=== l7_operand_fetch ===
Figure 1. Routed metal per tile (l7_operand_fetch).
Scale bar: 100 um. The die is cut into 16 by 24 equal tiles; white is low, dark blue is high, scaled to the fullest tile. Values are wire area over tile area, all layers added.
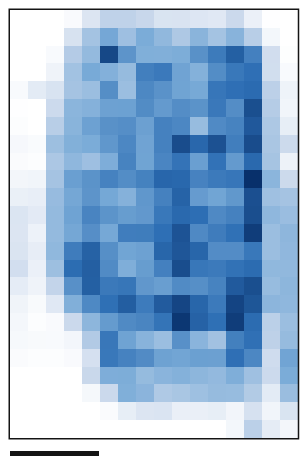
Figure 2. Metal 3 (l7_operand_fetch).
Cells faint in the background.
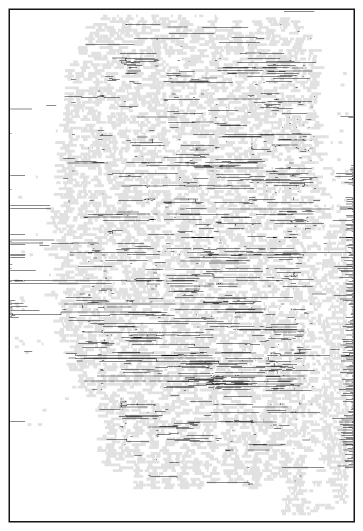
### config.mk
export PLATFORM = sky130hd
export DESIGN_NAME = l7_operand_fetch
export DESIGN_NICKNAME = d
export VERILOG_FILES = /design/src/rtl/l7_operand_fetch.sv
export SDC_FILE = /design/constraint.sdc
export NUM_CORES = 2
export LEC_CHECK = 0
export CAP_MARGIN = 20
export CORE_ASPECT_RATIO = 1.5
export CORE_MARGIN = 4
export CORE_UTILIZATION = 40
export CTS_CLUSTER_DIAMETER = 150
export DETAILED_ROUTE_END_ITERATION = 8
export HOLD_SLACK_MARGIN = 0.12
export SETUP_SLACK_MARGIN = 0.1
export SLEW_MARGIN = 20
export SYNTH_ARGS = -nofsm -noshare
export SYNTH_HDL_FRONTEND = slang
export SYNTH_SLANG_ARGS = --single-unit
### constraint.sdc
create_clock -name clk -period 54.7 [get_ports clk]
set_clock_uncertainty 0.1 [all_clocks]
set_input_delay 8.205 -clock clk [delete_from_list [all_inputs] [get_ports clk]]
set_output_delay 8.205 -clock clk [all_outputs]
set_load 0.01 [all_outputs]
### src/rtl/l7_operand_fetch.sv
// Operand fetch stage: owns the 32-entry register file with its write-back port,
// performs bypassed combinational reads and loads the ID/EX pipeline register.
module l7_operand_fetch #(
    parameter int unsigned XLEN  = 32,
    parameter int unsigned NREGS = 32,
    parameter int unsigned IMMW  = 20,
    parameter int unsigned PCW   = 7
) (
    input  logic                       clk,
    input  logic                       rst,
    input  logic                       id_valid,
    input  logic [XLEN-1:0]            Iin,
    input  logic [$clog2(NREGS)-1:0]   Rs1,
    input  logic [$clog2(NREGS)-1:0]   Rs2,
    input  logic [$clog2(NREGS)-1:0]   RD,
    input  logic [IMMW-1:0]            IMM,
    input  logic [PCW-1:0]             pc_in,
    input  logic                       stall,
    input  logic                       flush,
    input  logic                       wb_en,
    input  logic [$clog2(NREGS)-1:0]   wb_addr,
    input  logic [XLEN-1:0]            wb_data,
    output logic                       ex_valid,
    output logic [XLEN-1:0]            ex_instr,
    output logic [$clog2(NREGS)-1:0]   ex_rs1,
    output logic [$clog2(NREGS)-1:0]   ex_rs2,
    output logic [$clog2(NREGS)-1:0]   ex_rd,
    output logic [XLEN-1:0]            ex_rs1_val,
    output logic [XLEN-1:0]            ex_rs2_val,
    output logic [XLEN-1:0]            ex_imm,
    output logic [PCW-1:0]             ex_pc
);

    localparam int unsigned AW = $clog2(NREGS);

    logic [XLEN-1:0] rf [NREGS];
    logic            wb_hit_c;
    logic [XLEN-1:0] rd1_c;
    logic [XLEN-1:0] rd2_c;
    logic [XLEN-1:0] imm_ext_c;

    // A write-back that targets x0 never has any architectural effect.
    assign wb_hit_c = wb_en && (wb_addr != AW'(0));

    // Register file write port; x0 is never written so it stays zero.
    always_ff @(posedge clk or posedge rst) begin
        if (rst) begin
            for (int i = 0; i < int'(NREGS); i++) begin
                rf[i] <= '0;
            end
        end else if (wb_hit_c) begin
            rf[wb_addr] <= wb_data;
        end
    end

    // Bypassed read ports: x0 reads zero, a same-cycle write wins over the array.
    always_comb begin
        rd1_c = rf[Rs1];
        rd2_c = rf[Rs2];
        if (Rs1 == AW'(0)) begin
            rd1_c = '0;
        end else if (wb_hit_c && (wb_addr == Rs1)) begin
            rd1_c = wb_data;
        end
        if (Rs2 == AW'(0)) begin
            rd2_c = '0;
        end else if (wb_hit_c && (wb_addr == Rs2)) begin
            rd2_c = wb_data;
        end
    end

    // Sign-extend the raw immediate to the full data width.
    assign imm_ext_c = {{(XLEN-IMMW){IMM[IMMW-1]}}, IMM};

    // ID/EX register: flush beats stall beats load; stalled operands track write-back.
    always_ff @(posedge clk or posedge rst) begin
        if (rst) begin
            ex_valid   <= 1'b0;
            ex_instr   <= '0;
            ex_rs1     <= '0;
            ex_rs2     <= '0;
            ex_rd      <= '0;
            ex_rs1_val <= '0;
            ex_rs2_val <= '0;
            ex_imm     <= '0;
            ex_pc      <= '0;
        end else if (flush) begin
            ex_valid   <= 1'b0;
            ex_instr   <= '0;
            ex_rs1     <= '0;
            ex_rs2     <= '0;
            ex_rd      <= '0;
            ex_rs1_val <= '0;
            ex_rs2_val <= '0;
            ex_imm     <= '0;
            ex_pc      <= '0;
        end else if (stall) begin
            if (wb_hit_c && (wb_addr == ex_rs1)) begin
                ex_rs1_val <= wb_data;
            end
            if (wb_hit_c && (wb_addr == ex_rs2)) begin
                ex_rs2_val <= wb_data;
            end
        end else begin
            ex_valid   <= id_valid;
            ex_instr   <= Iin;
            ex_rs1     <= Rs1;
            ex_rs2     <= Rs2;
            ex_rd      <= RD;
            ex_rs1_val <= rd1_c;
            ex_rs2_val <= rd2_c;
            ex_imm     <= imm_ext_c;
            ex_pc      <= pc_in;
        end
    end

endmodule

==> ci_impl_report.md <==
### Yosys + OpenROAD results

| Metric | Value |
|---|---|
| Status | `complete, no violations` |
| Worst hold path startpoint | `rf[1000]` |
| Max rail drop VDD | `0.0300 mV` |
| Final min period | `12.26 ns` |
| FF-to-FF End | `ex_rs1_val[26]` |
| Cell count after synthesis | `4,268` |
| Clock-pin slew of the registers on the worst-case setup and hold paths | `0.06 ns` |
| Crit path DAT | `12.76 ns` |
| Dpl cells | `6,083` |
| Comb group | `0.454 mW` |
| Count of cell types in the netlist | `48` |
| LEAKAGE | `29.6 nW` |
| Fin util | `45.4%` |
| AO/OA Area Share | `6.02%` |
| Hold slack | `0.293 ns` |
| MUX share of area | `39.4%` |
| Slew @ Worst Pin | `1.19 ns` |
| Largest net degree at the start of global routing | `180` |
| Inverter count | `4` |
| Fin. max-slew vios | `0` |
| Most common cell in the netlist | `dfrtp_1` |
| First-pass GRT wire length | `300,000 um` |
| Area leader, netlist | `dfrtp_1` |
| Synth warn | `0` |
| Hold path depth | `0` |
| Crit-path most repeated cell | `buf_4` |
| Flop-to-flop setup slack | `51.64 ns` |
| Max cap viols | `0` |
| Post-DP HPWL | `112,000 um` |
| Worst-skew pair later-pin latency | `0.74 ns` |
| Flop share of the area | `42.8%` |
| Clock power share | `34.1%` |
| Worst-path cell chain | `buf_8 > buf_4 > buf_4 > buf_4 > mux4_2 > mux2_2 > a221oi_1 > a211oi_1 > a221o_1` |
| Top-area cell share | `48.4%` |
| Area Overhead vs Synth | `13.0%` |
| TAP cells | `1,936` |
| Number of setup buffers added after CTS | `0` |
| Number of routed nets with antenna violations | `0` |
| Congestion Overflow GR | `0` |
Notes on Figure 1 above:
emptiest ninth of the die: bottom left
mean over tiles: 0.22
fullest tile: 0.52
nearly empty tiles: 12%
Tot GR Track Use: 26.0%
routed wire length: 207,000 um
wire per inst: 32.9 um
routed vias: 40,400

Notes on Figure 2 above:
nets with wire on the layer: 473
longest straight run: 122 um
main direction: horizontal
share of all routed wire: 7.1%
GR met3 Demand/Resource: 4.46%

[registers in the layout (all words and copies together) (netlist names)]
| name | cells |
|---|---|
| rf | 1024 |
| ex_instr | 32 |
| ex_rs1_val | 32 |
| ex_rs2_val | 32 |
| ex_imm | 20 |
| ex_pc | 7 |
| ex_rd | 5 |
| ex_rs1 | 5 |
| ex_rs2 | 5 |
| ex_valid | 1 |
[per-layer routing]
layer / GRT usage, % / vias to the layer above / wire, um
met3: 4.46 / 475 / 14700
met4: 11.0 / 6 / 9810
met1: 33.7 / 21800 / 83100
li1: - / 16400 / -
met5: 0 / - / 41
met2: 43.3 / 1737 / 99300

=== dff_bank_arbiter_flat ===
===== src/rtl/dff_bank_pkg.sv =====
// Shared types and defaults for the two-requester flip-flop register bank arbiter.
package dff_bank_pkg;
    localparam int DEF_WIDTH = 8;
    localparam int DEF_DEPTH = 4;

    typedef enum logic [1:0] {IDLE = 2'd0, ACCESS = 2'd1, RESP = 2'd2} state_t;
    typedef enum logic {REQ_A = 1'b0, REQ_B = 1'b1} req_id_t;

    // Keeps the address bus at least one bit wide for a single-entry bank.
    function automatic int addr_w(input int depth);
        return (depth > 1) ? $clog2(depth) : 1;
    endfunction
endpackage


===== src/rtl/dff_bank_arbiter_if.sv =====
// Request/ack bus for requesters A and B; master = requester side, slave = arbiter.
interface dff_bank_arbiter_if
    import dff_bank_pkg::*;
#(
    parameter int WIDTH = DEF_WIDTH,
    parameter int DEPTH = DEF_DEPTH
);
    localparam int AW = addr_w(DEPTH);

    logic             a_req, a_we, a_ack;
    logic [AW-1:0]    a_addr;
    logic [WIDTH-1:0] a_wdata, a_rdata;
    logic             b_req, b_we, b_ack;
    logic [AW-1:0]    b_addr;
    logic [WIDTH-1:0] b_wdata, b_rdata;
    logic             busy;

    modport master (
        output a_req, a_we, a_addr, a_wdata, b_req, b_we, b_addr, b_wdata,
        input  a_ack, a_rdata, b_ack, b_rdata, busy
    );
    modport slave (
        input  a_req, a_we, a_addr, a_wdata, b_req, b_we, b_addr, b_wdata,
        output a_ack, a_rdata, b_ack, b_rdata, busy
    );
endinterface


===== src/rtl/dff_bank.sv =====
// DEPTH x WIDTH flip-flop storage: async clear, one write port, one combinational read port.
module dff_bank
    import dff_bank_pkg::*;
#(
    parameter int WIDTH = DEF_WIDTH,
    parameter int DEPTH = DEF_DEPTH,
    localparam int AW = addr_w(DEPTH)
) (
    input  logic             clk,
    input  logic             rst_n,
    input  logic             we,
    input  logic [AW-1:0]    waddr,
    input  logic [WIDTH-1:0] wdata,
    input  logic [AW-1:0]    raddr,
    output logic [WIDTH-1:0] rdata
);
    logic [DEPTH-1:0][WIDTH-1:0] mem;
    logic wr_ok, rd_ok;

    // Addresses past DEPTH only exist when DEPTH is not a power of two.
    generate
        if (DEPTH == (1 << AW)) begin : g_pow2
            assign wr_ok = 1'b1;
            assign rd_ok = 1'b1;
        end else begin : g_npow2
            assign wr_ok = (32'(waddr) < DEPTH);
            assign rd_ok = (32'(raddr) < DEPTH);
        end
    endgenerate

    always_ff @(posedge clk or negedge rst_n) begin
        if (!rst_n)             mem        <= '0;
        else if (we && wr_ok)   mem[waddr] <= wdata;
    end

    assign rdata = rd_ok ? mem[raddr] : '0;
endmodule


===== src/rtl/dff_bank_arbiter.sv =====
// Round-robin arbiter serialising single read/write transactions from A and B
// onto one dff_bank through an IDLE -> ACCESS -> RESP sequence.
module dff_bank_arbiter
    import dff_bank_pkg::*;
#(
    parameter int WIDTH = DEF_WIDTH,
    parameter int DEPTH = DEF_DEPTH,
    localparam int AW = addr_w(DEPTH)
) (
    input logic               clk,
    input logic               rst_n,
    dff_bank_arbiter_if.slave bus
);
    state_t           state, nxt;
    req_id_t          ptr, gnt_id, sel;
    logic             grant;
    logic             lat_we;
    logic [AW-1:0]    lat_addr;
    logic [WIDTH-1:0] lat_wdata, bank_rdata, acc_data;
    logic [WIDTH-1:0] a_rdata_q, b_rdata_q;

    always_comb begin
        nxt   = state;
        grant = 1'b0;
        sel   = ptr;
        case (state)
            IDLE: begin
                if (bus.a_req || bus.b_req) begin
                    grant = 1'b1;
                    nxt   = ACCESS;
                    if (!bus.b_req)      sel = REQ_A;
                    else if (!bus.a_req) sel = REQ_B;
                end
            end
            ACCESS:  nxt = RESP;
            RESP:    nxt = IDLE;
            default: nxt = IDLE;
        endcase
    end

    always_ff @(posedge clk or negedge rst_n) begin
        if (!rst_n) state <= IDLE;
        else        state <= nxt;
    end

    // Snapshot the winner's request so later input changes cannot disturb it.
    always_ff @(posedge clk or negedge rst_n) begin
        if (!rst_n) begin
            gnt_id    <= REQ_A;
            lat_we    <= 1'b0;
            lat_addr  <= '0;
            lat_wdata <= '0;
        end else if (grant) begin
            gnt_id    <= sel;
            lat_we    <= (sel == REQ_A) ? bus.a_we    : bus.b_we;
            lat_addr  <= (sel == REQ_A) ? bus.a_addr  : bus.b_addr;
            lat_wdata <= (sel == REQ_A) ? bus.a_wdata : bus.b_wdata;
        end
    end

    always_ff @(posedge clk or negedge rst_n) begin
        if (!rst_n)             ptr <= REQ_A;
        else if (state == RESP) ptr <= (gnt_id == REQ_A) ? REQ_B : REQ_A;
    end

    // A write reflects the value just written back to its requester.
    assign acc_data = lat_we ? lat_wdata : bank_rdata;

    always_ff @(posedge clk or negedge rst_n) begin
        if (!rst_n) begin
            a_rdata_q <= '0;
            b_rdata_q <= '0;
        end else if (state == ACCESS) begin
            if (gnt_id == REQ_A) a_rdata_q <= acc_data;
            else                 b_rdata_q <= acc_data;
        end
    end

    dff_bank #(.WIDTH(WIDTH), .DEPTH(DEPTH)) u_bank (
        .clk   (clk),
        .rst_n (rst_n),
        .we    ((state == ACCESS) && lat_we),
        .waddr (lat_addr),
        .wdata (lat_wdata),
        .raddr (lat_addr),
        .rdata (bank_rdata)
    );

    assign bus.a_ack   = (state == RESP) && (gnt_id == REQ_A);
    assign bus.b_ack   = (state == RESP) && (gnt_id == REQ_B);
    assign bus.a_rdata = a_rdata_q;
    assign bus.b_rdata = b_rdata_q;
    assign bus.busy    = (state != IDLE);
endmodule


===== src/flat_wrapper.sv =====
// flat-port wrapper written by rule: the top's interface ports become plain ports
module dff_bank_arbiter_flat import dff_bank_pkg::*;
#(
    parameter int WIDTH = DEF_WIDTH,
    parameter int DEPTH = DEF_DEPTH,
    localparam int AW = addr_w(DEPTH)
)
  (clk, rst_n, bus_a_req, bus_a_we, bus_a_addr, bus_a_wdata, bus_b_req, bus_b_we, bus_b_addr, bus_b_wdata, bus_a_ack, bus_a_rdata, bus_b_ack, bus_b_rdata, bus_busy);
  dff_bank_arbiter_if #(.WIDTH(WIDTH), .DEPTH(DEPTH)) bus_i ();
  input logic clk;
  input logic rst_n;
  input wire logic [$bits(bus_i.a_req)-1:0] bus_a_req;
  input wire logic [$bits(bus_i.a_we)-1:0] bus_a_we;
  input wire logic [$bits(bus_i.a_addr)-1:0] bus_a_addr;
  input wire logic [$bits(bus_i.a_wdata)-1:0] bus_a_wdata;
  input wire logic [$bits(bus_i.b_req)-1:0] bus_b_req;
  input wire logic [$bits(bus_i.b_we)-1:0] bus_b_we;
  input wire logic [$bits(bus_i.b_addr)-1:0] bus_b_addr;
  input wire logic [$bits(bus_i.b_wdata)-1:0] bus_b_wdata;
  output wire logic [$bits(bus_i.a_ack)-1:0] bus_a_ack;
  output wire logic [$bits(bus_i.a_rdata)-1:0] bus_a_rdata;
  output wire logic [$bits(bus_i.b_ack)-1:0] bus_b_ack;
  output wire logic [$bits(bus_i.b_rdata)-1:0] bus_b_rdata;
  output wire logic [$bits(bus_i.busy)-1:0] bus_busy;
  assign bus_i.a_req = bus_a_req;
  assign bus_i.a_we = bus_a_we;
  assign bus_i.a_addr = bus_a_addr;
  assign bus_i.a_wdata = bus_a_wdata;
  assign bus_i.b_req = bus_b_req;
  assign bus_i.b_we = bus_b_we;
  assign bus_i.b_addr = bus_b_addr;
  assign bus_i.b_wdata = bus_b_wdata;
  assign bus_a_ack = bus_i.a_ack;
  assign bus_a_rdata = bus_i.a_rdata;
  assign bus_b_ack = bus_i.b_ack;
  assign bus_b_rdata = bus_i.b_rdata;
  assign bus_busy = bus_i.busy;
  dff_bank_arbiter #(.WIDTH(WIDTH), .DEPTH(DEPTH)) u_core (.clk(clk), .rst_n(rst_n), .bus(bus_i));
endmodule

===== config.mk =====
export PLATFORM = sky130hd
export DESIGN_NAME = dff_bank_arbiter_flat
export DESIGN_NICKNAME = d
export VERILOG_FILES = /design/src/rtl/dff_bank_pkg.sv /design/src/rtl/dff_bank_arbiter_if.sv /design/src/rtl/dff_bank.sv /design/src/rtl/dff_bank_arbiter.sv /design/src/flat_wrapper.sv
export SDC_FILE = /design/constraint.sdc
export NUM_CORES = 1
export LEC_CHECK = 0
export ABC_CLOCK_PERIOD_IN_PS = 2800
export CAP_MARGIN = 20
export CORE_ASPECT_RATIO = 1.25
export CORE_MARGIN = 8
export CORE_UTILIZATION = 57
export DETAILED_ROUTE_END_ITERATION = 16
export PLACE_DENSITY_LB_ADDON = 0.1
export SETUP_SLACK_MARGIN = 0.02
export SLEW_MARGIN = 25
export SYNTH_ARGS = -nofsm -noshare
export SYNTH_HDL_FRONTEND = slang
export SYNTH_SLANG_ARGS = --single-unit

===== constraint.sdc =====
create_clock -name clk -period 2.8 [get_ports clk]
set_input_delay 0.42 -clock clk [delete_from_list [all_inputs] [get_ports clk]]
set_output_delay 0.42 -clock clk [all_outputs]
set_load 0.05 [all_outputs]

Figure 3. Zoomed window (dff_bank_arbiter_flat).
Region (19, 27) to (59, 67) um. Cells in gray, sequential cells in the stronger gray; small squares are vias.
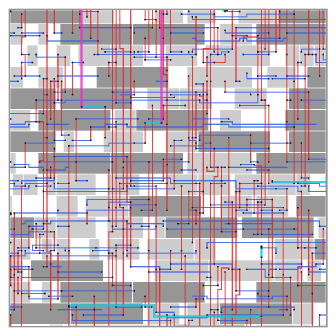
legend:
  metal 2:
    color: red
  metal 1:
    color: blue
  metal 3:
    color: cyan
  metal 4:
    color: magenta
netlist names of flops here include: u_core.u_bank.mem (15), u_core.bus.a_rdata (2), u_core.bus.b_rdata (2)
cells with their middle in the window: 97
sequential cells in the window: 28
most frequent: dfrtp_1 (28), mux2_2 (16), nand2_1 (7)

Figure 4. Routed metal per tile (dff_bank_arbiter_flat).
Scale bar: 20 um. The die is cut into 16 by 19 equal tiles; white is low, dark blue is high, scaled to the fullest tile. Values are wire area over tile area, all layers added.
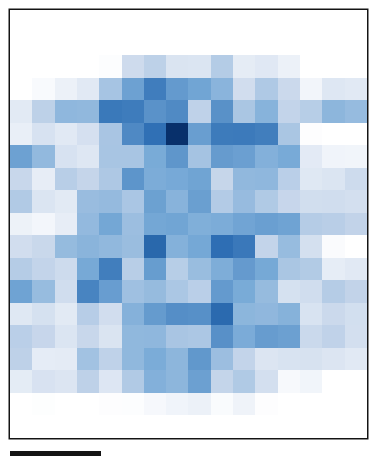
densest ninth of the die: middle
fullest tile: 0.43
tiles over half the peak: 18%
Tot GR Track Use: 15.9%
wire per inst: 16.2 um

Figure 5. Clock network drawn from the DEF (dff_bank_arbiter_flat).
Scale bar: 20 um.
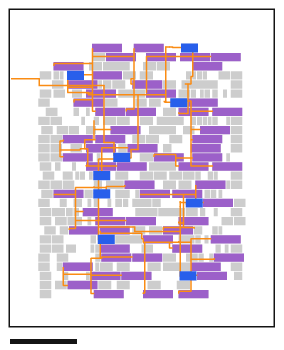
legend:
  flip-flops:
    color: purple
    count: 63
  clock drivers:
    color: blue
    count: 9
  clock wires:
    color: orange
    length: 724 um
routed clock nets: 10
Setup Skew: 0.0105 ns
P_clk: 0.771 mW
worst-skew pair later-pin latency: 0.34 ns
clock power share: 17.6%

==> ci_impl_report.md <==
### Yosys + OpenROAD results

| Metric | Value |
|---|---|
| Most common cell in the netlist | `dfrtp_1` |
| Status | `complete, no violations` |
| R2r startpoint | `u_core.state[1]` |
| FF-to-FF End | `u_core.u_bank.mem[10]` |
| Chip width | `78.7 um` |
| Max cap viols | `0` |
| Switching share of power | `39.5%` |
| Global placer's final weighted congestion | `0.688` |
| Comb/total area | `33.2%` |
| Seq pwr share | `39.6%` |
| Crit path depth | `3` |
| Residual DRC | `0` |
| Non-Filler Instances | `323` |
| XOR-XNOR Cells, Area Fraction | `0%` |
| Multi-In Gates | `133` |
| Register area share after synthesis | `56.4%` |
| Fin util | `73.8%` |
-- cell usage in the layout (no fill, tap or decap), types with 2 or more instances in the layout --
cell type / Yosys / layout
clkbuf_8: 0 / 10
nor2_1: 9 / 9
o21ai_2: 5 / 5
o21ai_1: 4 / 4
a21oi_1: 9 / 9
nor3_1: 2 / 2
clkdlybuf4s50_1: 0 / 43
dfrtp_1: 63 / 63
clkinvlp_4: 0 / 2
inv_1: 2 / 2
clkinv_2: 0 / 3
mux2_2: 32 / 32
mux2i_1: 19 / 19
or2_2: 2 / 2
o21ai_0: 11 / 11
nand2_1: 21 / 21
mux4_2: 8 / 8
buf_4: 2 / 6

=== assert_stim_gen ===
Figure 6. Metal 3 (assert_stim_gen).
Cells faint in the background.
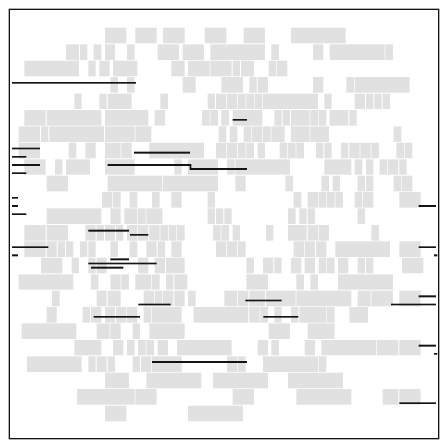
Figure 7. Routed metal per tile (assert_stim_gen).
Scale bar: 20 um. The die is cut into 14 by 14 equal tiles; white is low, dark blue is high, scaled to the fullest tile. Values are wire area over tile area, all layers added.
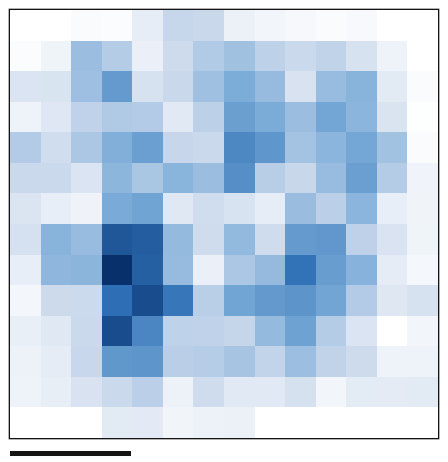
===== src/rtl/assert_stim_gen_pkg.sv =====
// Shared types and constants for the constrained 4-bit stimulus generator.
// The checker downstream rejects 4'hF, so every word source must avoid it.
package assert_stim_pkg;

    typedef enum logic [1:0] {
        INCR  = 2'd0,
        WALK  = 2'd1,
        LFSR  = 2'd2,
        CONST = 2'd3
    } mode_e;

    typedef enum logic [1:0] {
        IDLE = 2'd0,
        RUN  = 2'd1,
        DONE = 2'd2
    } state_e;

    localparam logic [3:0] ILLEGAL_WORD = 4'hF;
    localparam logic [3:0] INCR_MAX     = 4'hE;
    localparam logic [3:0] COVER_WORD   = 4'hA;
    localparam logic [3:0] LFSR_TAPS    = 4'b1100;  // x^4 + x^3 + 1

    // A zero or all-ones seed would either lock up the LFSR or be illegal.
    function automatic logic [3:0] sanitize_seed(input logic [3:0] seed);
        return (seed == 4'h0 || seed == ILLEGAL_WORD) ? 4'h1 : seed;
    endfunction

    function automatic logic [3:0] legalize(input logic [3:0] word);
        return (word == ILLEGAL_WORD) ? 4'h0 : word;
    endfunction

endpackage


===== src/rtl/assert_stim_gen_lfsr4.sv =====
// 4-bit Fibonacci LFSR; exposes both the current and the next state so the
// caller can preload the word that follows a handshake.
module lfsr4
    import assert_stim_pkg::*;
#(
    parameter logic [3:0] SEED = 4'h1
) (
    input  logic       clk,
    input  logic       rst_n,
    input  logic       load,
    input  logic       advance,
    output logic [3:0] state,
    output logic [3:0] next_state
);

    localparam logic [3:0] SEED_OK = sanitize_seed(SEED);

    assign next_state = {state[2:0], ^(state & LFSR_TAPS)};

    // NOTE: sequential state uses non-blocking assignments so every register
    // samples the pre-edge values of its neighbours.
    always_ff @(posedge clk or negedge rst_n) begin
        if (!rst_n) begin
            state <= SEED_OK;
        end else if (load) begin
            state <= SEED_OK;
        end else if (advance) begin
            state <= next_state;
        end
    end

endmodule


===== src/rtl/assert_stim_gen.sv =====
// Stimulus generator: emits a programmed number of legal 4-bit words over a
// valid/ready handshake and flags whether the cover word 4'hA was transferred.
module assert_stim_gen
    import assert_stim_pkg::*;
#(
    parameter logic [3:0] SEED  = 4'h1,
    parameter int         LEN_W = 8
) (
    input  logic             clk,
    input  logic             rst_n,
    input  logic             start,
    input  logic             abort,
    input  logic [1:0]       mode,
    input  logic [LEN_W-1:0] length,
    output logic [3:0]       data_out,
    output logic             data_valid,
    input  logic             data_ready,
    output logic             busy,
    output logic             done,
    output logic [LEN_W-1:0] sent_count,
    output logic             hit_a
);

    localparam logic [3:0] SEED_OK = sanitize_seed(SEED);

    state_e           state, state_nxt;
    mode_e            mode_q;
    logic [LEN_W-1:0] len_q;
    logic [3:0]       first_word, next_word;
    logic [3:0]       lfsr_q, lfsr_nxt;
    logic             handshake, last_xfer, start_go;

    assign handshake = (state == RUN) && data_ready;
    assign last_xfer = handshake && (sent_count == len_q - LEN_W'(1));
    assign start_go  = (state == IDLE) && start && !abort;

    lfsr4 #(.SEED(SEED)) u_lfsr (
        .clk        (clk),
        .rst_n      (rst_n),
        .load       (1'b0),
        .advance    (handshake && mode_q == LFSR),
        .state      (lfsr_q),
        .next_state (lfsr_nxt)
    );

    always_ff @(posedge clk or negedge rst_n) begin
        if (!rst_n) begin
            state <= IDLE;
        end else begin
            state <= state_nxt;
        end
    end

    // NOTE: each combinational output gets a default first so no path can
    // leave it unassigned and infer a latch.
    always_comb begin
        state_nxt = state;
        if (abort) begin
            state_nxt = IDLE;
        end else begin
            case (state)
                IDLE:    if (start) state_nxt = (length != '0) ? RUN : DONE;
                RUN:     if (last_xfer) state_nxt = DONE;
                DONE:    state_nxt = IDLE;
                default: state_nxt = IDLE;
            endcase
        end
    end

    always_comb begin
        data_valid = (state == RUN);
        busy       = (state == RUN);
        done       = (state == DONE);
    end

    always_comb begin
        first_word = 4'h0;
        case (mode_e'(mode))
            INCR:  first_word = 4'h0;
            WALK:  first_word = 4'h1;
            LFSR:  first_word = legalize(lfsr_q);
            CONST: first_word = SEED_OK;
            default: first_word = 4'h0;
        endcase
    end

    // The follow-on word is prepared from the current one so it can be shown
    // on the cycle right after its predecessor's handshake.
    always_comb begin
        next_word = data_out;
        case (mode_q)
            INCR:  next_word = (data_out == INCR_MAX) ? 4'h0 : data_out + 4'd1;
            WALK:  next_word = {data_out[2:0], data_out[3]};
            LFSR:  next_word = legalize(lfsr_nxt);
            CONST: next_word = SEED_OK;
            default: next_word = data_out;
        endcase
    end

    always_ff @(posedge clk or negedge rst_n) begin
        if (!rst_n) begin
            mode_q     <= INCR;
            len_q      <= '0;
            data_out   <= 4'h0;
            sent_count <= '0;
            hit_a      <= 1'b0;
        end else if (start_go) begin
            mode_q     <= mode_e'(mode);
            len_q      <= length;
            data_out   <= first_word;
            sent_count <= '0;
            hit_a      <= 1'b0;
        end else if (handshake) begin
            if (sent_count != {LEN_W{1'b1}}) sent_count <= sent_count + LEN_W'(1);
            if (data_out == COVER_WORD) hit_a <= 1'b1;
            data_out <= next_word;
        end
    end

endmodule


===== config.mk =====
export PLATFORM = sky130hd
export DESIGN_NAME = assert_stim_gen
export DESIGN_NICKNAME = d
export VERILOG_FILES = /design/src/rtl/assert_stim_gen_pkg.sv /design/src/rtl/assert_stim_gen_lfsr4.sv /design/src/rtl/assert_stim_gen.sv
export SDC_FILE = /design/constraint.sdc
export NUM_CORES = 1
export LEC_CHECK = 0
export ABC_AREA = 1
export CAP_MARGIN = 20
export CORE_UTILIZATION = 40
export CTS_CLUSTER_SIZE = 14
export DETAILED_ROUTE_END_ITERATION = 12
export HOLD_SLACK_MARGIN = 0.15
export SETUP_SLACK_MARGIN = 0.5
export SLEW_MARGIN = 20
export SYNTH_ARGS = -nofsm -noshare
export SYNTH_HDL_FRONTEND = slang
export SYNTH_SLANG_ARGS = --single-unit

===== constraint.sdc =====
create_clock -name clk -period 2.9 [get_ports clk]
set_clock_uncertainty 0.2 [all_clocks]
set_input_delay 0.435 -clock clk [delete_from_list [all_inputs] [get_ports clk]]
set_output_delay 0.435 -clock clk [all_outputs]
set_load 0.01 [all_outputs]

==> ci_impl_report.md <==
### Yosys + OpenROAD results

| Metric | Value |
|---|---|
| Cell internal pwr | `1.07 mW` |
| Area leader, netlist | `dfrtp_1` |
| FMAX | `479 MHz` |
| Hold Path End | `hit_a` |
| Post-Place Worst Slack | `0.653 ns` |
| First-iteration detailed-routing DRC count | `104` |
| Worst-skew pair later-pin latency | `0.28 ns` |
| Critical Path RT | `2.27 ns` |
| Count of tool warnings | `26` |
| Seq pwr share | `40.0%` |
| Diode count | `0` |
| Most Used Layer, Global Route | `met2` |
| Post-CTS Resized | `0` |
| Clk_buf instances | `7` |
| Non-Filler Instances | `352` |
| Basic Gates by Area | `35.8%` |
| TNS Setup | `0 ns` |
| MUX share of area | `0.593%` |
| Register area share after synthesis | `38.3%` |
| CTS buffer count | `5` |
| Num ports | `31` |
| Final setup viols | `0` |
| Met2 usage | `31.6%` |
| Setup crit end kind | `output pin` |
| Status | `complete, no violations` |
| Clock-cell share | `4.33%` |
| Final instance area | `2340 um^2` |
| Flop-to-flop setup slack | `0.98 ns` |
| Crit path capture | `data_valid` |
| Reg2Reg Depth | `8` |
| Number of cells in Yosys stat | `266` |
| Count of cell types in the netlist | `35` |
| Clk root buf | `clkbuf_8` |
## Picture notes: Figure 6
longest straight run: 20.2 um
share of all routed wire: 3.8%
wire length on this layer: 168 um
main direction: horizontal
nets with wire on the layer: 27
GR met3 Demand/Resource: 4.27%
routed wire length: 4410 um
routed vias: 1,771

## Picture notes: Figure 7
tiles over half the peak: 15%
mean over tiles: 0.14
fullest tile: 0.50
emptiest ninth of the die: bottom right
nearly empty tiles: 8.7%
Tot GR Track Use: 19.3%
wire per inst: 12.5 um

-- power groups by stage --
stage / combinational [mW] / sequential [mW] / clock, mW
3_3_place_gp: 0.711 / 0.724 / 0
4_1_cts: 0.720 / 0.715 / 0.378
2_1_floorplan: 0.463 / 0.692 / 0
3_5_place_dp: 0.717 / 0.719 / 0
6_report: 0.714 / 0.719 / 0.365
5_1_grt: 0.814 / 0.742 / 0.394
-- registers in the layout, indices dropped and copies added, names as in the netlist --
signal and flops:
sent_count 8, data_out 4, state 2, len_q 8
mode_q 2, hit_a 1, u_lfsr.state 4

=== midi_note_receiver_flat ===
==> config.mk <==
export PLATFORM = sky130hd
export DESIGN_NAME = midi_note_receiver_flat
export DESIGN_NICKNAME = d
export VERILOG_FILES = /design/src/rtl/midi_note_receiver_pkg.sv /design/src/rtl/midi_note_receiver_if.sv /design/src/rtl/midi_note_receiver_byte_rx.sv /design/src/rtl/midi_note_receiver.sv /design/src/flat_wrapper.sv
export SDC_FILE = /design/constraint.sdc
export NUM_CORES = 1
export LEC_CHECK = 0
export ABC_CLOCK_PERIOD_IN_PS = 2170
export CORE_MARGIN = 3
export CORE_UTILIZATION = 58
export CTS_CLUSTER_SIZE = 14
export DETAILED_ROUTE_END_ITERATION = 6
export PLACE_DENSITY = 0.82
export REMOVE_ABC_BUFFERS = 1
export SLEW_MARGIN = 20
export SYNTH_ARGS = -nofsm -noshare
export SYNTH_HDL_FRONTEND = slang
export SYNTH_HIERARCHICAL = 1
export SYNTH_SLANG_ARGS = --single-unit
==> constraint.sdc <==
create_clock -name clk -period 2.17 [get_ports clk]
set_input_delay 0.434 -clock clk [delete_from_list [all_inputs] [get_ports clk]]
set_output_delay 0.434 -clock clk [all_outputs]
set_load 0.005 [all_outputs]
==> src/rtl/midi_note_receiver_pkg.sv <==
// MIDI receiver shared package: message constants and FSM state types.
// Imported by the byte receiver, the interface users and the top.
package midi_pkg;

  localparam logic [3:0] MIDI_NOTE_OFF   = 4'h8;
  localparam logic [3:0] MIDI_NOTE_ON    = 4'h9;
  localparam logic [3:0] MIDI_PROG_CHG   = 4'hC;
  localparam logic [3:0] MIDI_CHAN_PRESS = 4'hD;
  localparam logic [7:0] REALTIME_MIN    = 8'hF8;
  localparam logic [7:0] SYSCOM_MIN      = 8'hF0;

  typedef enum logic [2:0] {
    RX_WAIT_IDLE,
    RX_IDLE,
    RX_START,
    RX_DATA,
    RX_STOP
  } rx_state_t;

  typedef enum logic [1:0] {
    NO_STATUS,
    WAIT_D1,
    WAIT_D2
  } parse_state_t;

endpackage

==> src/rtl/midi_note_receiver_if.sv <==
// MIDI note bus: serial line in, key/velocity events and framing error out.
// master = receiver side, slave = consumer (trigger logic) side.
interface midi_note_receiver_if;
  logic       midi_din;
  logic [6:0] midi_key;
  logic [6:0] midi_vel;
  logic       midi_dout_valid;
  logic       framing_error;

  modport master (
    input  midi_din,
    output midi_key, midi_vel,
    output midi_dout_valid, framing_error
  );

  modport slave (
    output midi_din,
    input  midi_key, midi_vel,
    input  midi_dout_valid, framing_error
  );
endinterface

==> src/rtl/midi_note_receiver_byte_rx.sv <==
// 8N1 byte receiver: din in; byte_data/byte_valid pulse, framing_error pulse.
// Samples at bit centres; WAIT_IDLE guards against a line held low.
module midi_byte_rx
  import midi_pkg::*;
#(
  parameter int CYCLES_PER_BIT = 3200
) (
  input  logic       clk,
  input  logic       rst,
  input  logic       din,
  output logic [7:0] byte_data,
  output logic       byte_valid,
  output logic       framing_error
);

  localparam int CNT_W = $clog2(CYCLES_PER_BIT);
  localparam logic [CNT_W-1:0] FULL =
    CNT_W'(CYCLES_PER_BIT - 1);
  localparam logic [CNT_W-1:0] HALF =
    CNT_W'(CYCLES_PER_BIT / 2 - 1);

  rx_state_t        state;
  logic [CNT_W-1:0] cnt;
  logic [2:0]       bit_idx;
  logic [7:0]       shreg;

  always_ff @(posedge clk) begin
    if (rst) begin
      state         <= RX_WAIT_IDLE;
      cnt           <= '0;
      bit_idx       <= '0;
      shreg         <= '0;
      byte_data     <= '0;
      byte_valid    <= 1'b0;
      framing_error <= 1'b0;
    end else begin
      byte_valid    <= 1'b0;
      framing_error <= 1'b0;
      unique case (state)
        RX_WAIT_IDLE: begin
          if (din) state <= RX_IDLE;
        end
        RX_IDLE: begin
          if (!din) begin
            state <= RX_START;
            cnt   <= '0;
          end
        end
        RX_START: begin
          if (cnt == HALF) begin
            cnt     <= '0;
            bit_idx <= '0;
            state   <= din ? RX_IDLE : RX_DATA;
          end else begin
            cnt <= cnt + 1'b1;
          end
        end
        RX_DATA: begin
          if (cnt == FULL) begin
            cnt   <= '0;
            shreg <= {din, shreg[7:1]};
            if (bit_idx == 3'd7) state <= RX_STOP;
            bit_idx <= bit_idx + 1'b1;
          end else begin
            cnt <= cnt + 1'b1;
          end
        end
        RX_STOP: begin
          if (cnt == FULL) begin
            cnt <= '0;
            if (din) begin
              byte_data  <= shreg;
              byte_valid <= 1'b1;
              state      <= RX_IDLE;
            end else begin
              framing_error <= 1'b1;
              state         <= RX_WAIT_IDLE;
            end
          end else begin
            cnt <= cnt + 1'b1;
          end
        end
        default: state <= RX_WAIT_IDLE;
      endcase
    end
  end

endmodule

==> src/rtl/midi_note_receiver.sv <==
// MIDI front end: deserializes bytes and parses channel messages with
// running status; pulses key/velocity for Note On with velocity > 0.
module midi_note_receiver
  import midi_pkg::*;
#(
  parameter int         CLK_FREQ_HZ       = 100_000_000,
  parameter int         BAUD              = 31250,
  parameter bit         CHANNEL_FILTER_EN = 1'b0,
  parameter logic [3:0] CHANNEL           = 4'd9
) (
  input logic                  clk,
  input logic                  rst,
  midi_note_receiver_if.master bus
);

  localparam int CYCLES_PER_BIT = CLK_FREQ_HZ / BAUD;

  logic [7:0] byte_data;
  logic       byte_valid;
  logic       rx_fe;

  midi_byte_rx #(
    .CYCLES_PER_BIT(CYCLES_PER_BIT)
  ) u_rx (
    .clk          (clk),
    .rst          (rst),
    .din          (bus.midi_din),
    .byte_data    (byte_data),
    .byte_valid   (byte_valid),
    .framing_error(rx_fe)
  );

  assign bus.framing_error = rx_fe;

  parse_state_t state;
  logic [7:0]   status;
  logic         rejected;
  logic [6:0]   d1;

  // Byte classes are made mutually exclusive for the one-hot decode.
  logic is_rt, is_sys, is_stat, is_data, one_byte;
  assign is_rt    = byte_data >= REALTIME_MIN;
  assign is_sys   = byte_data >= SYSCOM_MIN && !is_rt;
  assign is_stat  = byte_data[7] && byte_data < SYSCOM_MIN;
  assign is_data  = !byte_data[7];
  assign one_byte = status[7:4] == MIDI_PROG_CHG ||
                    status[7:4] == MIDI_CHAN_PRESS;

  always_ff @(posedge clk) begin
    if (rst) begin
      state               <= NO_STATUS;
      status              <= '0;
      rejected            <= 1'b0;
      d1                  <= '0;
      bus.midi_key        <= '0;
      bus.midi_vel        <= '0;
      bus.midi_dout_valid <= 1'b0;
    end else begin
      bus.midi_dout_valid <= 1'b0;
      if (byte_valid) begin
        unique case (1'b1)
          is_rt: ;
          is_sys: begin
            state  <= NO_STATUS;
            status <= '0;
          end
          is_stat: begin
            status   <= byte_data;
            rejected <= CHANNEL_FILTER_EN &&
                        byte_data[3:0] != CHANNEL;
            state    <= WAIT_D1;
          end
          is_data: begin
            unique case (state)
              NO_STATUS: ;
              WAIT_D1: begin
                if (!one_byte) begin
                  d1    <= byte_data[6:0];
                  state <= WAIT_D2;
                end
              end
              WAIT_D2: begin
                state <= WAIT_D1;
                if (status[7:4] == MIDI_NOTE_ON && !rejected &&
                    byte_data[6:0] != 7'd0) begin
                  bus.midi_key        <= d1;
                  bus.midi_vel        <= byte_data[6:0];
                  bus.midi_dout_valid <= 1'b1;
                end
              end
              default: state <= NO_STATUS;
            endcase
          end
          default: ;
        endcase
      end
    end
  end

endmodule

==> src/flat_wrapper.sv <==
// flat-port wrapper written by rule: the top's interface ports become plain ports
module midi_note_receiver_flat import midi_pkg::*;
#(
  parameter int         CLK_FREQ_HZ       = 100_000_000,
  parameter int         BAUD              = 31250,
  parameter bit         CHANNEL_FILTER_EN = 1'b0,
  parameter logic [3:0] CHANNEL           = 4'd9
)
  (clk, rst, bus_midi_din, bus_midi_key, bus_midi_vel, bus_midi_dout_valid, bus_framing_error);
  midi_note_receiver_if bus_i ();
  input logic clk;
  input logic rst;
  input wire logic [$bits(bus_i.midi_din)-1:0] bus_midi_din;
  output wire logic [$bits(bus_i.midi_key)-1:0] bus_midi_key;
  output wire logic [$bits(bus_i.midi_vel)-1:0] bus_midi_vel;
  output wire logic [$bits(bus_i.midi_dout_valid)-1:0] bus_midi_dout_valid;
  output wire logic [$bits(bus_i.framing_error)-1:0] bus_framing_error;
  assign bus_i.midi_din = bus_midi_din;
  assign bus_midi_key = bus_i.midi_key;
  assign bus_midi_vel = bus_i.midi_vel;
  assign bus_midi_dout_valid = bus_i.midi_dout_valid;
  assign bus_framing_error = bus_i.framing_error;
  midi_note_receiver #(.CLK_FREQ_HZ(CLK_FREQ_HZ), .BAUD(BAUD), .CHANNEL_FILTER_EN(CHANNEL_FILTER_EN), .CHANNEL(CHANNEL)) u_core (.clk(clk), .rst(rst), .bus(bus_i));
endmodule
Figure 8. Metal 3 (midi_note_receiver_flat).
Cells faint in the background.
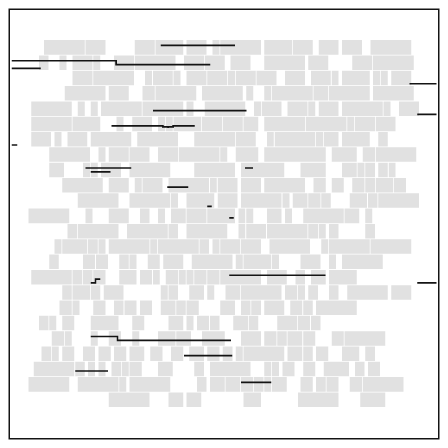
share of all routed wire: 3.1%
longest straight run: 20.0 um
nets with wire on the layer: 14
main direction: horizontal
GR met3 Demand/Resource: 7.21%
routed vias: 2,291
routed wire length: 5730 um

Figure 9. Clock network drawn from the DEF (midi_note_receiver_flat).
Scale bar: 20 um.
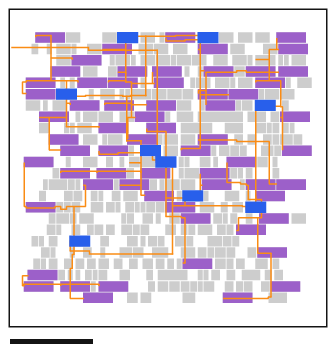
legend:
  clock wires:
    color: orange
    length: 795 um
  clock drivers:
    color: blue
    count: 9
  flip-flops:
    color: purple
    count: 64
routed clock nets: 10
flops lie: spread over the die
clock power share: 40.2%
P_clk: 1.05 mW

==> ci_impl_report.md <==
### Yosys + OpenROAD results

| Metric | Value |
|---|---|
| Status | `complete, no violations` |
| Synth logic family | `simple AND/OR/NAND/NOR gates` |
| DR top layer | `met4` |
| Signal buffers | `28` |
| Nets | `342` |
| Die Y | `76.0 um` |
| Final instance area | `3300 um^2` |
| MUX share of area | `13.0%` |
| Post-CTS Resized | `0` |
| Most numerous logic cells after layout | `dfxtp_1, nor2_1, mux2i_1` |
| Synth cell count leaders | `dfxtp_1, nor2_1, mux2i_1` |
| Synth warn | `6` |
| Clock sinks | `64` |
| RSZ-0062 raised after global routing | `no` |
| Die Area | `5780 um^2` |
| Worst hold path startpoint | `u_core/u_rx/bit_idx[2]` |
| Top cells, area | `dfxtp_1, mux2i_1, nor2_1, a21oi_1, nand2_1` |
| CTS buffer count | `9` |
| Vias in the first global route | `2,158` |
| Crit path depth | `5` |
| Hold crit path type | `reg2reg` |
| Multi-In Gates | `230` |
| Final min period | `2.07 ns` |
| Basic Gates by Area | `24.5%` |
| Top class by area | `logic gates` |
| H-tree levels | `3` |
| Flop-to-flop setup slack | `0.1 ns` |
| Clk buf depth | `2` |
| Storage cell area | `1280 um^2` |
| Worst-skew pair later-pin latency | `0.34 ns` |
| YS chip area | `2840 um^2` |
| Final count of hold timing violations | `0` |
| Post-Place Worst Slack | `0.128 ns` |
flip-flops by register name, indices dropped and copies added, names as in the netlist:
signal / cells
u_core/bus.midi_dout_valid: 1
u_core/bus.midi_key: 7
u_core/bus.midi_vel: 7
u_core/d1: 7
u_core/state: 2
u_core/status: 4
u_core/u_rx/bit_idx: 3
u_core/u_rx/byte_data: 8
u_core/u_rx/byte_valid: 1
u_core/u_rx/cnt: 12
u_core/u_rx/framing_error: 1
u_core/u_rx/shreg: 8
u_core/u_rx/state: 3
where the power goes:
group | switching, mW | internal, mW
Sequential | 0.0632 | 1.20
Combinational | 0.175 | 0.119
Clock | 0.459 | 0.588

=== bw_seq_multiplier_flat ===
===== config.mk =====
export PLATFORM = sky130hd
export DESIGN_NAME = bw_seq_multiplier_flat
export DESIGN_NICKNAME = d
export VERILOG_FILES = /design/src/rtl/bw_seq_multiplier_if.sv /design/src/rtl/bw_seq_multiplier.sv /design/src/flat_wrapper.sv
export SDC_FILE = /design/constraint.sdc
export NUM_CORES = 1
export LEC_CHECK = 0
export ABC_AREA = 1
export CORE_MARGIN = 8
export CORE_UTILIZATION = 35
export CTS_CLUSTER_DIAMETER = 200
export CTS_CLUSTER_SIZE = 14
export DETAILED_ROUTE_END_ITERATION = 10
export PLACE_DENSITY = 0.58
export SYNTH_ARGS = -nofsm -noshare
export SYNTH_HDL_FRONTEND = slang
export SYNTH_SLANG_ARGS = --single-unit

===== constraint.sdc =====
create_clock -name clk -period 4.7 [get_ports clk]
set_input_delay 0.705 -clock clk [delete_from_list [all_inputs] [get_ports clk]]
set_output_delay 0.705 -clock clk [all_outputs]
set_load 0.05 [all_outputs]

===== src/rtl/bw_seq_multiplier_if.sv =====
// Handshake, observation and result bundle for the sequential
// Baugh-Wooley multiplier. The slave modport is the multiplier side and
// the master modport is the producer/consumer side.
interface bw_seq_multiplier_if #(
  parameter int WIDTH = 16
);
  localparam int IDX_W = $clog2(WIDTH);

  logic               in_valid;
  logic               in_ready;
  logic [WIDTH-1:0]   in_a;
  logic [WIDTH-1:0]   in_b;
  logic               in_signed;

  logic               row_valid;
  logic [WIDTH-1:0]   row_data;
  logic [IDX_W-1:0]   row_idx;

  logic               out_valid;
  logic               out_ready;
  logic [2*WIDTH-1:0] out_product;

  modport master (
    output in_valid, in_a, in_b, in_signed, out_ready,
    input  in_ready, row_valid, row_data, row_idx, out_valid, out_product
  );

  modport slave (
    input  in_valid, in_a, in_b, in_signed, out_ready,
    output in_ready, row_valid, row_data, row_idx, out_valid, out_product
  );
endinterface


===== src/rtl/bw_seq_multiplier.sv =====
// Sequential Baugh-Wooley multiplier. One WIDTH-bit partial-product row
// is generated and accumulated per clock; a single correction cycle adds
// the signed-mode constant, then the 2*WIDTH-bit product is offered on a
// valid/ready handshake. Every row is also visible on the observation
// port while it is being accumulated.
module bw_seq_multiplier #(
  parameter int WIDTH = 16
) (
  input  logic               clk,
  input  logic               rst,
  bw_seq_multiplier_if.slave bus
);

  localparam int IDX_W = $clog2(WIDTH);
  localparam int ACC_W = 2 * WIDTH;

  localparam logic [IDX_W-1:0] LAST_IDX = IDX_W'(WIDTH - 1);
  localparam logic [ACC_W-1:0] ACC_ONE  = ACC_W'(1);
  // Folds the constant terms of all inverted Baugh-Wooley bits into one add.
  localparam logic [ACC_W-1:0] CORR_K   = (ACC_ONE << WIDTH) | (ACC_ONE << (ACC_W - 1));
  localparam logic [WIDTH-1:0] ROW_ONE  = WIDTH'(1);
  localparam logic [WIDTH-1:0] MSB_MASK = ROW_ONE << (WIDTH - 1);
  localparam logic [WIDTH-1:0] LOW_MASK = ~MSB_MASK;

  typedef enum logic [1:0] {
    IDLE = 2'd0,
    ROW  = 2'd1,
    CORR = 2'd2,
    DONE = 2'd3
  } state_t;

  state_t           r_state;
  state_t           w_nextState;

  logic [WIDTH-1:0] r_a;
  logic [WIDTH-1:0] r_b;
  logic             r_signed;
  logic [ACC_W-1:0] r_acc;
  logic [IDX_W-1:0] r_idx;

  logic             w_bBit;
  logic             w_lastRow;
  logic [WIDTH-1:0] w_andRow;
  logic [WIDTH-1:0] w_rowData;
  logic [ACC_W-1:0] w_rowExt;
  logic [ACC_W-1:0] w_rowShift;

  logic             w_inReady;
  logic             w_rowValid;
  logic             w_outValid;
  logic             w_accept;
  logic             w_release;

  // State register; reset aborts any operation in flight.
  always_ff @(posedge clk) begin
    if (rst) begin
      r_state <= IDLE;
    end else begin
      r_state <= w_nextState;
    end
  end

  // Next-state and handshake outputs. ROW stays put until the last row
  // index is reached; DONE waits for the consumer without a timeout.
  always_comb begin
    w_nextState = r_state;
    w_inReady   = 1'b0;
    w_rowValid  = 1'b0;
    w_outValid  = 1'b0;
    w_accept    = 1'b0;
    w_release   = 1'b0;
    case (r_state)
      IDLE: begin
        w_inReady = 1'b1;
        if (bus.in_valid) begin
          w_accept    = 1'b1;
          w_nextState = ROW;
        end
      end
      ROW: begin
        w_rowValid = 1'b1;
        if (w_lastRow) begin
          w_nextState = CORR;
        end
      end
      CORR: begin
        w_nextState = DONE;
      end
      DONE: begin
        w_outValid = 1'b1;
        if (bus.out_ready) begin
          w_release   = 1'b1;
          w_nextState = IDLE;
        end
      end
      default: begin
        w_nextState = IDLE;
      end
    endcase
  end

  // Partial-product row for the current index. Signed mode inverts the
  // MSB of ordinary rows and all but the MSB of the final row; unsigned
  // mode is a plain AND array. Because the row index stops at the last
  // row and operands only change on accept, the row output naturally
  // holds its last value outside ROW.
  always_comb begin
    w_bBit    = r_b[r_idx];
    w_lastRow = (r_idx == LAST_IDX);
    w_andRow  = r_a & {WIDTH{w_bBit}};
    w_rowData = w_andRow;
    if (r_signed) begin
      if (w_lastRow) begin
        w_rowData = w_andRow ^ LOW_MASK;
      end else begin
        w_rowData = w_andRow ^ MSB_MASK;
      end
    end
    w_rowExt   = {{WIDTH{1'b0}}, w_rowData};
    w_rowShift = w_rowExt << r_idx;
  end

  // Datapath: operand capture on accept, row accumulation with a wrapping
  // 2*WIDTH-bit adder, and the signed correction add in CORR.
  always_ff @(posedge clk) begin
    if (rst) begin
      r_a      <= '0;
      r_b      <= '0;
      r_signed <= 1'b0;
      r_acc    <= '0;
      r_idx    <= '0;
    end else begin
      if (w_accept) begin
        r_a      <= bus.in_a;
        r_b      <= bus.in_b;
        r_signed <= bus.in_signed;
        r_acc    <= '0;
        r_idx    <= '0;
      end else if (w_rowValid) begin
        r_acc <= r_acc + w_rowShift;
        if (!w_lastRow) begin
          r_idx <= r_idx + IDX_W'(1);
        end
      end else if ((r_state == CORR) && r_signed) begin
        r_acc <= r_acc + CORR_K;
      end
    end
  end

  assign bus.in_ready    = w_inReady;
  assign bus.row_valid   = w_rowValid;
  assign bus.row_data    = w_rowData;
  assign bus.row_idx     = r_idx;
  assign bus.out_valid   = w_outValid;
  assign bus.out_product = r_acc;

  // w_release is the DONE handshake; kept explicit for readability of
  // the FSM even though the state register already consumes it.
  logic w_unusedRelease;
  assign w_unusedRelease = w_release;

endmodule


===== src/flat_wrapper.sv =====
// flat-port wrapper written by rule: the top's interface ports become plain ports
module bw_seq_multiplier_flat 
#(
  parameter int WIDTH = 16
)
  (clk, rst, bus_in_valid, bus_in_a, bus_in_b, bus_in_signed, bus_out_ready, bus_in_ready, bus_row_valid, bus_row_data, bus_row_idx, bus_out_valid, bus_out_product);
  bw_seq_multiplier_if #(.WIDTH(WIDTH)) bus_i ();
  input  logic clk;
  input  logic rst;
  input wire logic [$bits(bus_i.in_valid)-1:0] bus_in_valid;
  input wire logic [$bits(bus_i.in_a)-1:0] bus_in_a;
  input wire logic [$bits(bus_i.in_b)-1:0] bus_in_b;
  input wire logic [$bits(bus_i.in_signed)-1:0] bus_in_signed;
  input wire logic [$bits(bus_i.out_ready)-1:0] bus_out_ready;
  output wire logic [$bits(bus_i.in_ready)-1:0] bus_in_ready;
  output wire logic [$bits(bus_i.row_valid)-1:0] bus_row_valid;
  output wire logic [$bits(bus_i.row_data)-1:0] bus_row_data;
  output wire logic [$bits(bus_i.row_idx)-1:0] bus_row_idx;
  output wire logic [$bits(bus_i.out_valid)-1:0] bus_out_valid;
  output wire logic [$bits(bus_i.out_product)-1:0] bus_out_product;
  assign bus_i.in_valid = bus_in_valid;
  assign bus_i.in_a = bus_in_a;
  assign bus_i.in_b = bus_in_b;
  assign bus_i.in_signed = bus_in_signed;
  assign bus_i.out_ready = bus_out_ready;
  assign bus_in_ready = bus_i.in_ready;
  assign bus_row_valid = bus_i.row_valid;
  assign bus_row_data = bus_i.row_data;
  assign bus_row_idx = bus_i.row_idx;
  assign bus_out_valid = bus_i.out_valid;
  assign bus_out_product = bus_i.out_product;
  bw_seq_multiplier #(.WIDTH(WIDTH)) u_core (.clk(clk), .rst(rst), .bus(bus_i));
endmodule

Figure 10. The clock network (bw_seq_multiplier_flat).
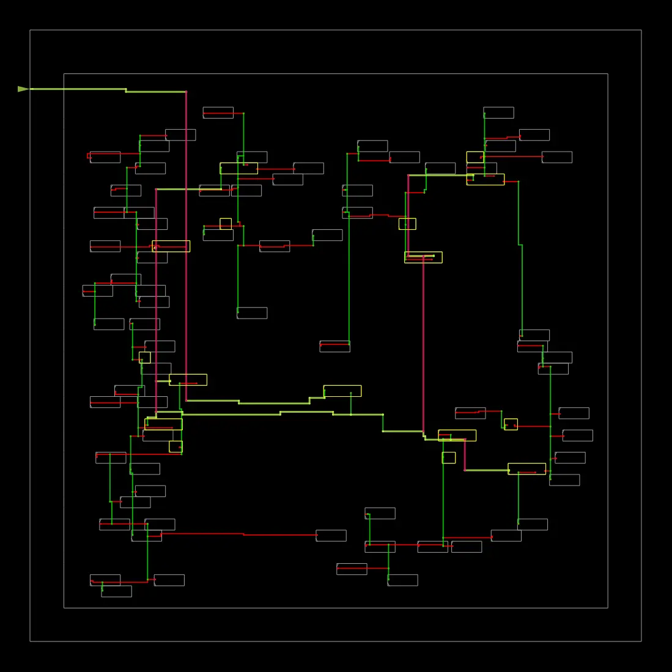
worst-skew pair later-pin latency: 0.36 ns
CTS buffer count: 9
Flops: 71
clk_buf instances: 9
clock sinks: 71

==> ci_impl_report.md <==
### Yosys + OpenROAD results

| Metric | Value |
|---|---|
| Cell internal pwr | `1.89 mW` |
| Post-CTS Resized | `0` |
| Hold Path End | `u_core.r_b[6]` |
| Final instance area | `7600 um^2` |
| Init Core Util | `35.9%` |
| Worst Path Class, Setup | `reg2reg` |
| TritonCTS clock tree | `yes` |
| Max rail drop VDD | `0.250 mV` |
| Post-synth ARST share | `0%` |
| Initial antenna violation count | `0` |
| Synth warn | `0` |
| Most Used Layer, Global Route | `met2` |
| Flop-to-flop setup slack | `0.32 ns` |
| Comb/total area | `56.3%` |
| Status | `complete, no violations` |
| Syn nets | `1,107` |
| Routed vias | `6,955` |
| Cell count after synthesis | `1,029` |
| Setup Skew | `0.0113 ns` |
Figure 11. Zoomed window (bw_seq_multiplier_flat).
Region (55, 55) to (95, 95) um. Cells in gray, sequential cells in the stronger gray; small squares are vias.
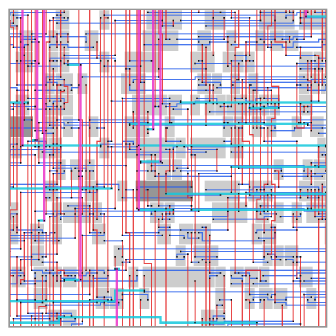
legend:
  metal 4:
    color: magenta
  metal 3:
    color: cyan
  metal 1:
    color: blue
  metal 2:
    color: red
sequential cells in the window: 1
most frequent: nand2_1 (43), nand3_1 (28), a21oi_1 (14)
netlist names of flops here include: u_core.bus.out_product (1)
cells with their middle in the window: 141

==> stage by stage <==
stage	std cells	setup slack [ns]	hold slack, ns
CTS	1332	0.393	0.467
finish	1332	0.322	0.475
floorplan	1029	0.980	0.430
global placement	1316	0.481	0.445
global route	1332	0.0207	0.507
detailed placement	1316	0.422	0.458
==> cells by family after synthesis <==
family | count (synthesis) | share of synthesized area, %
buf+inv | 126 | 8.46
compound gates | 206 | 17.7
xor+xnor | 26 | 3.66
simple gates | 559 | 39.0
flops | 71 | 22.8
fa+ha+maj | 41 | 8.36

=== uart_tx_arbiter ===
<file path="config.mk">
export PLATFORM = sky130hd
export DESIGN_NAME = uart_tx_arbiter
export DESIGN_NICKNAME = d
export VERILOG_FILES = /design/src/rtl/uart_tx_arbiter.sv
export SDC_FILE = /design/constraint.sdc
export NUM_CORES = 1
export LEC_CHECK = 0
export CORE_UTILIZATION = 35
export DETAILED_ROUTE_END_ITERATION = 6
export HOLD_SLACK_MARGIN = 0.08
export PLACE_DENSITY_LB_ADDON = 0.2
export SYNTH_ARGS = -nofsm -noshare
export SYNTH_HDL_FRONTEND = slang
export SYNTH_SLANG_ARGS = --single-unit
</file>
<file path="constraint.sdc">
create_clock -name ice_clk -period 1.75 [get_ports ice_clk]
set_input_delay 0.35 -clock ice_clk [delete_from_list [all_inputs] [get_ports ice_clk]]
set_output_delay 0.35 -clock ice_clk [all_outputs]
set_load 0.02 [all_outputs]
</file>
<file path="src/rtl/uart_tx_arbiter.sv">
// uart_tx_arbiter: round-robin, packet-granular sharing of one UART TX serializer
// between NUM_REQ byte streams, with optional source-ID header, CTS pause and inter-packet gap.
module uart_tx_arbiter #(
    parameter int NUM_REQ    = 4,
    parameter int DATA_BITS  = 8,
    parameter int HEADER_EN  = 1,
    parameter int GAP_CYCLES = 16
) (
    input  logic                         ice_clk,
    input  logic                         reset,
    input  logic [NUM_REQ-1:0]           req_valid,
    input  logic [NUM_REQ*DATA_BITS-1:0] req_data,
    input  logic [NUM_REQ-1:0]           req_last,
    output logic [NUM_REQ-1:0]           req_ready,
    input  logic                         cts_n,
    output logic                         tx_valid,
    output logic [DATA_BITS-1:0]         tx_data,
    input  logic                         tx_ready,
    output logic [NUM_REQ-1:0]           grant,
    output logic                         busy
);
    localparam int ptr_w = NUM_REQ > 1 ? $clog2(NUM_REQ) : 1;
    localparam int gap_w = GAP_CYCLES > 1 ? $clog2(GAP_CYCLES) : 1;

    typedef enum logic [1:0] {IDLE, HEADER, STREAM, GAP} state_t;

    state_t             state;
    logic [ptr_w-1:0]   ptr;
    logic [ptr_w-1:0]   win;
    logic [ptr_w-1:0]   idx;
    logic [gap_w-1:0]   gap_cnt;
    logic               found;
    logic [DATA_BITS-1:0] hdr;
    logic [DATA_BITS-1:0] cur;

    // Scan from farthest to nearest so the requester right after ptr wins.
    always_comb begin
        win   = ptr;
        idx   = '0;
        found = 1'b0;
        for (int k = NUM_REQ; k >= 1; k--) begin
            idx = ptr_w'((int'(ptr) + k) % NUM_REQ);
            if (req_valid[idx]) begin
                win   = idx;
                found = 1'b1;
            end
        end
    end

    // ptr always holds the current owner while a packet is in flight.
    assign hdr       = DATA_BITS'({4'hA, 4'(ptr)});
    assign cur       = req_data[int'(ptr)*DATA_BITS +: DATA_BITS];
    assign busy      = state != IDLE;
    assign tx_valid  = !cts_n && (state == HEADER || (state == STREAM && req_valid[ptr]));
    assign tx_data   = state == HEADER ? hdr : cur;
    assign req_ready = (state == STREAM && !cts_n && tx_ready) ? grant : '0;

    always_ff @(posedge ice_clk) begin
        if (reset) begin
            state   <= IDLE;
            grant   <= '0;
            ptr     <= ptr_w'(NUM_REQ - 1);
            gap_cnt <= '0;
        end else begin
            case (state)
                IDLE: if (!cts_n && found) begin
                    grant <= NUM_REQ'(1) << win;
                    ptr   <= win;
                    state <= HEADER_EN != 0 ? HEADER : STREAM;
                end
                HEADER: if (tx_valid && tx_ready) state <= STREAM;
                STREAM: if (tx_valid && tx_ready && req_last[ptr]) begin
                    grant   <= '0;
                    gap_cnt <= gap_w'(GAP_CYCLES > 0 ? GAP_CYCLES - 1 : 0);
                    state   <= GAP_CYCLES == 0 ? IDLE : GAP;
                end
                GAP: begin
                    if (gap_cnt == '0) state <= IDLE;
                    else gap_cnt <= gap_cnt - 1'b1;
                end
                default: state <= IDLE;
            endcase
        end
    end
endmodule

</file>
Figure 12. Clock network drawn from the DEF (uart_tx_arbiter).
Scale bar: 20 um.
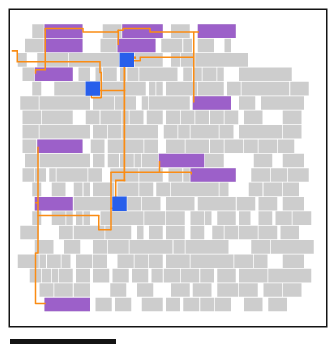
legend:
  clock wires:
    color: orange
    length: 218 um
  flip-flops:
    color: purple
    count: 12
  clock drivers:
    color: blue
    count: 3
routed clock nets: 4
P_clk: 0.238 mW
Setup Skew: 0.00450 ns

==> ci_impl_report.md <==
### Yosys + OpenROAD results

| Metric | Value |
|---|---|
| Status | `finished, violations left` |
| Violated checks | `setup timing` |
| Comb/total area | `45.9%` |
| Crit share post-route | `112%` |
| Final setup margin | `-0.201 ns` |
| Clock power share | `6.8%` |
| Flop-to-flop setup slack | `-0.14 ns` |
| Clk root buf | `clkbuf_4` |
| Final instance area | `2460 um^2` |
| Post-DP Area | `2060 um^2` |
| Switching share of power | `44.0%` |
| Switch Pwr | `1.55 mW` |
| Nets | `278` |
| Number of cells in Yosys stat | `126` |
| Final setup viols | `18` |
| Final count of hold timing violations | `0` |
| Dominant logic cell type in the layout | `buf_4` |
| FF-to-FF End | `gap_cnt[3]` |
| Reg2Reg Depth | `6` |
| Pwr Total | `3.51 mW` |
| Global placer's final weighted congestion | `0.781` |
| Count of cell types in the netlist | `47` |
| Crit path depth | `4` |
| Pwr Density | `1430 nW/um^2` |
| Flop share of the area | `10.4%` |
| Setup crit end kind | `output pin` |
| Worst-path cell chain | `buf_12 > mux4_2 > and2_4 > buf_6` |
| Multi-In Gates | `96` |
| TNS Setup | `-2.10 ns` |
| Number of routed nets with antenna violations | `0` |
| Cell count after synthesis | `126` |
| Top_reg_cell synth | `dfxtp_1` |
Figure 13. Signal wires by layer (uart_tx_arbiter).
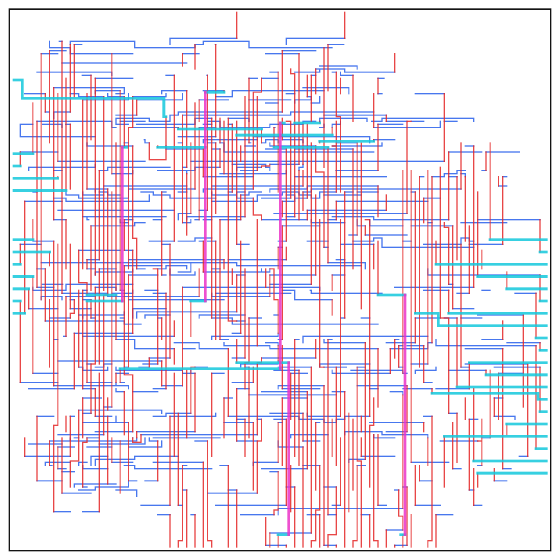
legend:
  metal 3:
    color: cyan
    wire_length: 257 um
  metal 4:
    color: magenta
    wire_length: 113 um
  metal 2:
    color: red
    wire_length: 2,540 um
  metal 1:
    color: blue
    wire_length: 1,890 um
Tot GR Track Use: 26.1%
routed wire length: 4800 um
wire per inst: 17.7 um
routed vias: 1,477

## timing repair
item	in CTS	in global routing
gates resized	129	27
endpoints found under the setup margin	24	25
pin swaps	22	10
buffers inserted	6	6
hold buffers	0	0
## sequential cells by signal, summed over array words and instances, names as in the netlist
register	flops
gap_cnt	4
grant	4
ptr	2
state	2
## kinds of logic (layout without fill, tap and decap cells)
group	after synthesis	in the layout	share of synthesized area, %
simple gates	42	42	22.4
compound gates	35	35	23.9
buf+inv	18	119	6.54
mux	13	13	20.2
flops	12	12	20.6
fa+ha+maj	6	6	6.43

=== tansig_output_argmax_flat ===
==> src/rtl/tansig_output_argmax_if.sv <==
// Sample-in / result-out bundle for the tansig output argmax stage.
// The master drives start and samples; the slave returns handshake and result.
interface tansig_output_argmax_if #(
  parameter int unsigned DATA_WIDTH = 32,
  parameter int unsigned IDX_W      = 4
);
  logic                  start;
  logic                  in_valid;
  logic [DATA_WIDTH-1:0] in_data;
  logic                  in_ready;
  logic                  busy;
  logic                  result_valid;
  logic [IDX_W-1:0]      result_index;
  logic [DATA_WIDTH-1:0] result_value;
  logic                  result_reject;
  logic                  nan_seen;

  modport master (
    output start, in_valid, in_data,
    input  in_ready, busy, result_valid, result_index, result_value,
           result_reject, nan_seen
  );

  modport slave (
    input  start, in_valid, in_data,
    output in_ready, busy, result_valid, result_index, result_value,
           result_reject, nan_seen
  );
endinterface

==> src/rtl/tansig_output_argmax.sv <==
// Serial argmax over one frame of IEEE-754 single activations, with zero
// flush, NaN exclusion and a confidence-threshold rejection flag.
module tansig_output_argmax #(
  parameter int unsigned DATA_WIDTH       = 32,
  parameter int unsigned NUM_CLASSES      = 10,
  parameter int unsigned IDX_W            = 4,
  parameter logic [31:0] REJECT_THRESHOLD = 32'h3F000000
) (
  input  logic                 clk,
  input  logic                 rst_n,
  tansig_output_argmax_if.slave bus
);

  typedef enum logic [1:0] {IDLE, ACCUM, DONE} state_t;

  // Monotonic unsigned key: positives above negatives, negatives reversed.
  function automatic logic [DATA_WIDTH-1:0] order_key(input logic [DATA_WIDTH-1:0] x);
    return x[31] ? ~x : {1'b1, x[30:0]};
  endfunction

  localparam logic [DATA_WIDTH-1:0] THR_KEY = REJECT_THRESHOLD[31] ? ~REJECT_THRESHOLD
                                              : {1'b1, REJECT_THRESHOLD[30:0]};
  localparam logic [IDX_W-1:0]      LAST_IDX = IDX_W'(NUM_CLASSES - 1);

  state_t                state_q, state_d;
  logic [IDX_W-1:0]      cnt_q, cnt_d;
  logic [DATA_WIDTH-1:0] best_q, best_d;
  logic [IDX_W-1:0]      best_idx_q, best_idx_d;
  logic                  best_vld_q, best_vld_d;
  logic                  nan_q, nan_d;

  logic                  in_ready_d, busy_d, res_valid_d;
  logic                  res_load;
  logic [IDX_W-1:0]      res_index_d;
  logic [DATA_WIDTH-1:0] res_value_d;
  logic                  res_reject_d, res_nan_d;

  logic                  accept, last, is_nan, take;
  logic [DATA_WIDTH-1:0] flushed;
  logic                  fin_vld;
  logic [DATA_WIDTH-1:0] fin_val;

  // Sample classification for the word currently on in_data.
  always_comb begin
    accept  = (state_q == ACCUM) && bus.in_valid;
    last    = (cnt_q == LAST_IDX);
    is_nan  = (bus.in_data[30:23] == 8'hFF) && (bus.in_data[22:0] != 23'd0);
    flushed = (bus.in_data[30:23] == 8'd0) ? '0 : bus.in_data;
    take    = accept && !is_nan &&
              (!best_vld_q || (order_key(flushed) > order_key(best_q)));
  end

  // State and datapath registers.
  always_ff @(posedge clk or negedge rst_n) begin
    if (!rst_n) begin
      state_q           <= IDLE;
      cnt_q             <= '0;
      best_q            <= '0;
      best_idx_q        <= '0;
      best_vld_q        <= 1'b0;
      nan_q             <= 1'b0;
      bus.in_ready      <= 1'b0;
      bus.busy          <= 1'b0;
      bus.result_valid  <= 1'b0;
      bus.result_index  <= '0;
      bus.result_value  <= '0;
      bus.result_reject <= 1'b0;
      bus.nan_seen      <= 1'b0;
    end else begin
      state_q          <= state_d;
      cnt_q            <= cnt_d;
      best_q           <= best_d;
      best_idx_q       <= best_idx_d;
      best_vld_q       <= best_vld_d;
      nan_q            <= nan_d;
      bus.in_ready     <= in_ready_d;
      bus.busy         <= busy_d;
      bus.result_valid <= res_valid_d;
      if (res_load) begin
        bus.result_index  <= res_index_d;
        bus.result_value  <= res_value_d;
        bus.result_reject <= res_reject_d;
        bus.nan_seen      <= res_nan_d;
      end
    end
  end

  // Next-state logic; start overrides every state.
  always_comb begin
    state_d = state_q;
    unique case (state_q)
      IDLE:    state_d = IDLE;
      ACCUM:   if (accept && last) state_d = DONE;
      DONE:    state_d = IDLE;
      default: state_d = IDLE;
    endcase
    if (bus.start) state_d = ACCUM;
  end

  // Datapath updates and registered-output next values.
  always_comb begin
    cnt_d      = cnt_q;
    best_d     = best_q;
    best_idx_d = best_idx_q;
    best_vld_d = best_vld_q;
    nan_d      = nan_q;

    if (bus.start) begin
      cnt_d      = '0;
      best_d     = '0;
      best_idx_d = '0;
      best_vld_d = 1'b0;
      nan_d      = 1'b0;
    end else if (accept) begin
      cnt_d = last ? '0 : cnt_q + IDX_W'(1);
      nan_d = nan_q | is_nan;
      if (take) begin
        best_d     = flushed;
        best_idx_d = cnt_q;
        best_vld_d = 1'b1;
      end
    end

    // Result folds in the final sample combinationally so it is ready in DONE.
    fin_vld      = best_vld_q || take;
    fin_val      = take ? flushed : best_q;
    res_load     = accept && last && !bus.start;
    res_index_d  = fin_vld ? (take ? cnt_q : best_idx_q) : '0;
    res_value_d  = fin_vld ? fin_val : '0;
    res_reject_d = !fin_vld || !(order_key(fin_val) > THR_KEY);
    res_nan_d    = nan_q | is_nan;

    in_ready_d  = (state_d == ACCUM);
    busy_d      = (state_d == ACCUM);
    res_valid_d = (state_d == DONE);
  end

endmodule

==> src/flat_wrapper.sv <==
// flat-port wrapper written by rule: the top's interface ports become plain ports
module tansig_output_argmax_flat 
#(
  parameter int unsigned DATA_WIDTH       = 32,
  parameter int unsigned NUM_CLASSES      = 10,
  parameter int unsigned IDX_W            = 4,
  parameter logic [31:0] REJECT_THRESHOLD = 32'h3F000000
)
  (clk, rst_n, bus_start, bus_in_valid, bus_in_data, bus_in_ready, bus_busy, bus_result_valid, bus_result_index, bus_result_value, bus_result_reject, bus_nan_seen);
  tansig_output_argmax_if #(.DATA_WIDTH(DATA_WIDTH), .IDX_W(IDX_W)) bus_i ();
  input  logic clk;
  input  logic rst_n;
  input wire logic [$bits(bus_i.start)-1:0] bus_start;
  input wire logic [$bits(bus_i.in_valid)-1:0] bus_in_valid;
  input wire logic [$bits(bus_i.in_data)-1:0] bus_in_data;
  output wire logic [$bits(bus_i.in_ready)-1:0] bus_in_ready;
  output wire logic [$bits(bus_i.busy)-1:0] bus_busy;
  output wire logic [$bits(bus_i.result_valid)-1:0] bus_result_valid;
  output wire logic [$bits(bus_i.result_index)-1:0] bus_result_index;
  output wire logic [$bits(bus_i.result_value)-1:0] bus_result_value;
  output wire logic [$bits(bus_i.result_reject)-1:0] bus_result_reject;
  output wire logic [$bits(bus_i.nan_seen)-1:0] bus_nan_seen;
  assign bus_i.start = bus_start;
  assign bus_i.in_valid = bus_in_valid;
  assign bus_i.in_data = bus_in_data;
  assign bus_in_ready = bus_i.in_ready;
  assign bus_busy = bus_i.busy;
  assign bus_result_valid = bus_i.result_valid;
  assign bus_result_index = bus_i.result_index;
  assign bus_result_value = bus_i.result_value;
  assign bus_result_reject = bus_i.result_reject;
  assign bus_nan_seen = bus_i.nan_seen;
  tansig_output_argmax #(.DATA_WIDTH(DATA_WIDTH), .NUM_CLASSES(NUM_CLASSES), .IDX_W(IDX_W), .REJECT_THRESHOLD(REJECT_THRESHOLD)) u_core (.clk(clk), .rst_n(rst_n), .bus(bus_i));
endmodule
==> config.mk <==
export PLATFORM = sky130hd
export DESIGN_NAME = tansig_output_argmax_flat
export DESIGN_NICKNAME = d
export VERILOG_FILES = /design/src/rtl/tansig_output_argmax_if.sv /design/src/rtl/tansig_output_argmax.sv /design/src/flat_wrapper.sv
export SDC_FILE = /design/constraint.sdc
export NUM_CORES = 1
export LEC_CHECK = 0
export ABC_AREA = 0
export CELL_PAD_IN_SITES_DETAIL_PLACEMENT = 0
export CELL_PAD_IN_SITES_GLOBAL_PLACEMENT = 2
export CORE_MARGIN = 5
export CORE_UTILIZATION = 31
export CTS_BUF_LIST = sky130_fd_sc_hd__clkbuf_4 sky130_fd_sc_hd__clkbuf_8 sky130_fd_sc_hd__clkbuf_16
export DETAILED_ROUTE_END_ITERATION = 10
export PLACE_DENSITY_LB_ADDON = 0.1
export SYNTH_ARGS = -nofsm -noshare
export SYNTH_HDL_FRONTEND = slang
export SYNTH_SLANG_ARGS = --single-unit
==> constraint.sdc <==
create_clock -name clk -period 3.4 [get_ports clk]
set_input_delay 0.68 -clock clk [delete_from_list [all_inputs] [get_ports clk]]
set_output_delay 0.68 -clock clk [all_outputs]
set_load 0.005 [all_outputs]
Figure 14. Zoomed window (tansig_output_argmax_flat).
Region (52, 52) to (92, 92) um. Cells in gray, sequential cells in the stronger gray; small squares are vias.
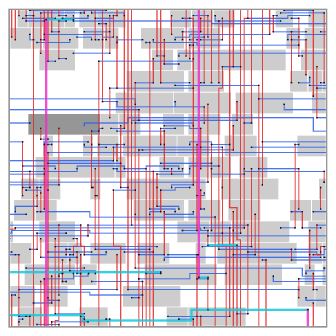
legend:
  metal 4:
    color: magenta
  metal 3:
    color: cyan
  metal 1:
    color: blue
  metal 2:
    color: red
netlist names of flops here include: u_core.best_vld_q (1)
most frequent: buf_4 (21), buf_12 (9), ha_1 (8)
cells with their middle in the window: 90
sequential cells in the window: 1

==> ci_impl_report.md <==
### Yosys + OpenROAD results

| Metric | Value |
|---|---|
| Status | `complete, no violations` |
| Synth warn | `0` |
| Worst setup path startpoint | `bus_in_data[29]` |
| Count of cell types in the netlist | `45` |
| First-iteration detailed-routing DRC count | `300` |
| First-pass GRT wire length | `32,100 um` |
| Syn_area_per_cell | `8.65 um^2` |
| Number of setup buffers added after CTS | `7` |
| Slew @ Worst Pin | `0.662 ns` |
| AO/OA Area Share | `20.3%` |
| Most Used Layer, Global Route | `met2` |
| Crit-path max cell delay | `0.35 ns` |
| Vias in the first global route | `5,747` |
| Register area share after synthesis | `37.2%` |
| Post-DP Area | `7160 um^2` |
| Switch Pwr | `0.898 mW` |
| Basic Gates by Area | `19.8%` |
Figure 15. Metal 3 (tansig_output_argmax_flat).
Cells faint in the background.
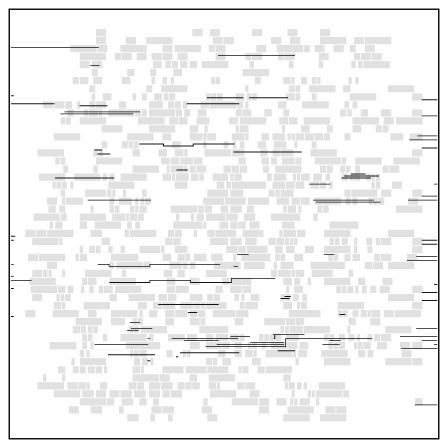
wire length on this layer: 860 um
main direction: horizontal
nets with wire on the layer: 64
longest straight run: 29.4 um
GR met3 Demand/Resource: 3.65%
routed wire length: 20,500 um
routed vias: 5,560

layout make-up:
cell class	count	area share (%)
Clock buffer	13	3.30
Clock inverter	2	0.431
Inverter	9	0.416
Multi-Input combinational cell	500	42.3
Sequential cell	84	25.9
Tap cell	229	3.53
Timing Repair Buffer	174	24.1
stage by stage:
step	utilization, %	setup slack, ns	hold WS (ns)	setup TNS (ns)
global placement	39.9	-0.453	0.474	-26.13
global route	45.2	-0.0298	0.420	-0.255
detailed placement	39.9	-0.506	0.479	-30.86
floorplan	-	0.00155	0.384	0
finish	45.2	0.106	0.372	0
CTS	43.3	0.0382	0.388	0

=== spi_regfile_peripheral ===
Figure 16. Routed metal per tile (spi_regfile_peripheral).
Scale bar: 20 um. The die is cut into 21 by 23 equal tiles; white is low, dark blue is high, scaled to the fullest tile. Values are wire area over tile area, all layers added.
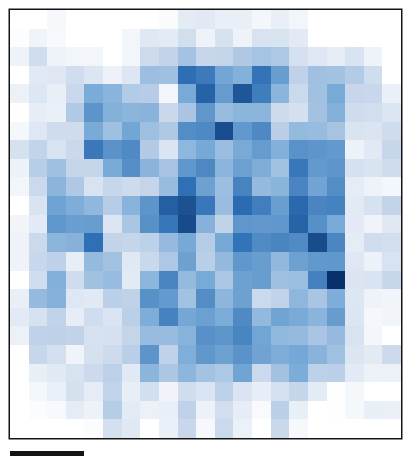
Figure 17. The clock network (spi_regfile_peripheral).
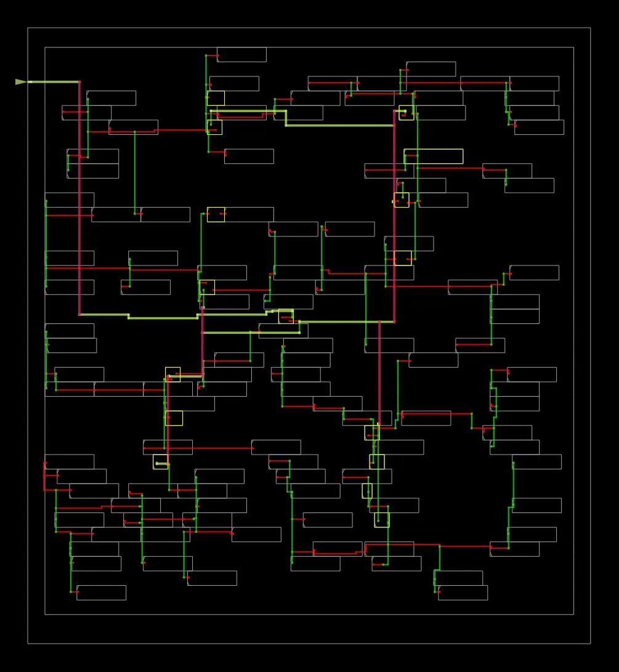
`config.mk`:
```
export PLATFORM = sky130hd
export DESIGN_NAME = spi_regfile_peripheral
export DESIGN_NICKNAME = d
export VERILOG_FILES = /design/src/rtl/spi_pkg.sv /design/src/rtl/spi_sync.sv /design/src/rtl/spi_regfile_peripheral.sv
export SDC_FILE = /design/constraint.sdc
export NUM_CORES = 1
export LEC_CHECK = 0
export ABC_AREA = 1
export CAP_MARGIN = 20
export CORE_ASPECT_RATIO = 1.1
export CORE_MARGIN = 3
export CORE_UTILIZATION = 50
export CTS_BUF_LIST = sky130_fd_sc_hd__clkbuf_4
export DETAILED_ROUTE_END_ITERATION = 10
export PLACE_DENSITY = 0.71
export SETUP_SLACK_MARGIN = 0.5
export SYNTH_ARGS = -nofsm -noshare
export SYNTH_HDL_FRONTEND = slang
export SYNTH_SLANG_ARGS = --single-unit
```
`constraint.sdc`:
```
create_clock -name clk -period 2.7 [get_ports clk]
set_clock_uncertainty 0.05 [all_clocks]
set_input_delay 0.54 -clock clk [delete_from_list [all_inputs] [get_ports clk]]
set_output_delay 0.54 -clock clk [all_outputs]
set_load 0.02 [all_outputs]
```
`src/rtl/spi_pkg.sv`:
```
// -----------------------------------------------------------------------------
// spi_pkg
// Shared definitions for the SPI register-file peripheral: frame layout
// helpers (field positions derived from the address/data widths) and the
// encoding of the R/W bit.
// No ports (package).
// -----------------------------------------------------------------------------
package spi_pkg;

    // R/W bit encoding (first bit on the wire)
    localparam logic SPI_WRITE = 1'b1;
    localparam logic SPI_READ  = 1'b0;

    // Data field always occupies the least significant bits of the frame
    localparam int DATA_LSB = 0;

    // Total frame length: R/W bit + address field + data field
    function automatic int frame_width(input int addr_w, input int data_w);
        return 1 + addr_w + data_w;
    endfunction

    // Bit position of the R/W flag inside a complete frame
    function automatic int rw_bit_pos(input int addr_w, input int data_w);
        return addr_w + data_w;
    endfunction

    // Least significant bit of the address field inside a complete frame
    function automatic int addr_lsb_pos(input int data_w);
        return data_w;
    endfunction

endpackage

```
`src/rtl/spi_sync.sv`:
```
// -----------------------------------------------------------------------------
// spi_sync
// Single-bit multi-flop synchroniser with asynchronous reset to RST_VAL.
// The oldest TAPS stages are exported so the caller can detect edges on the
// last two synchronised stages without adding another flop.
// Ports:
//   clk    in   system clock
//   rst_n  in   asynchronous active-low reset
//   d      in   asynchronous input
//   q      out  [TAPS-1:0]; q[TAPS-1] = last stage, q[0] = newest exported stage
// -----------------------------------------------------------------------------
module spi_sync #(
    parameter int   STAGES  = 2,
    parameter int   TAPS    = 1,
    parameter logic RST_VAL = 1'b0
) (
    input  logic            clk,
    input  logic            rst_n,
    input  logic            d,
    output logic [TAPS-1:0] q
);

    logic [STAGES-1:0] ff_r;

    // Shift the asynchronous input through the synchroniser chain
    always_ff @(posedge clk or negedge rst_n) begin
        if (!rst_n) begin
            ff_r <= {STAGES{RST_VAL}};
        end else begin
            ff_r <= {ff_r[STAGES-2:0], d};
        end
    end

    assign q = ff_r[STAGES-1 -: TAPS];

endmodule

```
`src/rtl/spi_regfile_peripheral.sv`:
```
// -----------------------------------------------------------------------------
// spi_regfile_peripheral
// SPI mode-0 peripheral giving read/write access to a NUM_REGS x DATA_W
// register file. Frame = R/W bit, ADDR_W address bits, DATA_W data bits,
// MSB first. Writes commit one clock after the synchronised nCS rise; reads
// shift the addressed register out on CIPO during the data phase.
// Ports:
//   clk        in   system clock (>= 8x SCLK)
//   rst_n      in   asynchronous active-low reset
//   nCS        in   chip select, active low, asynchronous
//   SCLK       in   SPI clock, idle low, asynchronous
//   COPI       in   controller-out data
//   CIPO       out  peripheral-out data
//   cipo_oe    out  CIPO output enable, high while a frame is active
//   regs_out   out  flattened register file, reg i at [i*DATA_W +: DATA_W]
//   wr_pulse   out  one-clock pulse on a committed write
//   wr_addr    out  address of the last committed write
//   frame_err  out  one-clock pulse on an aborted or over-long frame
// -----------------------------------------------------------------------------
module spi_regfile_peripheral
    import spi_pkg::*;
#(
    parameter int NUM_REGS    = 8,
    parameter int DATA_W      = 8,
    parameter int ADDR_W      = 7,
    parameter int SYNC_STAGES = 2
) (
    input  logic                       clk,
    input  logic                       rst_n,
    input  logic                       nCS,
    input  logic                       SCLK,
    input  logic                       COPI,
    output logic                       CIPO,
    output logic                       cipo_oe,
    output logic [NUM_REGS*DATA_W-1:0] regs_out,
    output logic                       wr_pulse,
    output logic [ADDR_W-1:0]          wr_addr,
    output logic                       frame_err
);

    localparam int FRAME_W  = frame_width(ADDR_W, DATA_W);
    localparam int RW_BIT   = rw_bit_pos(ADDR_W, DATA_W);
    localparam int ADDR_LSB = addr_lsb_pos(DATA_W);
    localparam int CNT_W    = $clog2(FRAME_W + 1);
    localparam int IDX_W    = (NUM_REGS > 1) ? $clog2(NUM_REGS) : 1;

    localparam logic [CNT_W-1:0]  FRAME_CNT  = CNT_W'(FRAME_W);
    // Count value just before the last address bit arrives
    localparam logic [CNT_W-1:0]  LOAD_PRE   = CNT_W'(ADDR_W);
    localparam logic [CNT_W-1:0]  CNT_ONE    = CNT_W'(1);
    localparam logic [ADDR_W:0]   NUM_REGS_L = (ADDR_W + 1)'(NUM_REGS);

    // Synchronised inputs: [1] = last stage, [0] = stage before it
    logic [1:0] ncs_sync_s;
    logic [1:0] sclk_sync_s;
    logic [0:0] copi_sync_s;

    logic ncs_fall_s, ncs_rise_s, ncs_low_s;
    logic sclk_rise_s, sclk_fall_s;

    logic [FRAME_W-1:0] rx_r;
    logic [FRAME_W-1:0] rx_next_s;
    logic [CNT_W-1:0]   cnt_r;
    logic               overrun_r;
    logic               commit_r;
    logic [DATA_W-1:0]  tx_r;
    logic [DATA_W-1:0]  regs_r [NUM_REGS];

    logic               ld_rw_s;
    logic [ADDR_W-1:0]  ld_addr_s;
    logic [DATA_W-1:0]  ld_data_s;
    logic               cm_rw_s;
    logic [ADDR_W-1:0]  cm_addr_s;
    logic [DATA_W-1:0]  cm_data_s;
    logic               cm_in_range_s;

    spi_sync #(.STAGES(SYNC_STAGES), .TAPS(2), .RST_VAL(1'b1)) u_sync_ncs (
        .clk   (clk),
        .rst_n (rst_n),
        .d     (nCS),
        .q     (ncs_sync_s)
    );

    spi_sync #(.STAGES(SYNC_STAGES), .TAPS(2), .RST_VAL(1'b0)) u_sync_sclk (
        .clk   (clk),
        .rst_n (rst_n),
        .d     (SCLK),
        .q     (sclk_sync_s)
    );

    spi_sync #(.STAGES(SYNC_STAGES), .TAPS(1), .RST_VAL(1'b0)) u_sync_copi (
        .clk   (clk),
        .rst_n (rst_n),
        .d     (COPI),
        .q     (copi_sync_s)
    );

    // Edge detection on the last two synchronised stages
    always_comb begin
        ncs_fall_s  = ncs_sync_s[1] & ~ncs_sync_s[0];
        ncs_rise_s  = ~ncs_sync_s[1] & ncs_sync_s[0];
        ncs_low_s   = ~ncs_sync_s[0];
        sclk_rise_s = ~sclk_sync_s[1] & sclk_sync_s[0];
        sclk_fall_s = sclk_sync_s[1] & ~sclk_sync_s[0];
    end

    // Decode the frame being shifted in (read load) and the completed frame (commit)
    always_comb begin
        rx_next_s = {rx_r[FRAME_W-2:0], copi_sync_s[0]};
        // R/W and address sit in the low bits at the moment the last address bit lands
        ld_rw_s   = rx_next_s[ADDR_W];
        ld_addr_s = rx_next_s[ADDR_W-1:0];
        if ({1'b0, ld_addr_s} < NUM_REGS_L) begin
            ld_data_s = regs_r[ld_addr_s[IDX_W-1:0]];
        end else begin
            ld_data_s = {DATA_W{1'b0}};
        end
        cm_rw_s       = rx_r[RW_BIT];
        cm_addr_s     = rx_r[ADDR_LSB +: ADDR_W];
        cm_data_s     = rx_r[DATA_LSB +: DATA_W];
        cm_in_range_s = ({1'b0, cm_addr_s} < NUM_REGS_L);
    end

    // Frame reception, read-back shifting and end-of-frame commit
    always_ff @(posedge clk or negedge rst_n) begin
        if (!rst_n) begin
            rx_r      <= {FRAME_W{1'b0}};
            cnt_r     <= {CNT_W{1'b0}};
            overrun_r <= 1'b0;
            commit_r  <= 1'b0;
            tx_r      <= {DATA_W{1'b0}};
            CIPO      <= 1'b0;
            cipo_oe   <= 1'b0;
            wr_pulse  <= 1'b0;
            wr_addr   <= {ADDR_W{1'b0}};
            frame_err <= 1'b0;
            for (int i = 0; i < NUM_REGS; i++) begin
                regs_r[i] <= {DATA_W{1'b0}};
            end
        end else begin
            wr_pulse  <= 1'b0;
            frame_err <= 1'b0;

            // Evaluated one clock after the nCS rise; a new frame start below overrides cipo_oe
            if (commit_r) begin
                commit_r <= 1'b0;
                cipo_oe  <= 1'b0;
                CIPO     <= 1'b0;
                tx_r     <= {DATA_W{1'b0}};
                if ((cnt_r == FRAME_CNT) && !overrun_r) begin
                    if ((cm_rw_s == SPI_WRITE) && cm_in_range_s) begin
                        regs_r[cm_addr_s[IDX_W-1:0]] <= cm_data_s;
                        wr_addr  <= cm_addr_s;
                        wr_pulse <= 1'b1;
                    end
                end else begin
                    frame_err <= 1'b1;
                end
            end

            if (ncs_fall_s) begin
                // Frame start wins over any SCLK edge seen in the same cycle
                cnt_r     <= {CNT_W{1'b0}};
                rx_r      <= {FRAME_W{1'b0}};
                overrun_r <= 1'b0;
                tx_r      <= {DATA_W{1'b0}};
                CIPO      <= 1'b0;
                cipo_oe   <= 1'b1;
            end else if (ncs_rise_s) begin
                commit_r <= 1'b1;
            end else if (ncs_low_s) begin
                if (sclk_rise_s) begin
                    if (cnt_r < FRAME_CNT) begin
                        rx_r  <= rx_next_s;
                        cnt_r <= cnt_r + CNT_ONE;
                        if ((cnt_r == LOAD_PRE) && (ld_rw_s == SPI_READ)) begin
                            tx_r <= ld_data_s;
                        end
                    end else begin
                        overrun_r <= 1'b1;
                    end
                end else if (sclk_fall_s) begin
                    // tx_r drains to zero, so CIPO returns low after the last data bit
                    CIPO <= tx_r[DATA_W-1];
                    tx_r <= {tx_r[DATA_W-2:0], 1'b0};
                end
            end
        end
    end

    genvar g;
    for (g = 0; g < NUM_REGS; g++) begin : g_flat
        assign regs_out[g*DATA_W +: DATA_W] = regs_r[g];
    end

endmodule
```
==> ci_impl_report.md <==
### Yosys + OpenROAD results

| Metric | Value |
|---|---|
| Crit-path max cell delay | `0.63 ns` |
| Hold crit path type | `reg2reg` |
| Post-DP Area | `6310 um^2` |
| Reg2Reg Depth | `8` |
| Post-Place Worst Slack | `0.772 ns` |
| Detailed-routed wire length on met2 | `7050 um` |
| Synth cell count leaders | `nand2_1, nand3_1, dfrtp_1` |
| Nets | `784` |
| Global placer's final weighted congestion | `0.857` |
| Pwr Density | `435 nW/um^2` |
| Die Y | `115 um` |
| Syn nets | `717` |
| Cell Rows | `39` |
| Num ports | `80` |
| Clock-cell share | `2.24%` |
| Hold path depth | `0` |
| Post-Syn Area | `5420 um^2` |
| Post-DP HPWL | `10,100 um` |
| Crit share post-route | `78.5%` |
| CP Launch Type | `flip-flop` |
| Met3 wire length | `755 um` |
| Comb/total area | `32.5%` |
| TNS Setup | `0 ns` |
| Hold Path End | `u_sync_copi.ff_r[1]` |
| Flops after synth | `112` |
| Clock-pin slew of the registers on the worst-case setup and hold paths | `0.16 ns` |
| First-iteration detailed-routing DRC count | `334` |
| Status | `complete, no violations` |
| Syn_area_per_cell | `7.63 um^2` |
| Clock power share | `30.4%` |
| Hold slack | `0.321 ns` |
| Pwr Total | `2.81 mW` |
| TAP cells | `143` |
Notes on Figure 16 above:
mean over tiles: 0.19
emptiest ninth of the die: bottom left
densest ninth of the die: middle
fullest tile: 0.64
wire per inst: 15.5 um
Tot GR Track Use: 24.6%
routed vias: 4,897
routed wire length: 14,300 um

Notes on Figure 17 above:
clock sinks: 112
worst-skew pair later-pin latency: 0.47 ns

-- registers in the layout, indices dropped and copies added (netlist names) --
| name | count |
|---|---|
| u_sync_sclk.q | 2 |
| frame_err | 1 |
| regs_out | 64 |
| wr_addr | 7 |
| cipo_oe | 1 |
| CIPO | 1 |
| wr_pulse | 1 |
| commit_r | 1 |
| u_sync_ncs.q | 2 |
| rx_r | 16 |
| cnt_r | 5 |
| u_sync_copi.ff_r | 2 |
| tx_r | 8 |
| overrun_r | 1 |

=== phase_decoder ===
--- src/rtl/phase_decoder.sv ---
// rtl/phase_decoder.sv - recovers oscillation phase by timing rising edges against full_tick
module phase_decoder #(
  parameter int PHASE_W   = 4,
  parameter int SLOT_LOG2 = 2,
  parameter int STABLE_N  = 3
) (
  input  logic               sclk,
  input  logic               re,
  input  logic               full_tick,
  input  logic               osc_in,
  output logic [PHASE_W-1:0] phi_out,
  output logic               phi_valid,
  output logic               locked,
  output logic               miss,
  output logic               glitch
);

  localparam int CNT_W = PHASE_W + SLOT_LOG2;
  localparam logic [3:0] STAB_MAX = 4'(STABLE_N);

  typedef enum logic [1:0] {
    IDLE     = 2'd0,
    ARMED    = 2'd1,
    CAPTURED = 2'd2
  } state_t;

  state_t             state_q;
  logic [CNT_W-1:0]   cnt_q;
  logic               osc_d_q;
  logic [PHASE_W-1:0] cap_q;
  logic               seen_q;
  logic               extra_q;
  logic [3:0]         stab_q;

  logic               rise;
  logic [3:0]         stab_inc;
  logic [3:0]         stab_d;

  assign rise = osc_in & ~osc_d_q;

  // Stability count the closing period would leave behind; stab_q==0 means no valid predecessor
  always_comb begin
    stab_inc = (stab_q >= STAB_MAX) ? STAB_MAX : stab_q + 4'd1;
    stab_d   = 4'd0;
    if (seen_q) begin
      if ((cap_q == phi_out) && (stab_q != 4'd0)) begin
        stab_d = stab_inc;
      end else begin
        stab_d = 4'd1;
      end
    end
  end

  // Period counter resynced by full_tick, plus one-cycle history of osc_in for edge detection
  always_ff @(posedge sclk or posedge re) begin
    if (re) begin
      cnt_q   <= '0;
      osc_d_q <= 1'b0;
    end else begin
      cnt_q   <= full_tick ? '0 : cnt_q + 1'b1;
      osc_d_q <= osc_in;
    end
  end

  // Capture/close FSM with registered result and strobe outputs
  always_ff @(posedge sclk or posedge re) begin
    if (re) begin
      state_q   <= IDLE;
      cap_q     <= '0;
      seen_q    <= 1'b0;
      extra_q   <= 1'b0;
      stab_q    <= 4'd0;
      phi_out   <= '0;
      phi_valid <= 1'b0;
      locked    <= 1'b0;
      miss      <= 1'b0;
      glitch    <= 1'b0;
    end else begin
      phi_valid <= 1'b0;
      miss      <= 1'b0;
      glitch    <= 1'b0;
      if (full_tick) begin
        // Close the running period with the flags gathered before this cycle
        if (state_q != IDLE) begin
          if (seen_q) begin
            phi_out   <= cap_q;
            phi_valid <= 1'b1;
            glitch    <= extra_q;
          end else begin
            miss <= 1'b1;
          end
          stab_q <= stab_d;
          locked <= (stab_d == STAB_MAX);
        end
        // An edge coincident with the tick opens the new period at phase 0
        extra_q <= 1'b0;
        if (rise) begin
          seen_q  <= 1'b1;
          cap_q   <= '0;
          state_q <= CAPTURED;
        end else begin
          seen_q  <= 1'b0;
          state_q <= ARMED;
        end
      end else begin
        case (state_q)
          ARMED: begin
            if (rise) begin
              cap_q   <= cnt_q[CNT_W-1 -: PHASE_W];
              seen_q  <= 1'b1;
              state_q <= CAPTURED;
            end
          end
          CAPTURED: begin
            if (rise) begin
              extra_q <= 1'b1;
            end
          end
          default: begin
          end
        endcase
      end
    end
  end

endmodule

--- config.mk ---
export PLATFORM = sky130hd
export DESIGN_NAME = phase_decoder
export DESIGN_NICKNAME = d
export VERILOG_FILES = /design/src/rtl/phase_decoder.sv
export SDC_FILE = /design/constraint.sdc
export NUM_CORES = 1
export LEC_CHECK = 0
export CORE_MARGIN = 2
export CORE_UTILIZATION = 48
export DETAILED_ROUTE_END_ITERATION = 10
export PLACE_DENSITY = 0.76
export SKIP_CTS_REPAIR_TIMING = 1
export SYNTH_ARGS = -nofsm -noshare
export SYNTH_HDL_FRONTEND = slang
export SYNTH_SLANG_ARGS = --single-unit
--- constraint.sdc ---
create_clock -name sclk -period 2.25 [get_ports sclk]
set_clock_uncertainty 0.05 [all_clocks]
set_input_delay 0.45 -clock sclk [delete_from_list [all_inputs] [get_ports sclk]]
set_output_delay 0.45 -clock sclk [all_outputs]
set_load 0.02 [all_outputs]
Figure 18. Routed metal per tile (phase_decoder).
Scale bar: 20 um. The die is cut into 11 by 11 equal tiles; white is low, dark blue is high, scaled to the fullest tile. Values are wire area over tile area, all layers added.
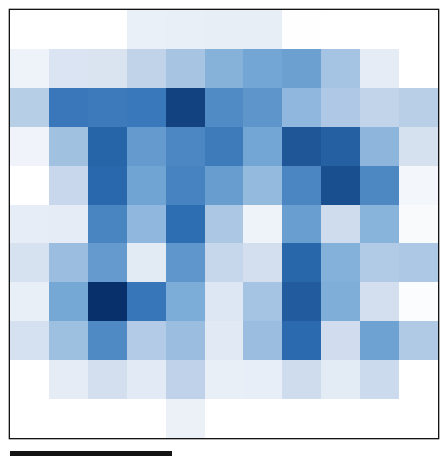
fullest tile: 0.30
mean over tiles: 0.097
tiles over half the peak: 29%
Tot GR Track Use: 15.3%
wire per inst: 12.6 um

==> ci_impl_report.md <==
### Yosys + OpenROAD results

| Metric | Value |
|---|---|
| Core footprint | `2230 um^2` |
| Hold crit path type | `in2async` |
| Critical-path top delay cell | `clkdlybuf4s50_1` |
| Hold slack | `0.429 ns` |
| TNS Setup | `0 ns` |
| Slew headroom | `65.1%` |
| Synth logic family | `simple AND/OR/NAND/NOR gates` |
| Max rail drop VDD | `0.525 mV` |
| Post-synth ARST share | `100%` |
| First-pass GRT wire length | `3070 um` |
| CTS buffer count | `3` |
| Diode count | `0` |
| Die Area | `2790 um^2` |
| MUX share of area | `7.87%` |
| Num ports | `12` |
| Clk_buf instances | `3` |
| Status | `complete, no violations` |
| Count of tool warnings | `27` |
| Inverter count | `7` |
| Congestion Overflow GR | `0` |
| Nets | `118` |
| Comb/total area | `33.9%` |
| NonClk Buf Share | `9.30%` |
| Share of cells above drive strength 1 | `15.5%` |
| Basic Gates by Area | `14.2%` |
| Critical path buffers and inverters | `1` |
| Vias in the first global route | `720` |
| Fin util | `60.2%` |
| Most numerous logic cells after layout | `dfrtp_1, clkdlybuf4s50_1, mux2_2, nor2_1, inv_1` |
| Crit share post-route | `82.0%` |
| Syn nets | `102` |
| Worst Path Class, Setup | `reg2out` |
| Final count of hold timing violations | `0` |
| Synth cell count leaders | `dfrtp_1, mux2_2, nor2_1` |
| Post-DP HPWL | `1290 um` |
| Slew @ Worst Pin | `0.518 ns` |
| Post-Place Worst Slack | `0.318 ns` |
| Worst setup path startpoint | `phi_out[3]` |
| Register area share after synthesis | `56.8%` |
| XOR-XNOR Cells, Area Fraction | `5.36%` |
| Flop-to-flop setup slack | `0.75 ns` |
Figure 19. Signal wires by layer (phase_decoder).
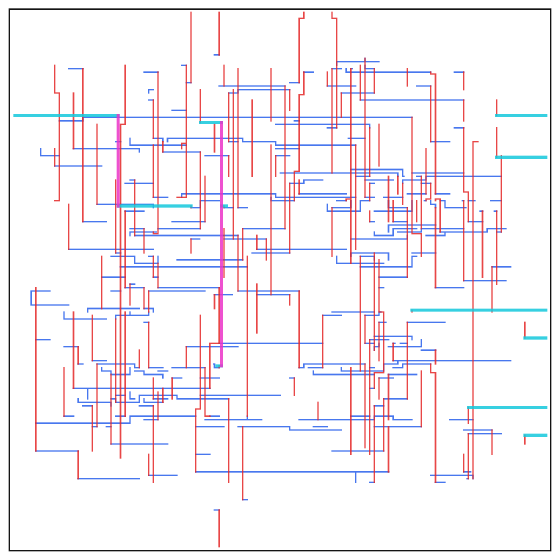
legend:
  metal 1:
    color: blue
    wire_length: 751 um
  metal 4:
    color: magenta
    wire_length: 32.6 um
  metal 2:
    color: red
    wire_length: 899 um
  metal 3:
    color: cyan
    wire_length: 54.2 um
routed vias: 723
routed wire length: 1740 um

power by group:
| group | leakage (nW) | internal (mW) | total (mW) | switching, mW |
|---|---|---|---|---|
| clock | 0.0279 | 0.180 | 0.316 | 0.136 |
| combinational | 0.295 | 0.0597 | 0.129 | 0.0688 |
| sequential | 0.350 | 0.490 | 0.512 | 0.0219 |
registers in the layout, summed over array words and instances (netlist names):
name / flops
cnt_q: 6
cap_q: 4
phi_out: 4
stab_q: 4
state_q: 2
extra_q: 1
glitch: 1
locked: 1
miss: 1
osc_d_q: 1
phi_valid: 1

=== frame_read_addr_gen_flat ===
## config.mk

```make
export PLATFORM = sky130hd
export DESIGN_NAME = frame_read_addr_gen_flat
export DESIGN_NICKNAME = d
export VERILOG_FILES = /design/src/rtl/frame_read_addr_gen_if.sv /design/src/rtl/frame_read_addr_gen.sv /design/src/flat_wrapper.sv
export SDC_FILE = /design/constraint.sdc
export NUM_CORES = 1
export LEC_CHECK = 0
export ABC_AREA = 0
export CAP_MARGIN = 20
export CELL_PAD_IN_SITES_DETAIL_PLACEMENT = 0
export CELL_PAD_IN_SITES_GLOBAL_PLACEMENT = 1
export CORE_MARGIN = 4
export CORE_UTILIZATION = 43
export DETAILED_ROUTE_END_ITERATION = 7
export PLACE_DENSITY_LB_ADDON = 0.1
export SLEW_MARGIN = 0
export SYNTH_ARGS = -nofsm -noshare
export SYNTH_HDL_FRONTEND = slang
export SYNTH_SLANG_ARGS = --single-unit
```

## constraint.sdc

```tcl
create_clock -name i_clk -period 2.6 [get_ports i_clk]
set_input_delay 0.65 -clock i_clk [delete_from_list [all_inputs] [get_ports i_clk]]
set_output_delay 0.65 -clock i_clk [all_outputs]
set_load 0.1 [all_outputs]
```

## src/rtl/frame_read_addr_gen_if.sv

```systemverilog
// Frame read address generator bus: display-side controls in, SRAM
// address/strobe and status out.
interface frame_read_addr_gen_if #(
    parameter int ADDR_WIDTH = 20
);
    logic                  i_frame_start;
    logic                  i_buf_sel;
    logic                  i_pixel_en;
    logic [ADDR_WIDTH-1:0] o_sram_addr;
    logic                  o_sram_oe_n;
    logic                  o_load;
    logic                  o_frame_done;
    logic                  o_underrun;

    // Display timing side: drives frame/pixel controls, observes SRAM side.
    modport master (
        output i_frame_start, i_buf_sel, i_pixel_en,
        input  o_sram_addr, o_sram_oe_n, o_load, o_frame_done, o_underrun
    );

    // Address generator side.
    modport slave (
        input  i_frame_start, i_buf_sel, i_pixel_en,
        output o_sram_addr, o_sram_oe_n, o_load, o_frame_done, o_underrun
    );
endinterface

```

## src/rtl/frame_read_addr_gen.sv

```systemverilog
// Walks one frame buffer in SRAM, one word per PIXEL_PER_ADDR pixels,
// paced by the display pixel enable. Emits a one-cycle load strobe each
// time a new word is on the SRAM bus, and supports double buffering.
module frame_read_addr_gen #(
    parameter int H_PIXELS       = 640,
    parameter int V_LINES        = 480,
    parameter int PIXEL_PER_ADDR = 4,
    parameter int ADDR_WIDTH     = 20,
    parameter int FRAME_BASE0    = 0,
    parameter int FRAME_BASE1    = 76800
) (
    input  logic                  i_clk,
    input  logic                  i_rst_n,
    frame_read_addr_gen_if.slave  bus
);
    localparam int W      = H_PIXELS * V_LINES / PIXEL_PER_ADDR;
    localparam int PIX_W  = (PIXEL_PER_ADDR > 1) ? $clog2(PIXEL_PER_ADDR) : 1;
    localparam int WORD_W = (W > 1) ? $clog2(W) : 1;

    localparam logic [PIX_W-1:0]      PIX_LAST  = PIX_W'(PIXEL_PER_ADDR - 1);
    localparam logic [WORD_W-1:0]     WORD_LAST = WORD_W'(W - 1);
    localparam logic [ADDR_WIDTH-1:0] BASE0     = ADDR_WIDTH'(FRAME_BASE0);
    localparam logic [ADDR_WIDTH-1:0] BASE1     = ADDR_WIDTH'(FRAME_BASE1);

    // A frame must not run past the top of the SRAM address space, and
    // the pixel counter relies on a power-of-2 word packing.
    if ((longint'(FRAME_BASE0) + longint'(W)) > (longint'(1) << ADDR_WIDTH)) begin : g_chk_base0
        $error("FRAME_BASE0 + W does not fit in ADDR_WIDTH");
    end
    if ((longint'(FRAME_BASE1) + longint'(W)) > (longint'(1) << ADDR_WIDTH)) begin : g_chk_base1
        $error("FRAME_BASE1 + W does not fit in ADDR_WIDTH");
    end
    if ((PIXEL_PER_ADDR < 1) || ((PIXEL_PER_ADDR & (PIXEL_PER_ADDR - 1)) != 0)) begin : g_chk_ppa
        $error("PIXEL_PER_ADDR must be a power of 2");
    end

    typedef enum logic [1:0] {
        IDLE     = 2'd0,
        PREFETCH = 2'd1,
        STREAM   = 2'd2,
        DONE     = 2'd3
    } state_t;

    state_t                state_q, state_d;
    logic [ADDR_WIDTH-1:0] addr_q, addr_d;
    logic [PIX_W-1:0]      pix_q, pix_d;
    logic [WORD_W-1:0]     word_q, word_d;
    logic                  load_q, load_d;
    logic                  done_q, done_d;
    logic                  underrun_q, underrun_d;

    // State and datapath registers; async reset returns every output to idle.
    always_ff @(posedge i_clk or negedge i_rst_n) begin
        if (!i_rst_n) begin
            state_q    <= IDLE;
            addr_q     <= '0;
            pix_q      <= '0;
            word_q     <= '0;
            load_q     <= 1'b0;
            done_q     <= 1'b0;
            underrun_q <= 1'b0;
        end else begin
            state_q    <= state_d;
            addr_q     <= addr_d;
            pix_q      <= pix_d;
            word_q     <= word_d;
            load_q     <= load_d;
            done_q     <= done_d;
            underrun_q <= underrun_d;
        end
    end

    // Next-state logic. Frame start overrides everything (including a
    // coincident pixel); load/done are registered so they line up with the
    // address they describe.
    always_comb begin
        state_d    = state_q;
        addr_d     = addr_q;
        pix_d      = pix_q;
        word_d     = word_q;
        load_d     = 1'b0;
        done_d     = 1'b0;
        underrun_d = underrun_q;

        if (bus.i_frame_start) begin
            state_d    = PREFETCH;
            addr_d     = bus.i_buf_sel ? BASE1 : BASE0;
            pix_d      = '0;
            word_d     = '0;
            underrun_d = 1'b0;
            load_d     = 1'b1;
        end else begin
            case (state_q)
                PREFETCH: begin
                    state_d = STREAM;
                    if (bus.i_pixel_en) underrun_d = 1'b1;
                end
                STREAM: begin
                    if (bus.i_pixel_en) begin
                        if (pix_q == PIX_LAST) begin
                            pix_d = '0;
                            if (word_q == WORD_LAST) begin
                                // Last word consumed: address holds at base+W-1.
                                state_d = DONE;
                                done_d  = 1'b1;
                            end else begin
                                addr_d = addr_q + ADDR_WIDTH'(1);
                                word_d = word_q + WORD_W'(1);
                                load_d = 1'b1;
                            end
                        end else begin
                            pix_d = pix_q + PIX_W'(1);
                        end
                    end
                end
                default: begin
                    if (bus.i_pixel_en) underrun_d = 1'b1;
                end
            endcase
        end
    end

    assign bus.o_sram_addr  = addr_q;
    assign bus.o_sram_oe_n  = !((state_q == PREFETCH) || (state_q == STREAM));
    assign bus.o_load       = load_q;
    assign bus.o_frame_done = done_q;
    assign bus.o_underrun   = underrun_q;

endmodule
```

## src/flat_wrapper.sv

```systemverilog
// flat-port wrapper written by rule: the top's interface ports become plain ports
module frame_read_addr_gen_flat 
#(
    parameter int H_PIXELS       = 640,
    parameter int V_LINES        = 480,
    parameter int PIXEL_PER_ADDR = 4,
    parameter int ADDR_WIDTH     = 20,
    parameter int FRAME_BASE0    = 0,
    parameter int FRAME_BASE1    = 76800
)
  (i_clk, i_rst_n, bus_i_frame_start, bus_i_buf_sel, bus_i_pixel_en, bus_o_sram_addr, bus_o_sram_oe_n, bus_o_load, bus_o_frame_done, bus_o_underrun);
  frame_read_addr_gen_if #(.ADDR_WIDTH(ADDR_WIDTH)) bus_i ();
  input  logic i_clk;
  input  logic i_rst_n;
  input wire logic [$bits(bus_i.i_frame_start)-1:0] bus_i_frame_start;
  input wire logic [$bits(bus_i.i_buf_sel)-1:0] bus_i_buf_sel;
  input wire logic [$bits(bus_i.i_pixel_en)-1:0] bus_i_pixel_en;
  output wire logic [$bits(bus_i.o_sram_addr)-1:0] bus_o_sram_addr;
  output wire logic [$bits(bus_i.o_sram_oe_n)-1:0] bus_o_sram_oe_n;
  output wire logic [$bits(bus_i.o_load)-1:0] bus_o_load;
  output wire logic [$bits(bus_i.o_frame_done)-1:0] bus_o_frame_done;
  output wire logic [$bits(bus_i.o_underrun)-1:0] bus_o_underrun;
  assign bus_i.i_frame_start = bus_i_frame_start;
  assign bus_i.i_buf_sel = bus_i_buf_sel;
  assign bus_i.i_pixel_en = bus_i_pixel_en;
  assign bus_o_sram_addr = bus_i.o_sram_addr;
  assign bus_o_sram_oe_n = bus_i.o_sram_oe_n;
  assign bus_o_load = bus_i.o_load;
  assign bus_o_frame_done = bus_i.o_frame_done;
  assign bus_o_underrun = bus_i.o_underrun;
  frame_read_addr_gen #(.H_PIXELS(H_PIXELS), .V_LINES(V_LINES), .PIXEL_PER_ADDR(PIXEL_PER_ADDR), .ADDR_WIDTH(ADDR_WIDTH), .FRAME_BASE0(FRAME_BASE0), .FRAME_BASE1(FRAME_BASE1)) u_core (.i_clk(i_clk), .i_rst_n(i_rst_n), .bus(bus_i));
endmodule
```

Figure 20. Routed metal per tile (frame_read_addr_gen_flat).
Scale bar: 20 um. The die is cut into 17 by 17 equal tiles; white is low, dark blue is high, scaled to the fullest tile. Values are wire area over tile area, all layers added.
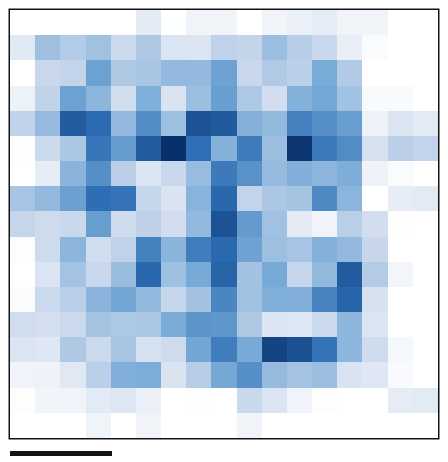
tiles over half the peak: 19%
densest ninth of the die: middle
mean over tiles: 0.13
nearly empty tiles: 19%
fullest tile: 0.43
routed vias: 2,191
wire per inst: 15.5 um
Tot GR Track Use: 17.4%
routed wire length: 5760 um

-- state kept, by name (all words and copies together), names as in the netlist --
register,count
u_core.word_q,17
u_core.bus.o_load,1
u_core.bus.o_frame_done,1
u_core.bus.o_sram_addr,20
u_core.bus.o_underrun,1
u_core.state_q,2
u_core.pix_q,2
-- critical path, stage by stage --
cell,delay (ns)
clkdlybuf4s50_1,0.53
and3_1,0.32
buf_4,0.21
nand4_1,0.22
or3_1,0.41
a21oi_1,0.14
==> ci_impl_report.md <==
### Yosys + OpenROAD results

| Metric | Value |
|---|---|
| Final setup viols | `0` |
| Area leader, netlist | `dfrtp_1` |
| Status | `complete, no violations` |
| Chip width | `84.2 um` |
| Syn nets | `277` |
| Flops after synth | `44` |
| Hold crit path type | `in2async` |
| Post-synth ARST share | `100%` |
| Synth cell count leaders | `dfrtp_1, a21oi_1, nand3_1` |
| Num ports | `29` |
| M1 GR Usage | `25.6%` |
| Congestion Overflow GR | `0` |
| Clk root buf | `clkbuf_8` |
| Setup Skew | `0.00275 ns` |
| Worst Path Class, Setup | `in2reg` |
| Post-DP Area | `2840 um^2` |
| CP max FO | `8` |
| TNS Setup | `0 ns` |
| Clock power share | `35.8%` |
| Die Y | `84.2 um` |
| Pwr Total | `1.44 mW` |
| First-pass GRT wire length | `10,300 um` |
| Crit path DAT | `2.48 ns` |
| Vias in the first global route | `2,122` |
| Crit path capture | `u_core.word_q[11]` |
| Dominant logic cell type in the layout | `dfrtp_1` |
| Inverter count | `6` |
| Detailed-routed wire length on met2 | `2520 um` |
| AO/OA Area Share | `15.8%` |
| Top-area cell share | `44.0%` |
| NonClk Buf Share | `10.4%` |

=== btn_debounce_flat ===
Figure 21. Metal 3 (btn_debounce_flat).
Cells faint in the background.
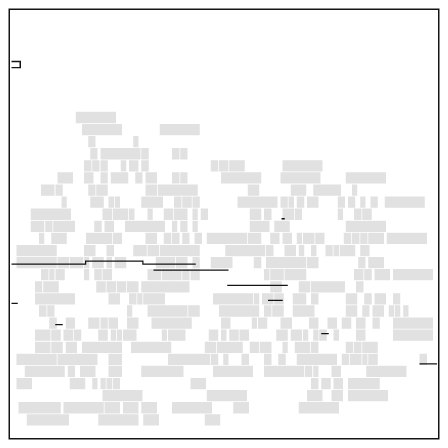
### config.mk
export PLATFORM = sky130hd
export DESIGN_NAME = btn_debounce_flat
export DESIGN_NICKNAME = d
export VERILOG_FILES = /design/src/rtl/btn_debounce_if.sv /design/src/rtl/btn_debounce.sv /design/src/flat_wrapper.sv
export SDC_FILE = /design/constraint.sdc
export NUM_CORES = 1
export LEC_CHECK = 0
export CORE_UTILIZATION = 30
export CTS_BUF_LIST = sky130_fd_sc_hd__clkbuf_8
export CTS_CLUSTER_SIZE = 24
export DETAILED_ROUTE_END_ITERATION = 8
export GPL_TIMING_DRIVEN = 1
export MAX_ROUTING_LAYER = met4
export PLACE_DENSITY_LB_ADDON = 0.3
export SLEW_MARGIN = 20
export SYNTH_ARGS = -nofsm -noshare
export SYNTH_HDL_FRONTEND = slang
export SYNTH_SLANG_ARGS = --single-unit
### constraint.sdc
create_clock -name clk -period 2 [get_ports clk]
set_input_delay 0.5 -clock clk [delete_from_list [all_inputs] [get_ports clk]]
set_output_delay 0.5 -clock clk [all_outputs]
set_load 0.01 [all_outputs]
### src/rtl/btn_debounce_if.sv
// Button bundle: raw active-low pins in, debounced level and press/release pulses out.
interface btn_debounce_if #(
  parameter int N = 2
);
  logic [N-1:0] btn_n;
  logic [N-1:0] level;
  logic [N-1:0] pressed_p;
  logic [N-1:0] released_p;

  modport master (output btn_n, input level, pressed_p, released_p);
  modport slave  (input btn_n, output level, pressed_p, released_p);
endinterface

### src/rtl/btn_debounce.sv
// Per-channel 2-flop synchroniser and stable-time debounce FSM with registered outputs.
// Define BTN_AUTOREPEAT_EN to add hold-to-repeat pressed_p pulses.
module btn_debounce #(
  parameter int N             = 2,
  parameter int DEB_CYCLES    = 240000,
  parameter int REPEAT_DELAY  = 12000000,
  parameter int REPEAT_PERIOD = 2400000
) (
  input  logic          clk,
  input  logic          rst_n,
  btn_debounce_if.slave bus
);
  localparam int CW = ($clog2(DEB_CYCLES) > 1) ? $clog2(DEB_CYCLES) : 1;
  localparam logic [CW-1:0] CNT_LAST = CW'(DEB_CYCLES - 1);

  typedef enum logic [1:0] {
    ST_UP        = 2'd0,
    ST_WAIT_DOWN = 2'd1,
    ST_DOWN      = 2'd2,
    ST_WAIT_UP   = 2'd3
  } state_t;

`ifdef BTN_AUTOREPEAT_EN
  localparam int RMAX = (REPEAT_DELAY > REPEAT_PERIOD) ? REPEAT_DELAY : REPEAT_PERIOD;
  localparam int RW   = $clog2(RMAX + 1);
  localparam logic [RW-1:0] RPT_DLY_LAST = RW'(REPEAT_DELAY - 1);
  localparam logic [RW-1:0] RPT_PER_LAST = RW'(REPEAT_PERIOD - 1);
`else
  logic w_unused_rpt;
  assign w_unused_rpt = (REPEAT_DELAY != REPEAT_PERIOD);
`endif

  // Preset to released so the channels leave reset idle.
  logic [N-1:0] r_sync1;
  logic [N-1:0] r_sync2;

  always_ff @(posedge clk or negedge rst_n) begin
    if (!rst_n) begin
      r_sync1 <= '1;
      r_sync2 <= '1;
    end else begin
      r_sync1 <= bus.btn_n;
      r_sync2 <= r_sync1;
    end
  end

  for (genvar gi = 0; gi < N; gi++) begin : g_ch
    state_t        r_state;
    state_t        w_state_next;
    logic [CW-1:0] r_cnt;
    logic [CW-1:0] w_cnt_next;
    logic          r_level;
    logic          r_press;
    logic          r_release;
    logic          w_s;
    logic          w_level_next;
    logic          w_accept_press;
    logic          w_accept_release;
    logic          w_repeat;

    assign w_s = ~r_sync2[gi];

    always_ff @(posedge clk or negedge rst_n) begin
      if (!rst_n) begin
        r_state   <= ST_UP;
        r_cnt     <= '0;
        r_level   <= 1'b0;
        r_press   <= 1'b0;
        r_release <= 1'b0;
      end else begin
        r_state   <= w_state_next;
        r_cnt     <= w_cnt_next;
        r_level   <= w_level_next;
        r_press   <= w_accept_press | w_repeat;
        r_release <= w_accept_release;
      end
    end

    always_comb begin
      w_state_next = r_state;
      w_cnt_next   = r_cnt;
      case (r_state)
        ST_UP: begin
          if (w_s) begin
            w_state_next = ST_WAIT_DOWN;
            w_cnt_next   = CW'(1);
          end
        end
        ST_WAIT_DOWN: begin
          if (!w_s) begin
            w_state_next = ST_UP;
            w_cnt_next   = '0;
          end else if (r_cnt == CNT_LAST) begin
            w_state_next = ST_DOWN;
            w_cnt_next   = '0;
          end else begin
            w_cnt_next = r_cnt + 1'b1;
          end
        end
        ST_DOWN: begin
          if (!w_s) begin
            w_state_next = ST_WAIT_UP;
            w_cnt_next   = CW'(1);
          end
        end
        ST_WAIT_UP: begin
          if (w_s) begin
            w_state_next = ST_DOWN;
            w_cnt_next   = '0;
          end else if (r_cnt == CNT_LAST) begin
            w_state_next = ST_UP;
            w_cnt_next   = '0;
          end else begin
            w_cnt_next = r_cnt + 1'b1;
          end
        end
        default: begin
          w_state_next = ST_UP;
          w_cnt_next   = '0;
        end
      endcase
    end

    always_comb begin
      w_accept_press   = (r_state == ST_WAIT_DOWN) && (w_state_next == ST_DOWN);
      w_accept_release = (r_state == ST_WAIT_UP) && (w_state_next == ST_UP);
      w_level_next     = (w_state_next == ST_DOWN) || (w_state_next == ST_WAIT_UP);
    end

`ifdef BTN_AUTOREPEAT_EN
    logic [RW-1:0] r_rpt;
    logic          r_armed;
    logic          w_held;
    logic          w_rpt_hit;

    assign w_held    = (r_state == ST_DOWN) || (r_state == ST_WAIT_UP);
    assign w_rpt_hit = w_held && (r_rpt == (r_armed ? RPT_PER_LAST : RPT_DLY_LAST));
    // A repeat never coincides with the release pulse of the same channel.
    assign w_repeat  = w_rpt_hit && (w_state_next != ST_UP);

    always_ff @(posedge clk or negedge rst_n) begin
      if (!rst_n) begin
        r_rpt   <= '0;
        r_armed <= 1'b0;
      end else if (!w_held || (w_state_next == ST_UP)) begin
        r_rpt   <= '0;
        r_armed <= 1'b0;
      end else if (w_rpt_hit) begin
        r_rpt   <= '0;
        r_armed <= 1'b1;
      end else begin
        r_rpt <= r_rpt + 1'b1;
      end
    end
`else
    assign w_repeat = 1'b0;
`endif

    assign bus.level[gi]      = r_level;
    assign bus.pressed_p[gi]  = r_press;
    assign bus.released_p[gi] = r_release;
  end

endmodule

### src/flat_wrapper.sv
// flat-port wrapper written by rule: the top's interface ports become plain ports
module btn_debounce_flat 
#(
  parameter int N             = 2,
  parameter int DEB_CYCLES    = 240000,
  parameter int REPEAT_DELAY  = 12000000,
  parameter int REPEAT_PERIOD = 2400000
)
  (clk, rst_n, bus_btn_n, bus_level, bus_pressed_p, bus_released_p);
  btn_debounce_if #(.N(N)) bus_i ();
  input  logic clk;
  input  logic rst_n;
  input wire logic [$bits(bus_i.btn_n)-1:0] bus_btn_n;
  output wire logic [$bits(bus_i.level)-1:0] bus_level;
  output wire logic [$bits(bus_i.pressed_p)-1:0] bus_pressed_p;
  output wire logic [$bits(bus_i.released_p)-1:0] bus_released_p;
  assign bus_i.btn_n = bus_btn_n;
  assign bus_level = bus_i.level;
  assign bus_pressed_p = bus_i.pressed_p;
  assign bus_released_p = bus_i.released_p;
  btn_debounce #(.N(N), .DEB_CYCLES(DEB_CYCLES), .REPEAT_DELAY(REPEAT_DELAY), .REPEAT_PERIOD(REPEAT_PERIOD)) u_core (.clk(clk), .rst_n(rst_n), .bus(bus_i));
endmodule
==> ci_impl_report.md <==
### Yosys + OpenROAD results

| Metric | Value |
|---|---|
| Crit path capture | `u_core.g_ch[1].r_cnt[16]` |
| Count of cell types in the netlist | `53` |
| CP Launch Type | `flip-flop` |
| M1 WL | `2560 um` |
| Most common cell in the netlist | `dfrtp_1` |
| NonClk Buf Share | `8.72%` |
| CTS buffer count | `5` |
| MUX share of area | `4.93%` |
| Status | `complete, no violations` |
| Final instance area | `3100 um^2` |
| Adder share | `0.939%` |
| Main power group | `registers` |
| Slew @ Worst Pin | `0.714 ns` |
| Num ports | `10` |
| Chip width | `96.3 um` |
| Post-synth EDFFs | `0` |
About Figure 21:
wire length on this layer: 88.2 um
nets with wire on the layer: 7
routed vias: 2,068
GR met3 Demand/Resource: 2.61%
routed wire length: 5540 um

## registers in the layout, summed over array words and instances (netlist names)
name,cells
u_core.g_ch.r_release,2
u_core.r_sync1,2
u_core.g_ch.r_press,2
u_core.g_ch.r_cnt,36
u_core.r_sync2,2
u_core.g_ch.r_state,3
u_core.g_ch.r_level,2
## placed cells by master (no fill, tap or decap), types with 7 or more instances in the layout
master and count:
dfrtp_1 45, buf_4 22, mux2i_1 12, nor2_1 11
nor3_1 8, nand4_1 7, nand2_1 24, clkdlybuf4s50_1 8
a21oi_1 21, or3_1 8, o21ai_0 19, inv_1 10
nand3_1 26


==> gallery <==
Clock network drawn from the DEF.
Plate I
Scale bar: 20 um.
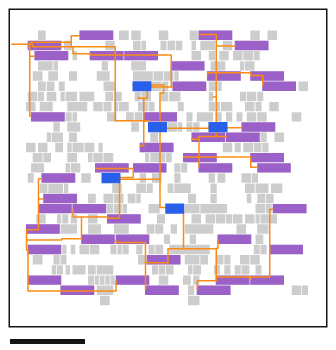
Plate II
Scale bar: 20 um.
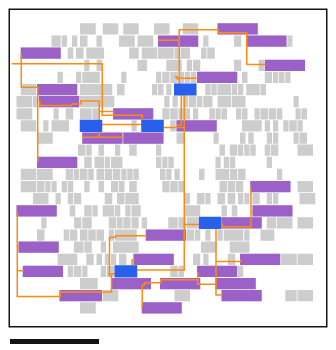
Plate III
Scale bar: 50 um.
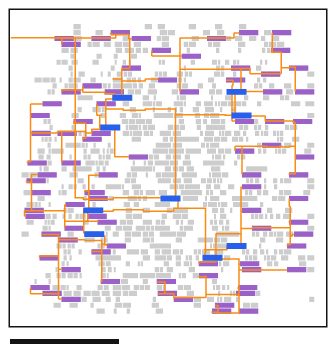
Plate IV
Scale bar: 50 um.
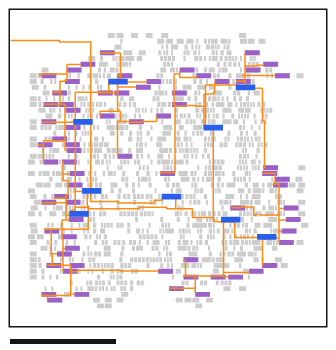
Plate V
Scale bar: 20 um.
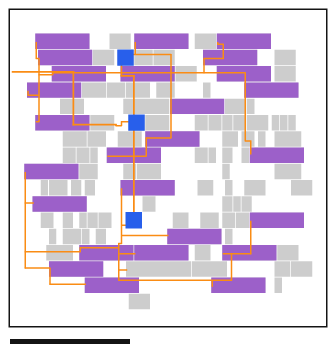
Plate VI
Scale bar: 20 um.
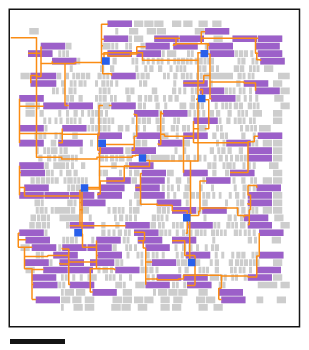
- smallest die: Plate V
- most sequential cells: Plate VI
assert_stim_gen: Plate II
phase_decoder: Plate V
tansig_output_argmax_flat: Plate III
spi_regfile_peripheral: Plate VI
bw_seq_multiplier_flat: Plate IV
frame_read_addr_gen_flat: Plate I


==> screenshots <==
Routed metal per tile.
(a)
Scale bar: 50 um. The die is cut into 30 by 30 equal tiles; white is low, dark blue is high, scaled to the fullest tile. Values are wire area over tile area, all layers added.
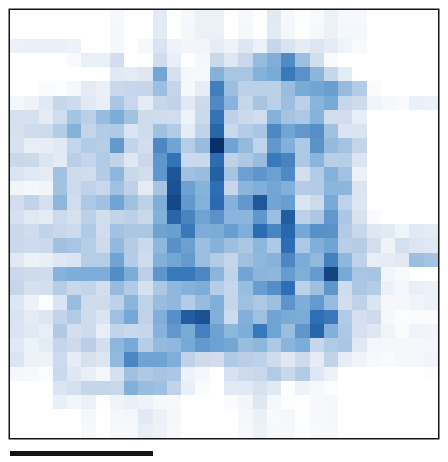
(b)
Scale bar: 20 um. The die is cut into 15 by 15 equal tiles; white is low, dark blue is high, scaled to the fullest tile. Values are wire area over tile area, all layers added.
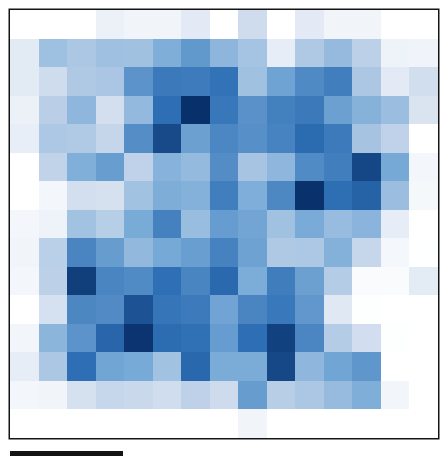
(c)
Scale bar: 20 um. The die is cut into 12 by 12 equal tiles; white is low, dark blue is high, scaled to the fullest tile. Values are wire area over tile area, all layers added.
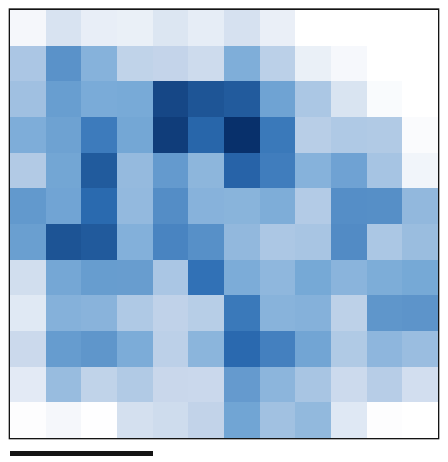
(d)
Scale bar: 50 um. The die is cut into 29 by 29 equal tiles; white is low, dark blue is high, scaled to the fullest tile. Values are wire area over tile area, all layers added.
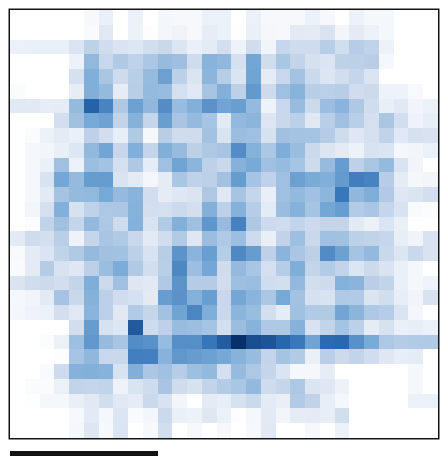
(e)
Scale bar: 20 um. The die is cut into 19 by 19 equal tiles; white is low, dark blue is high, scaled to the fullest tile. Values are wire area over tile area, all layers added.
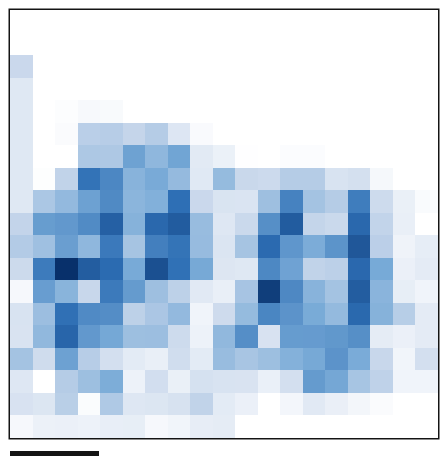
(d): tansig_output_argmax_flat
(b): midi_note_receiver_flat
(e): btn_debounce_flat
(a): bw_seq_multiplier_flat
(c): uart_tx_arbiter
The one with the smallest die is (c).

Key to (a):
nearly empty tiles: 21%
mean over tiles: 0.15
densest ninth of the die: middle

Power and IR drop assume default switching activity.
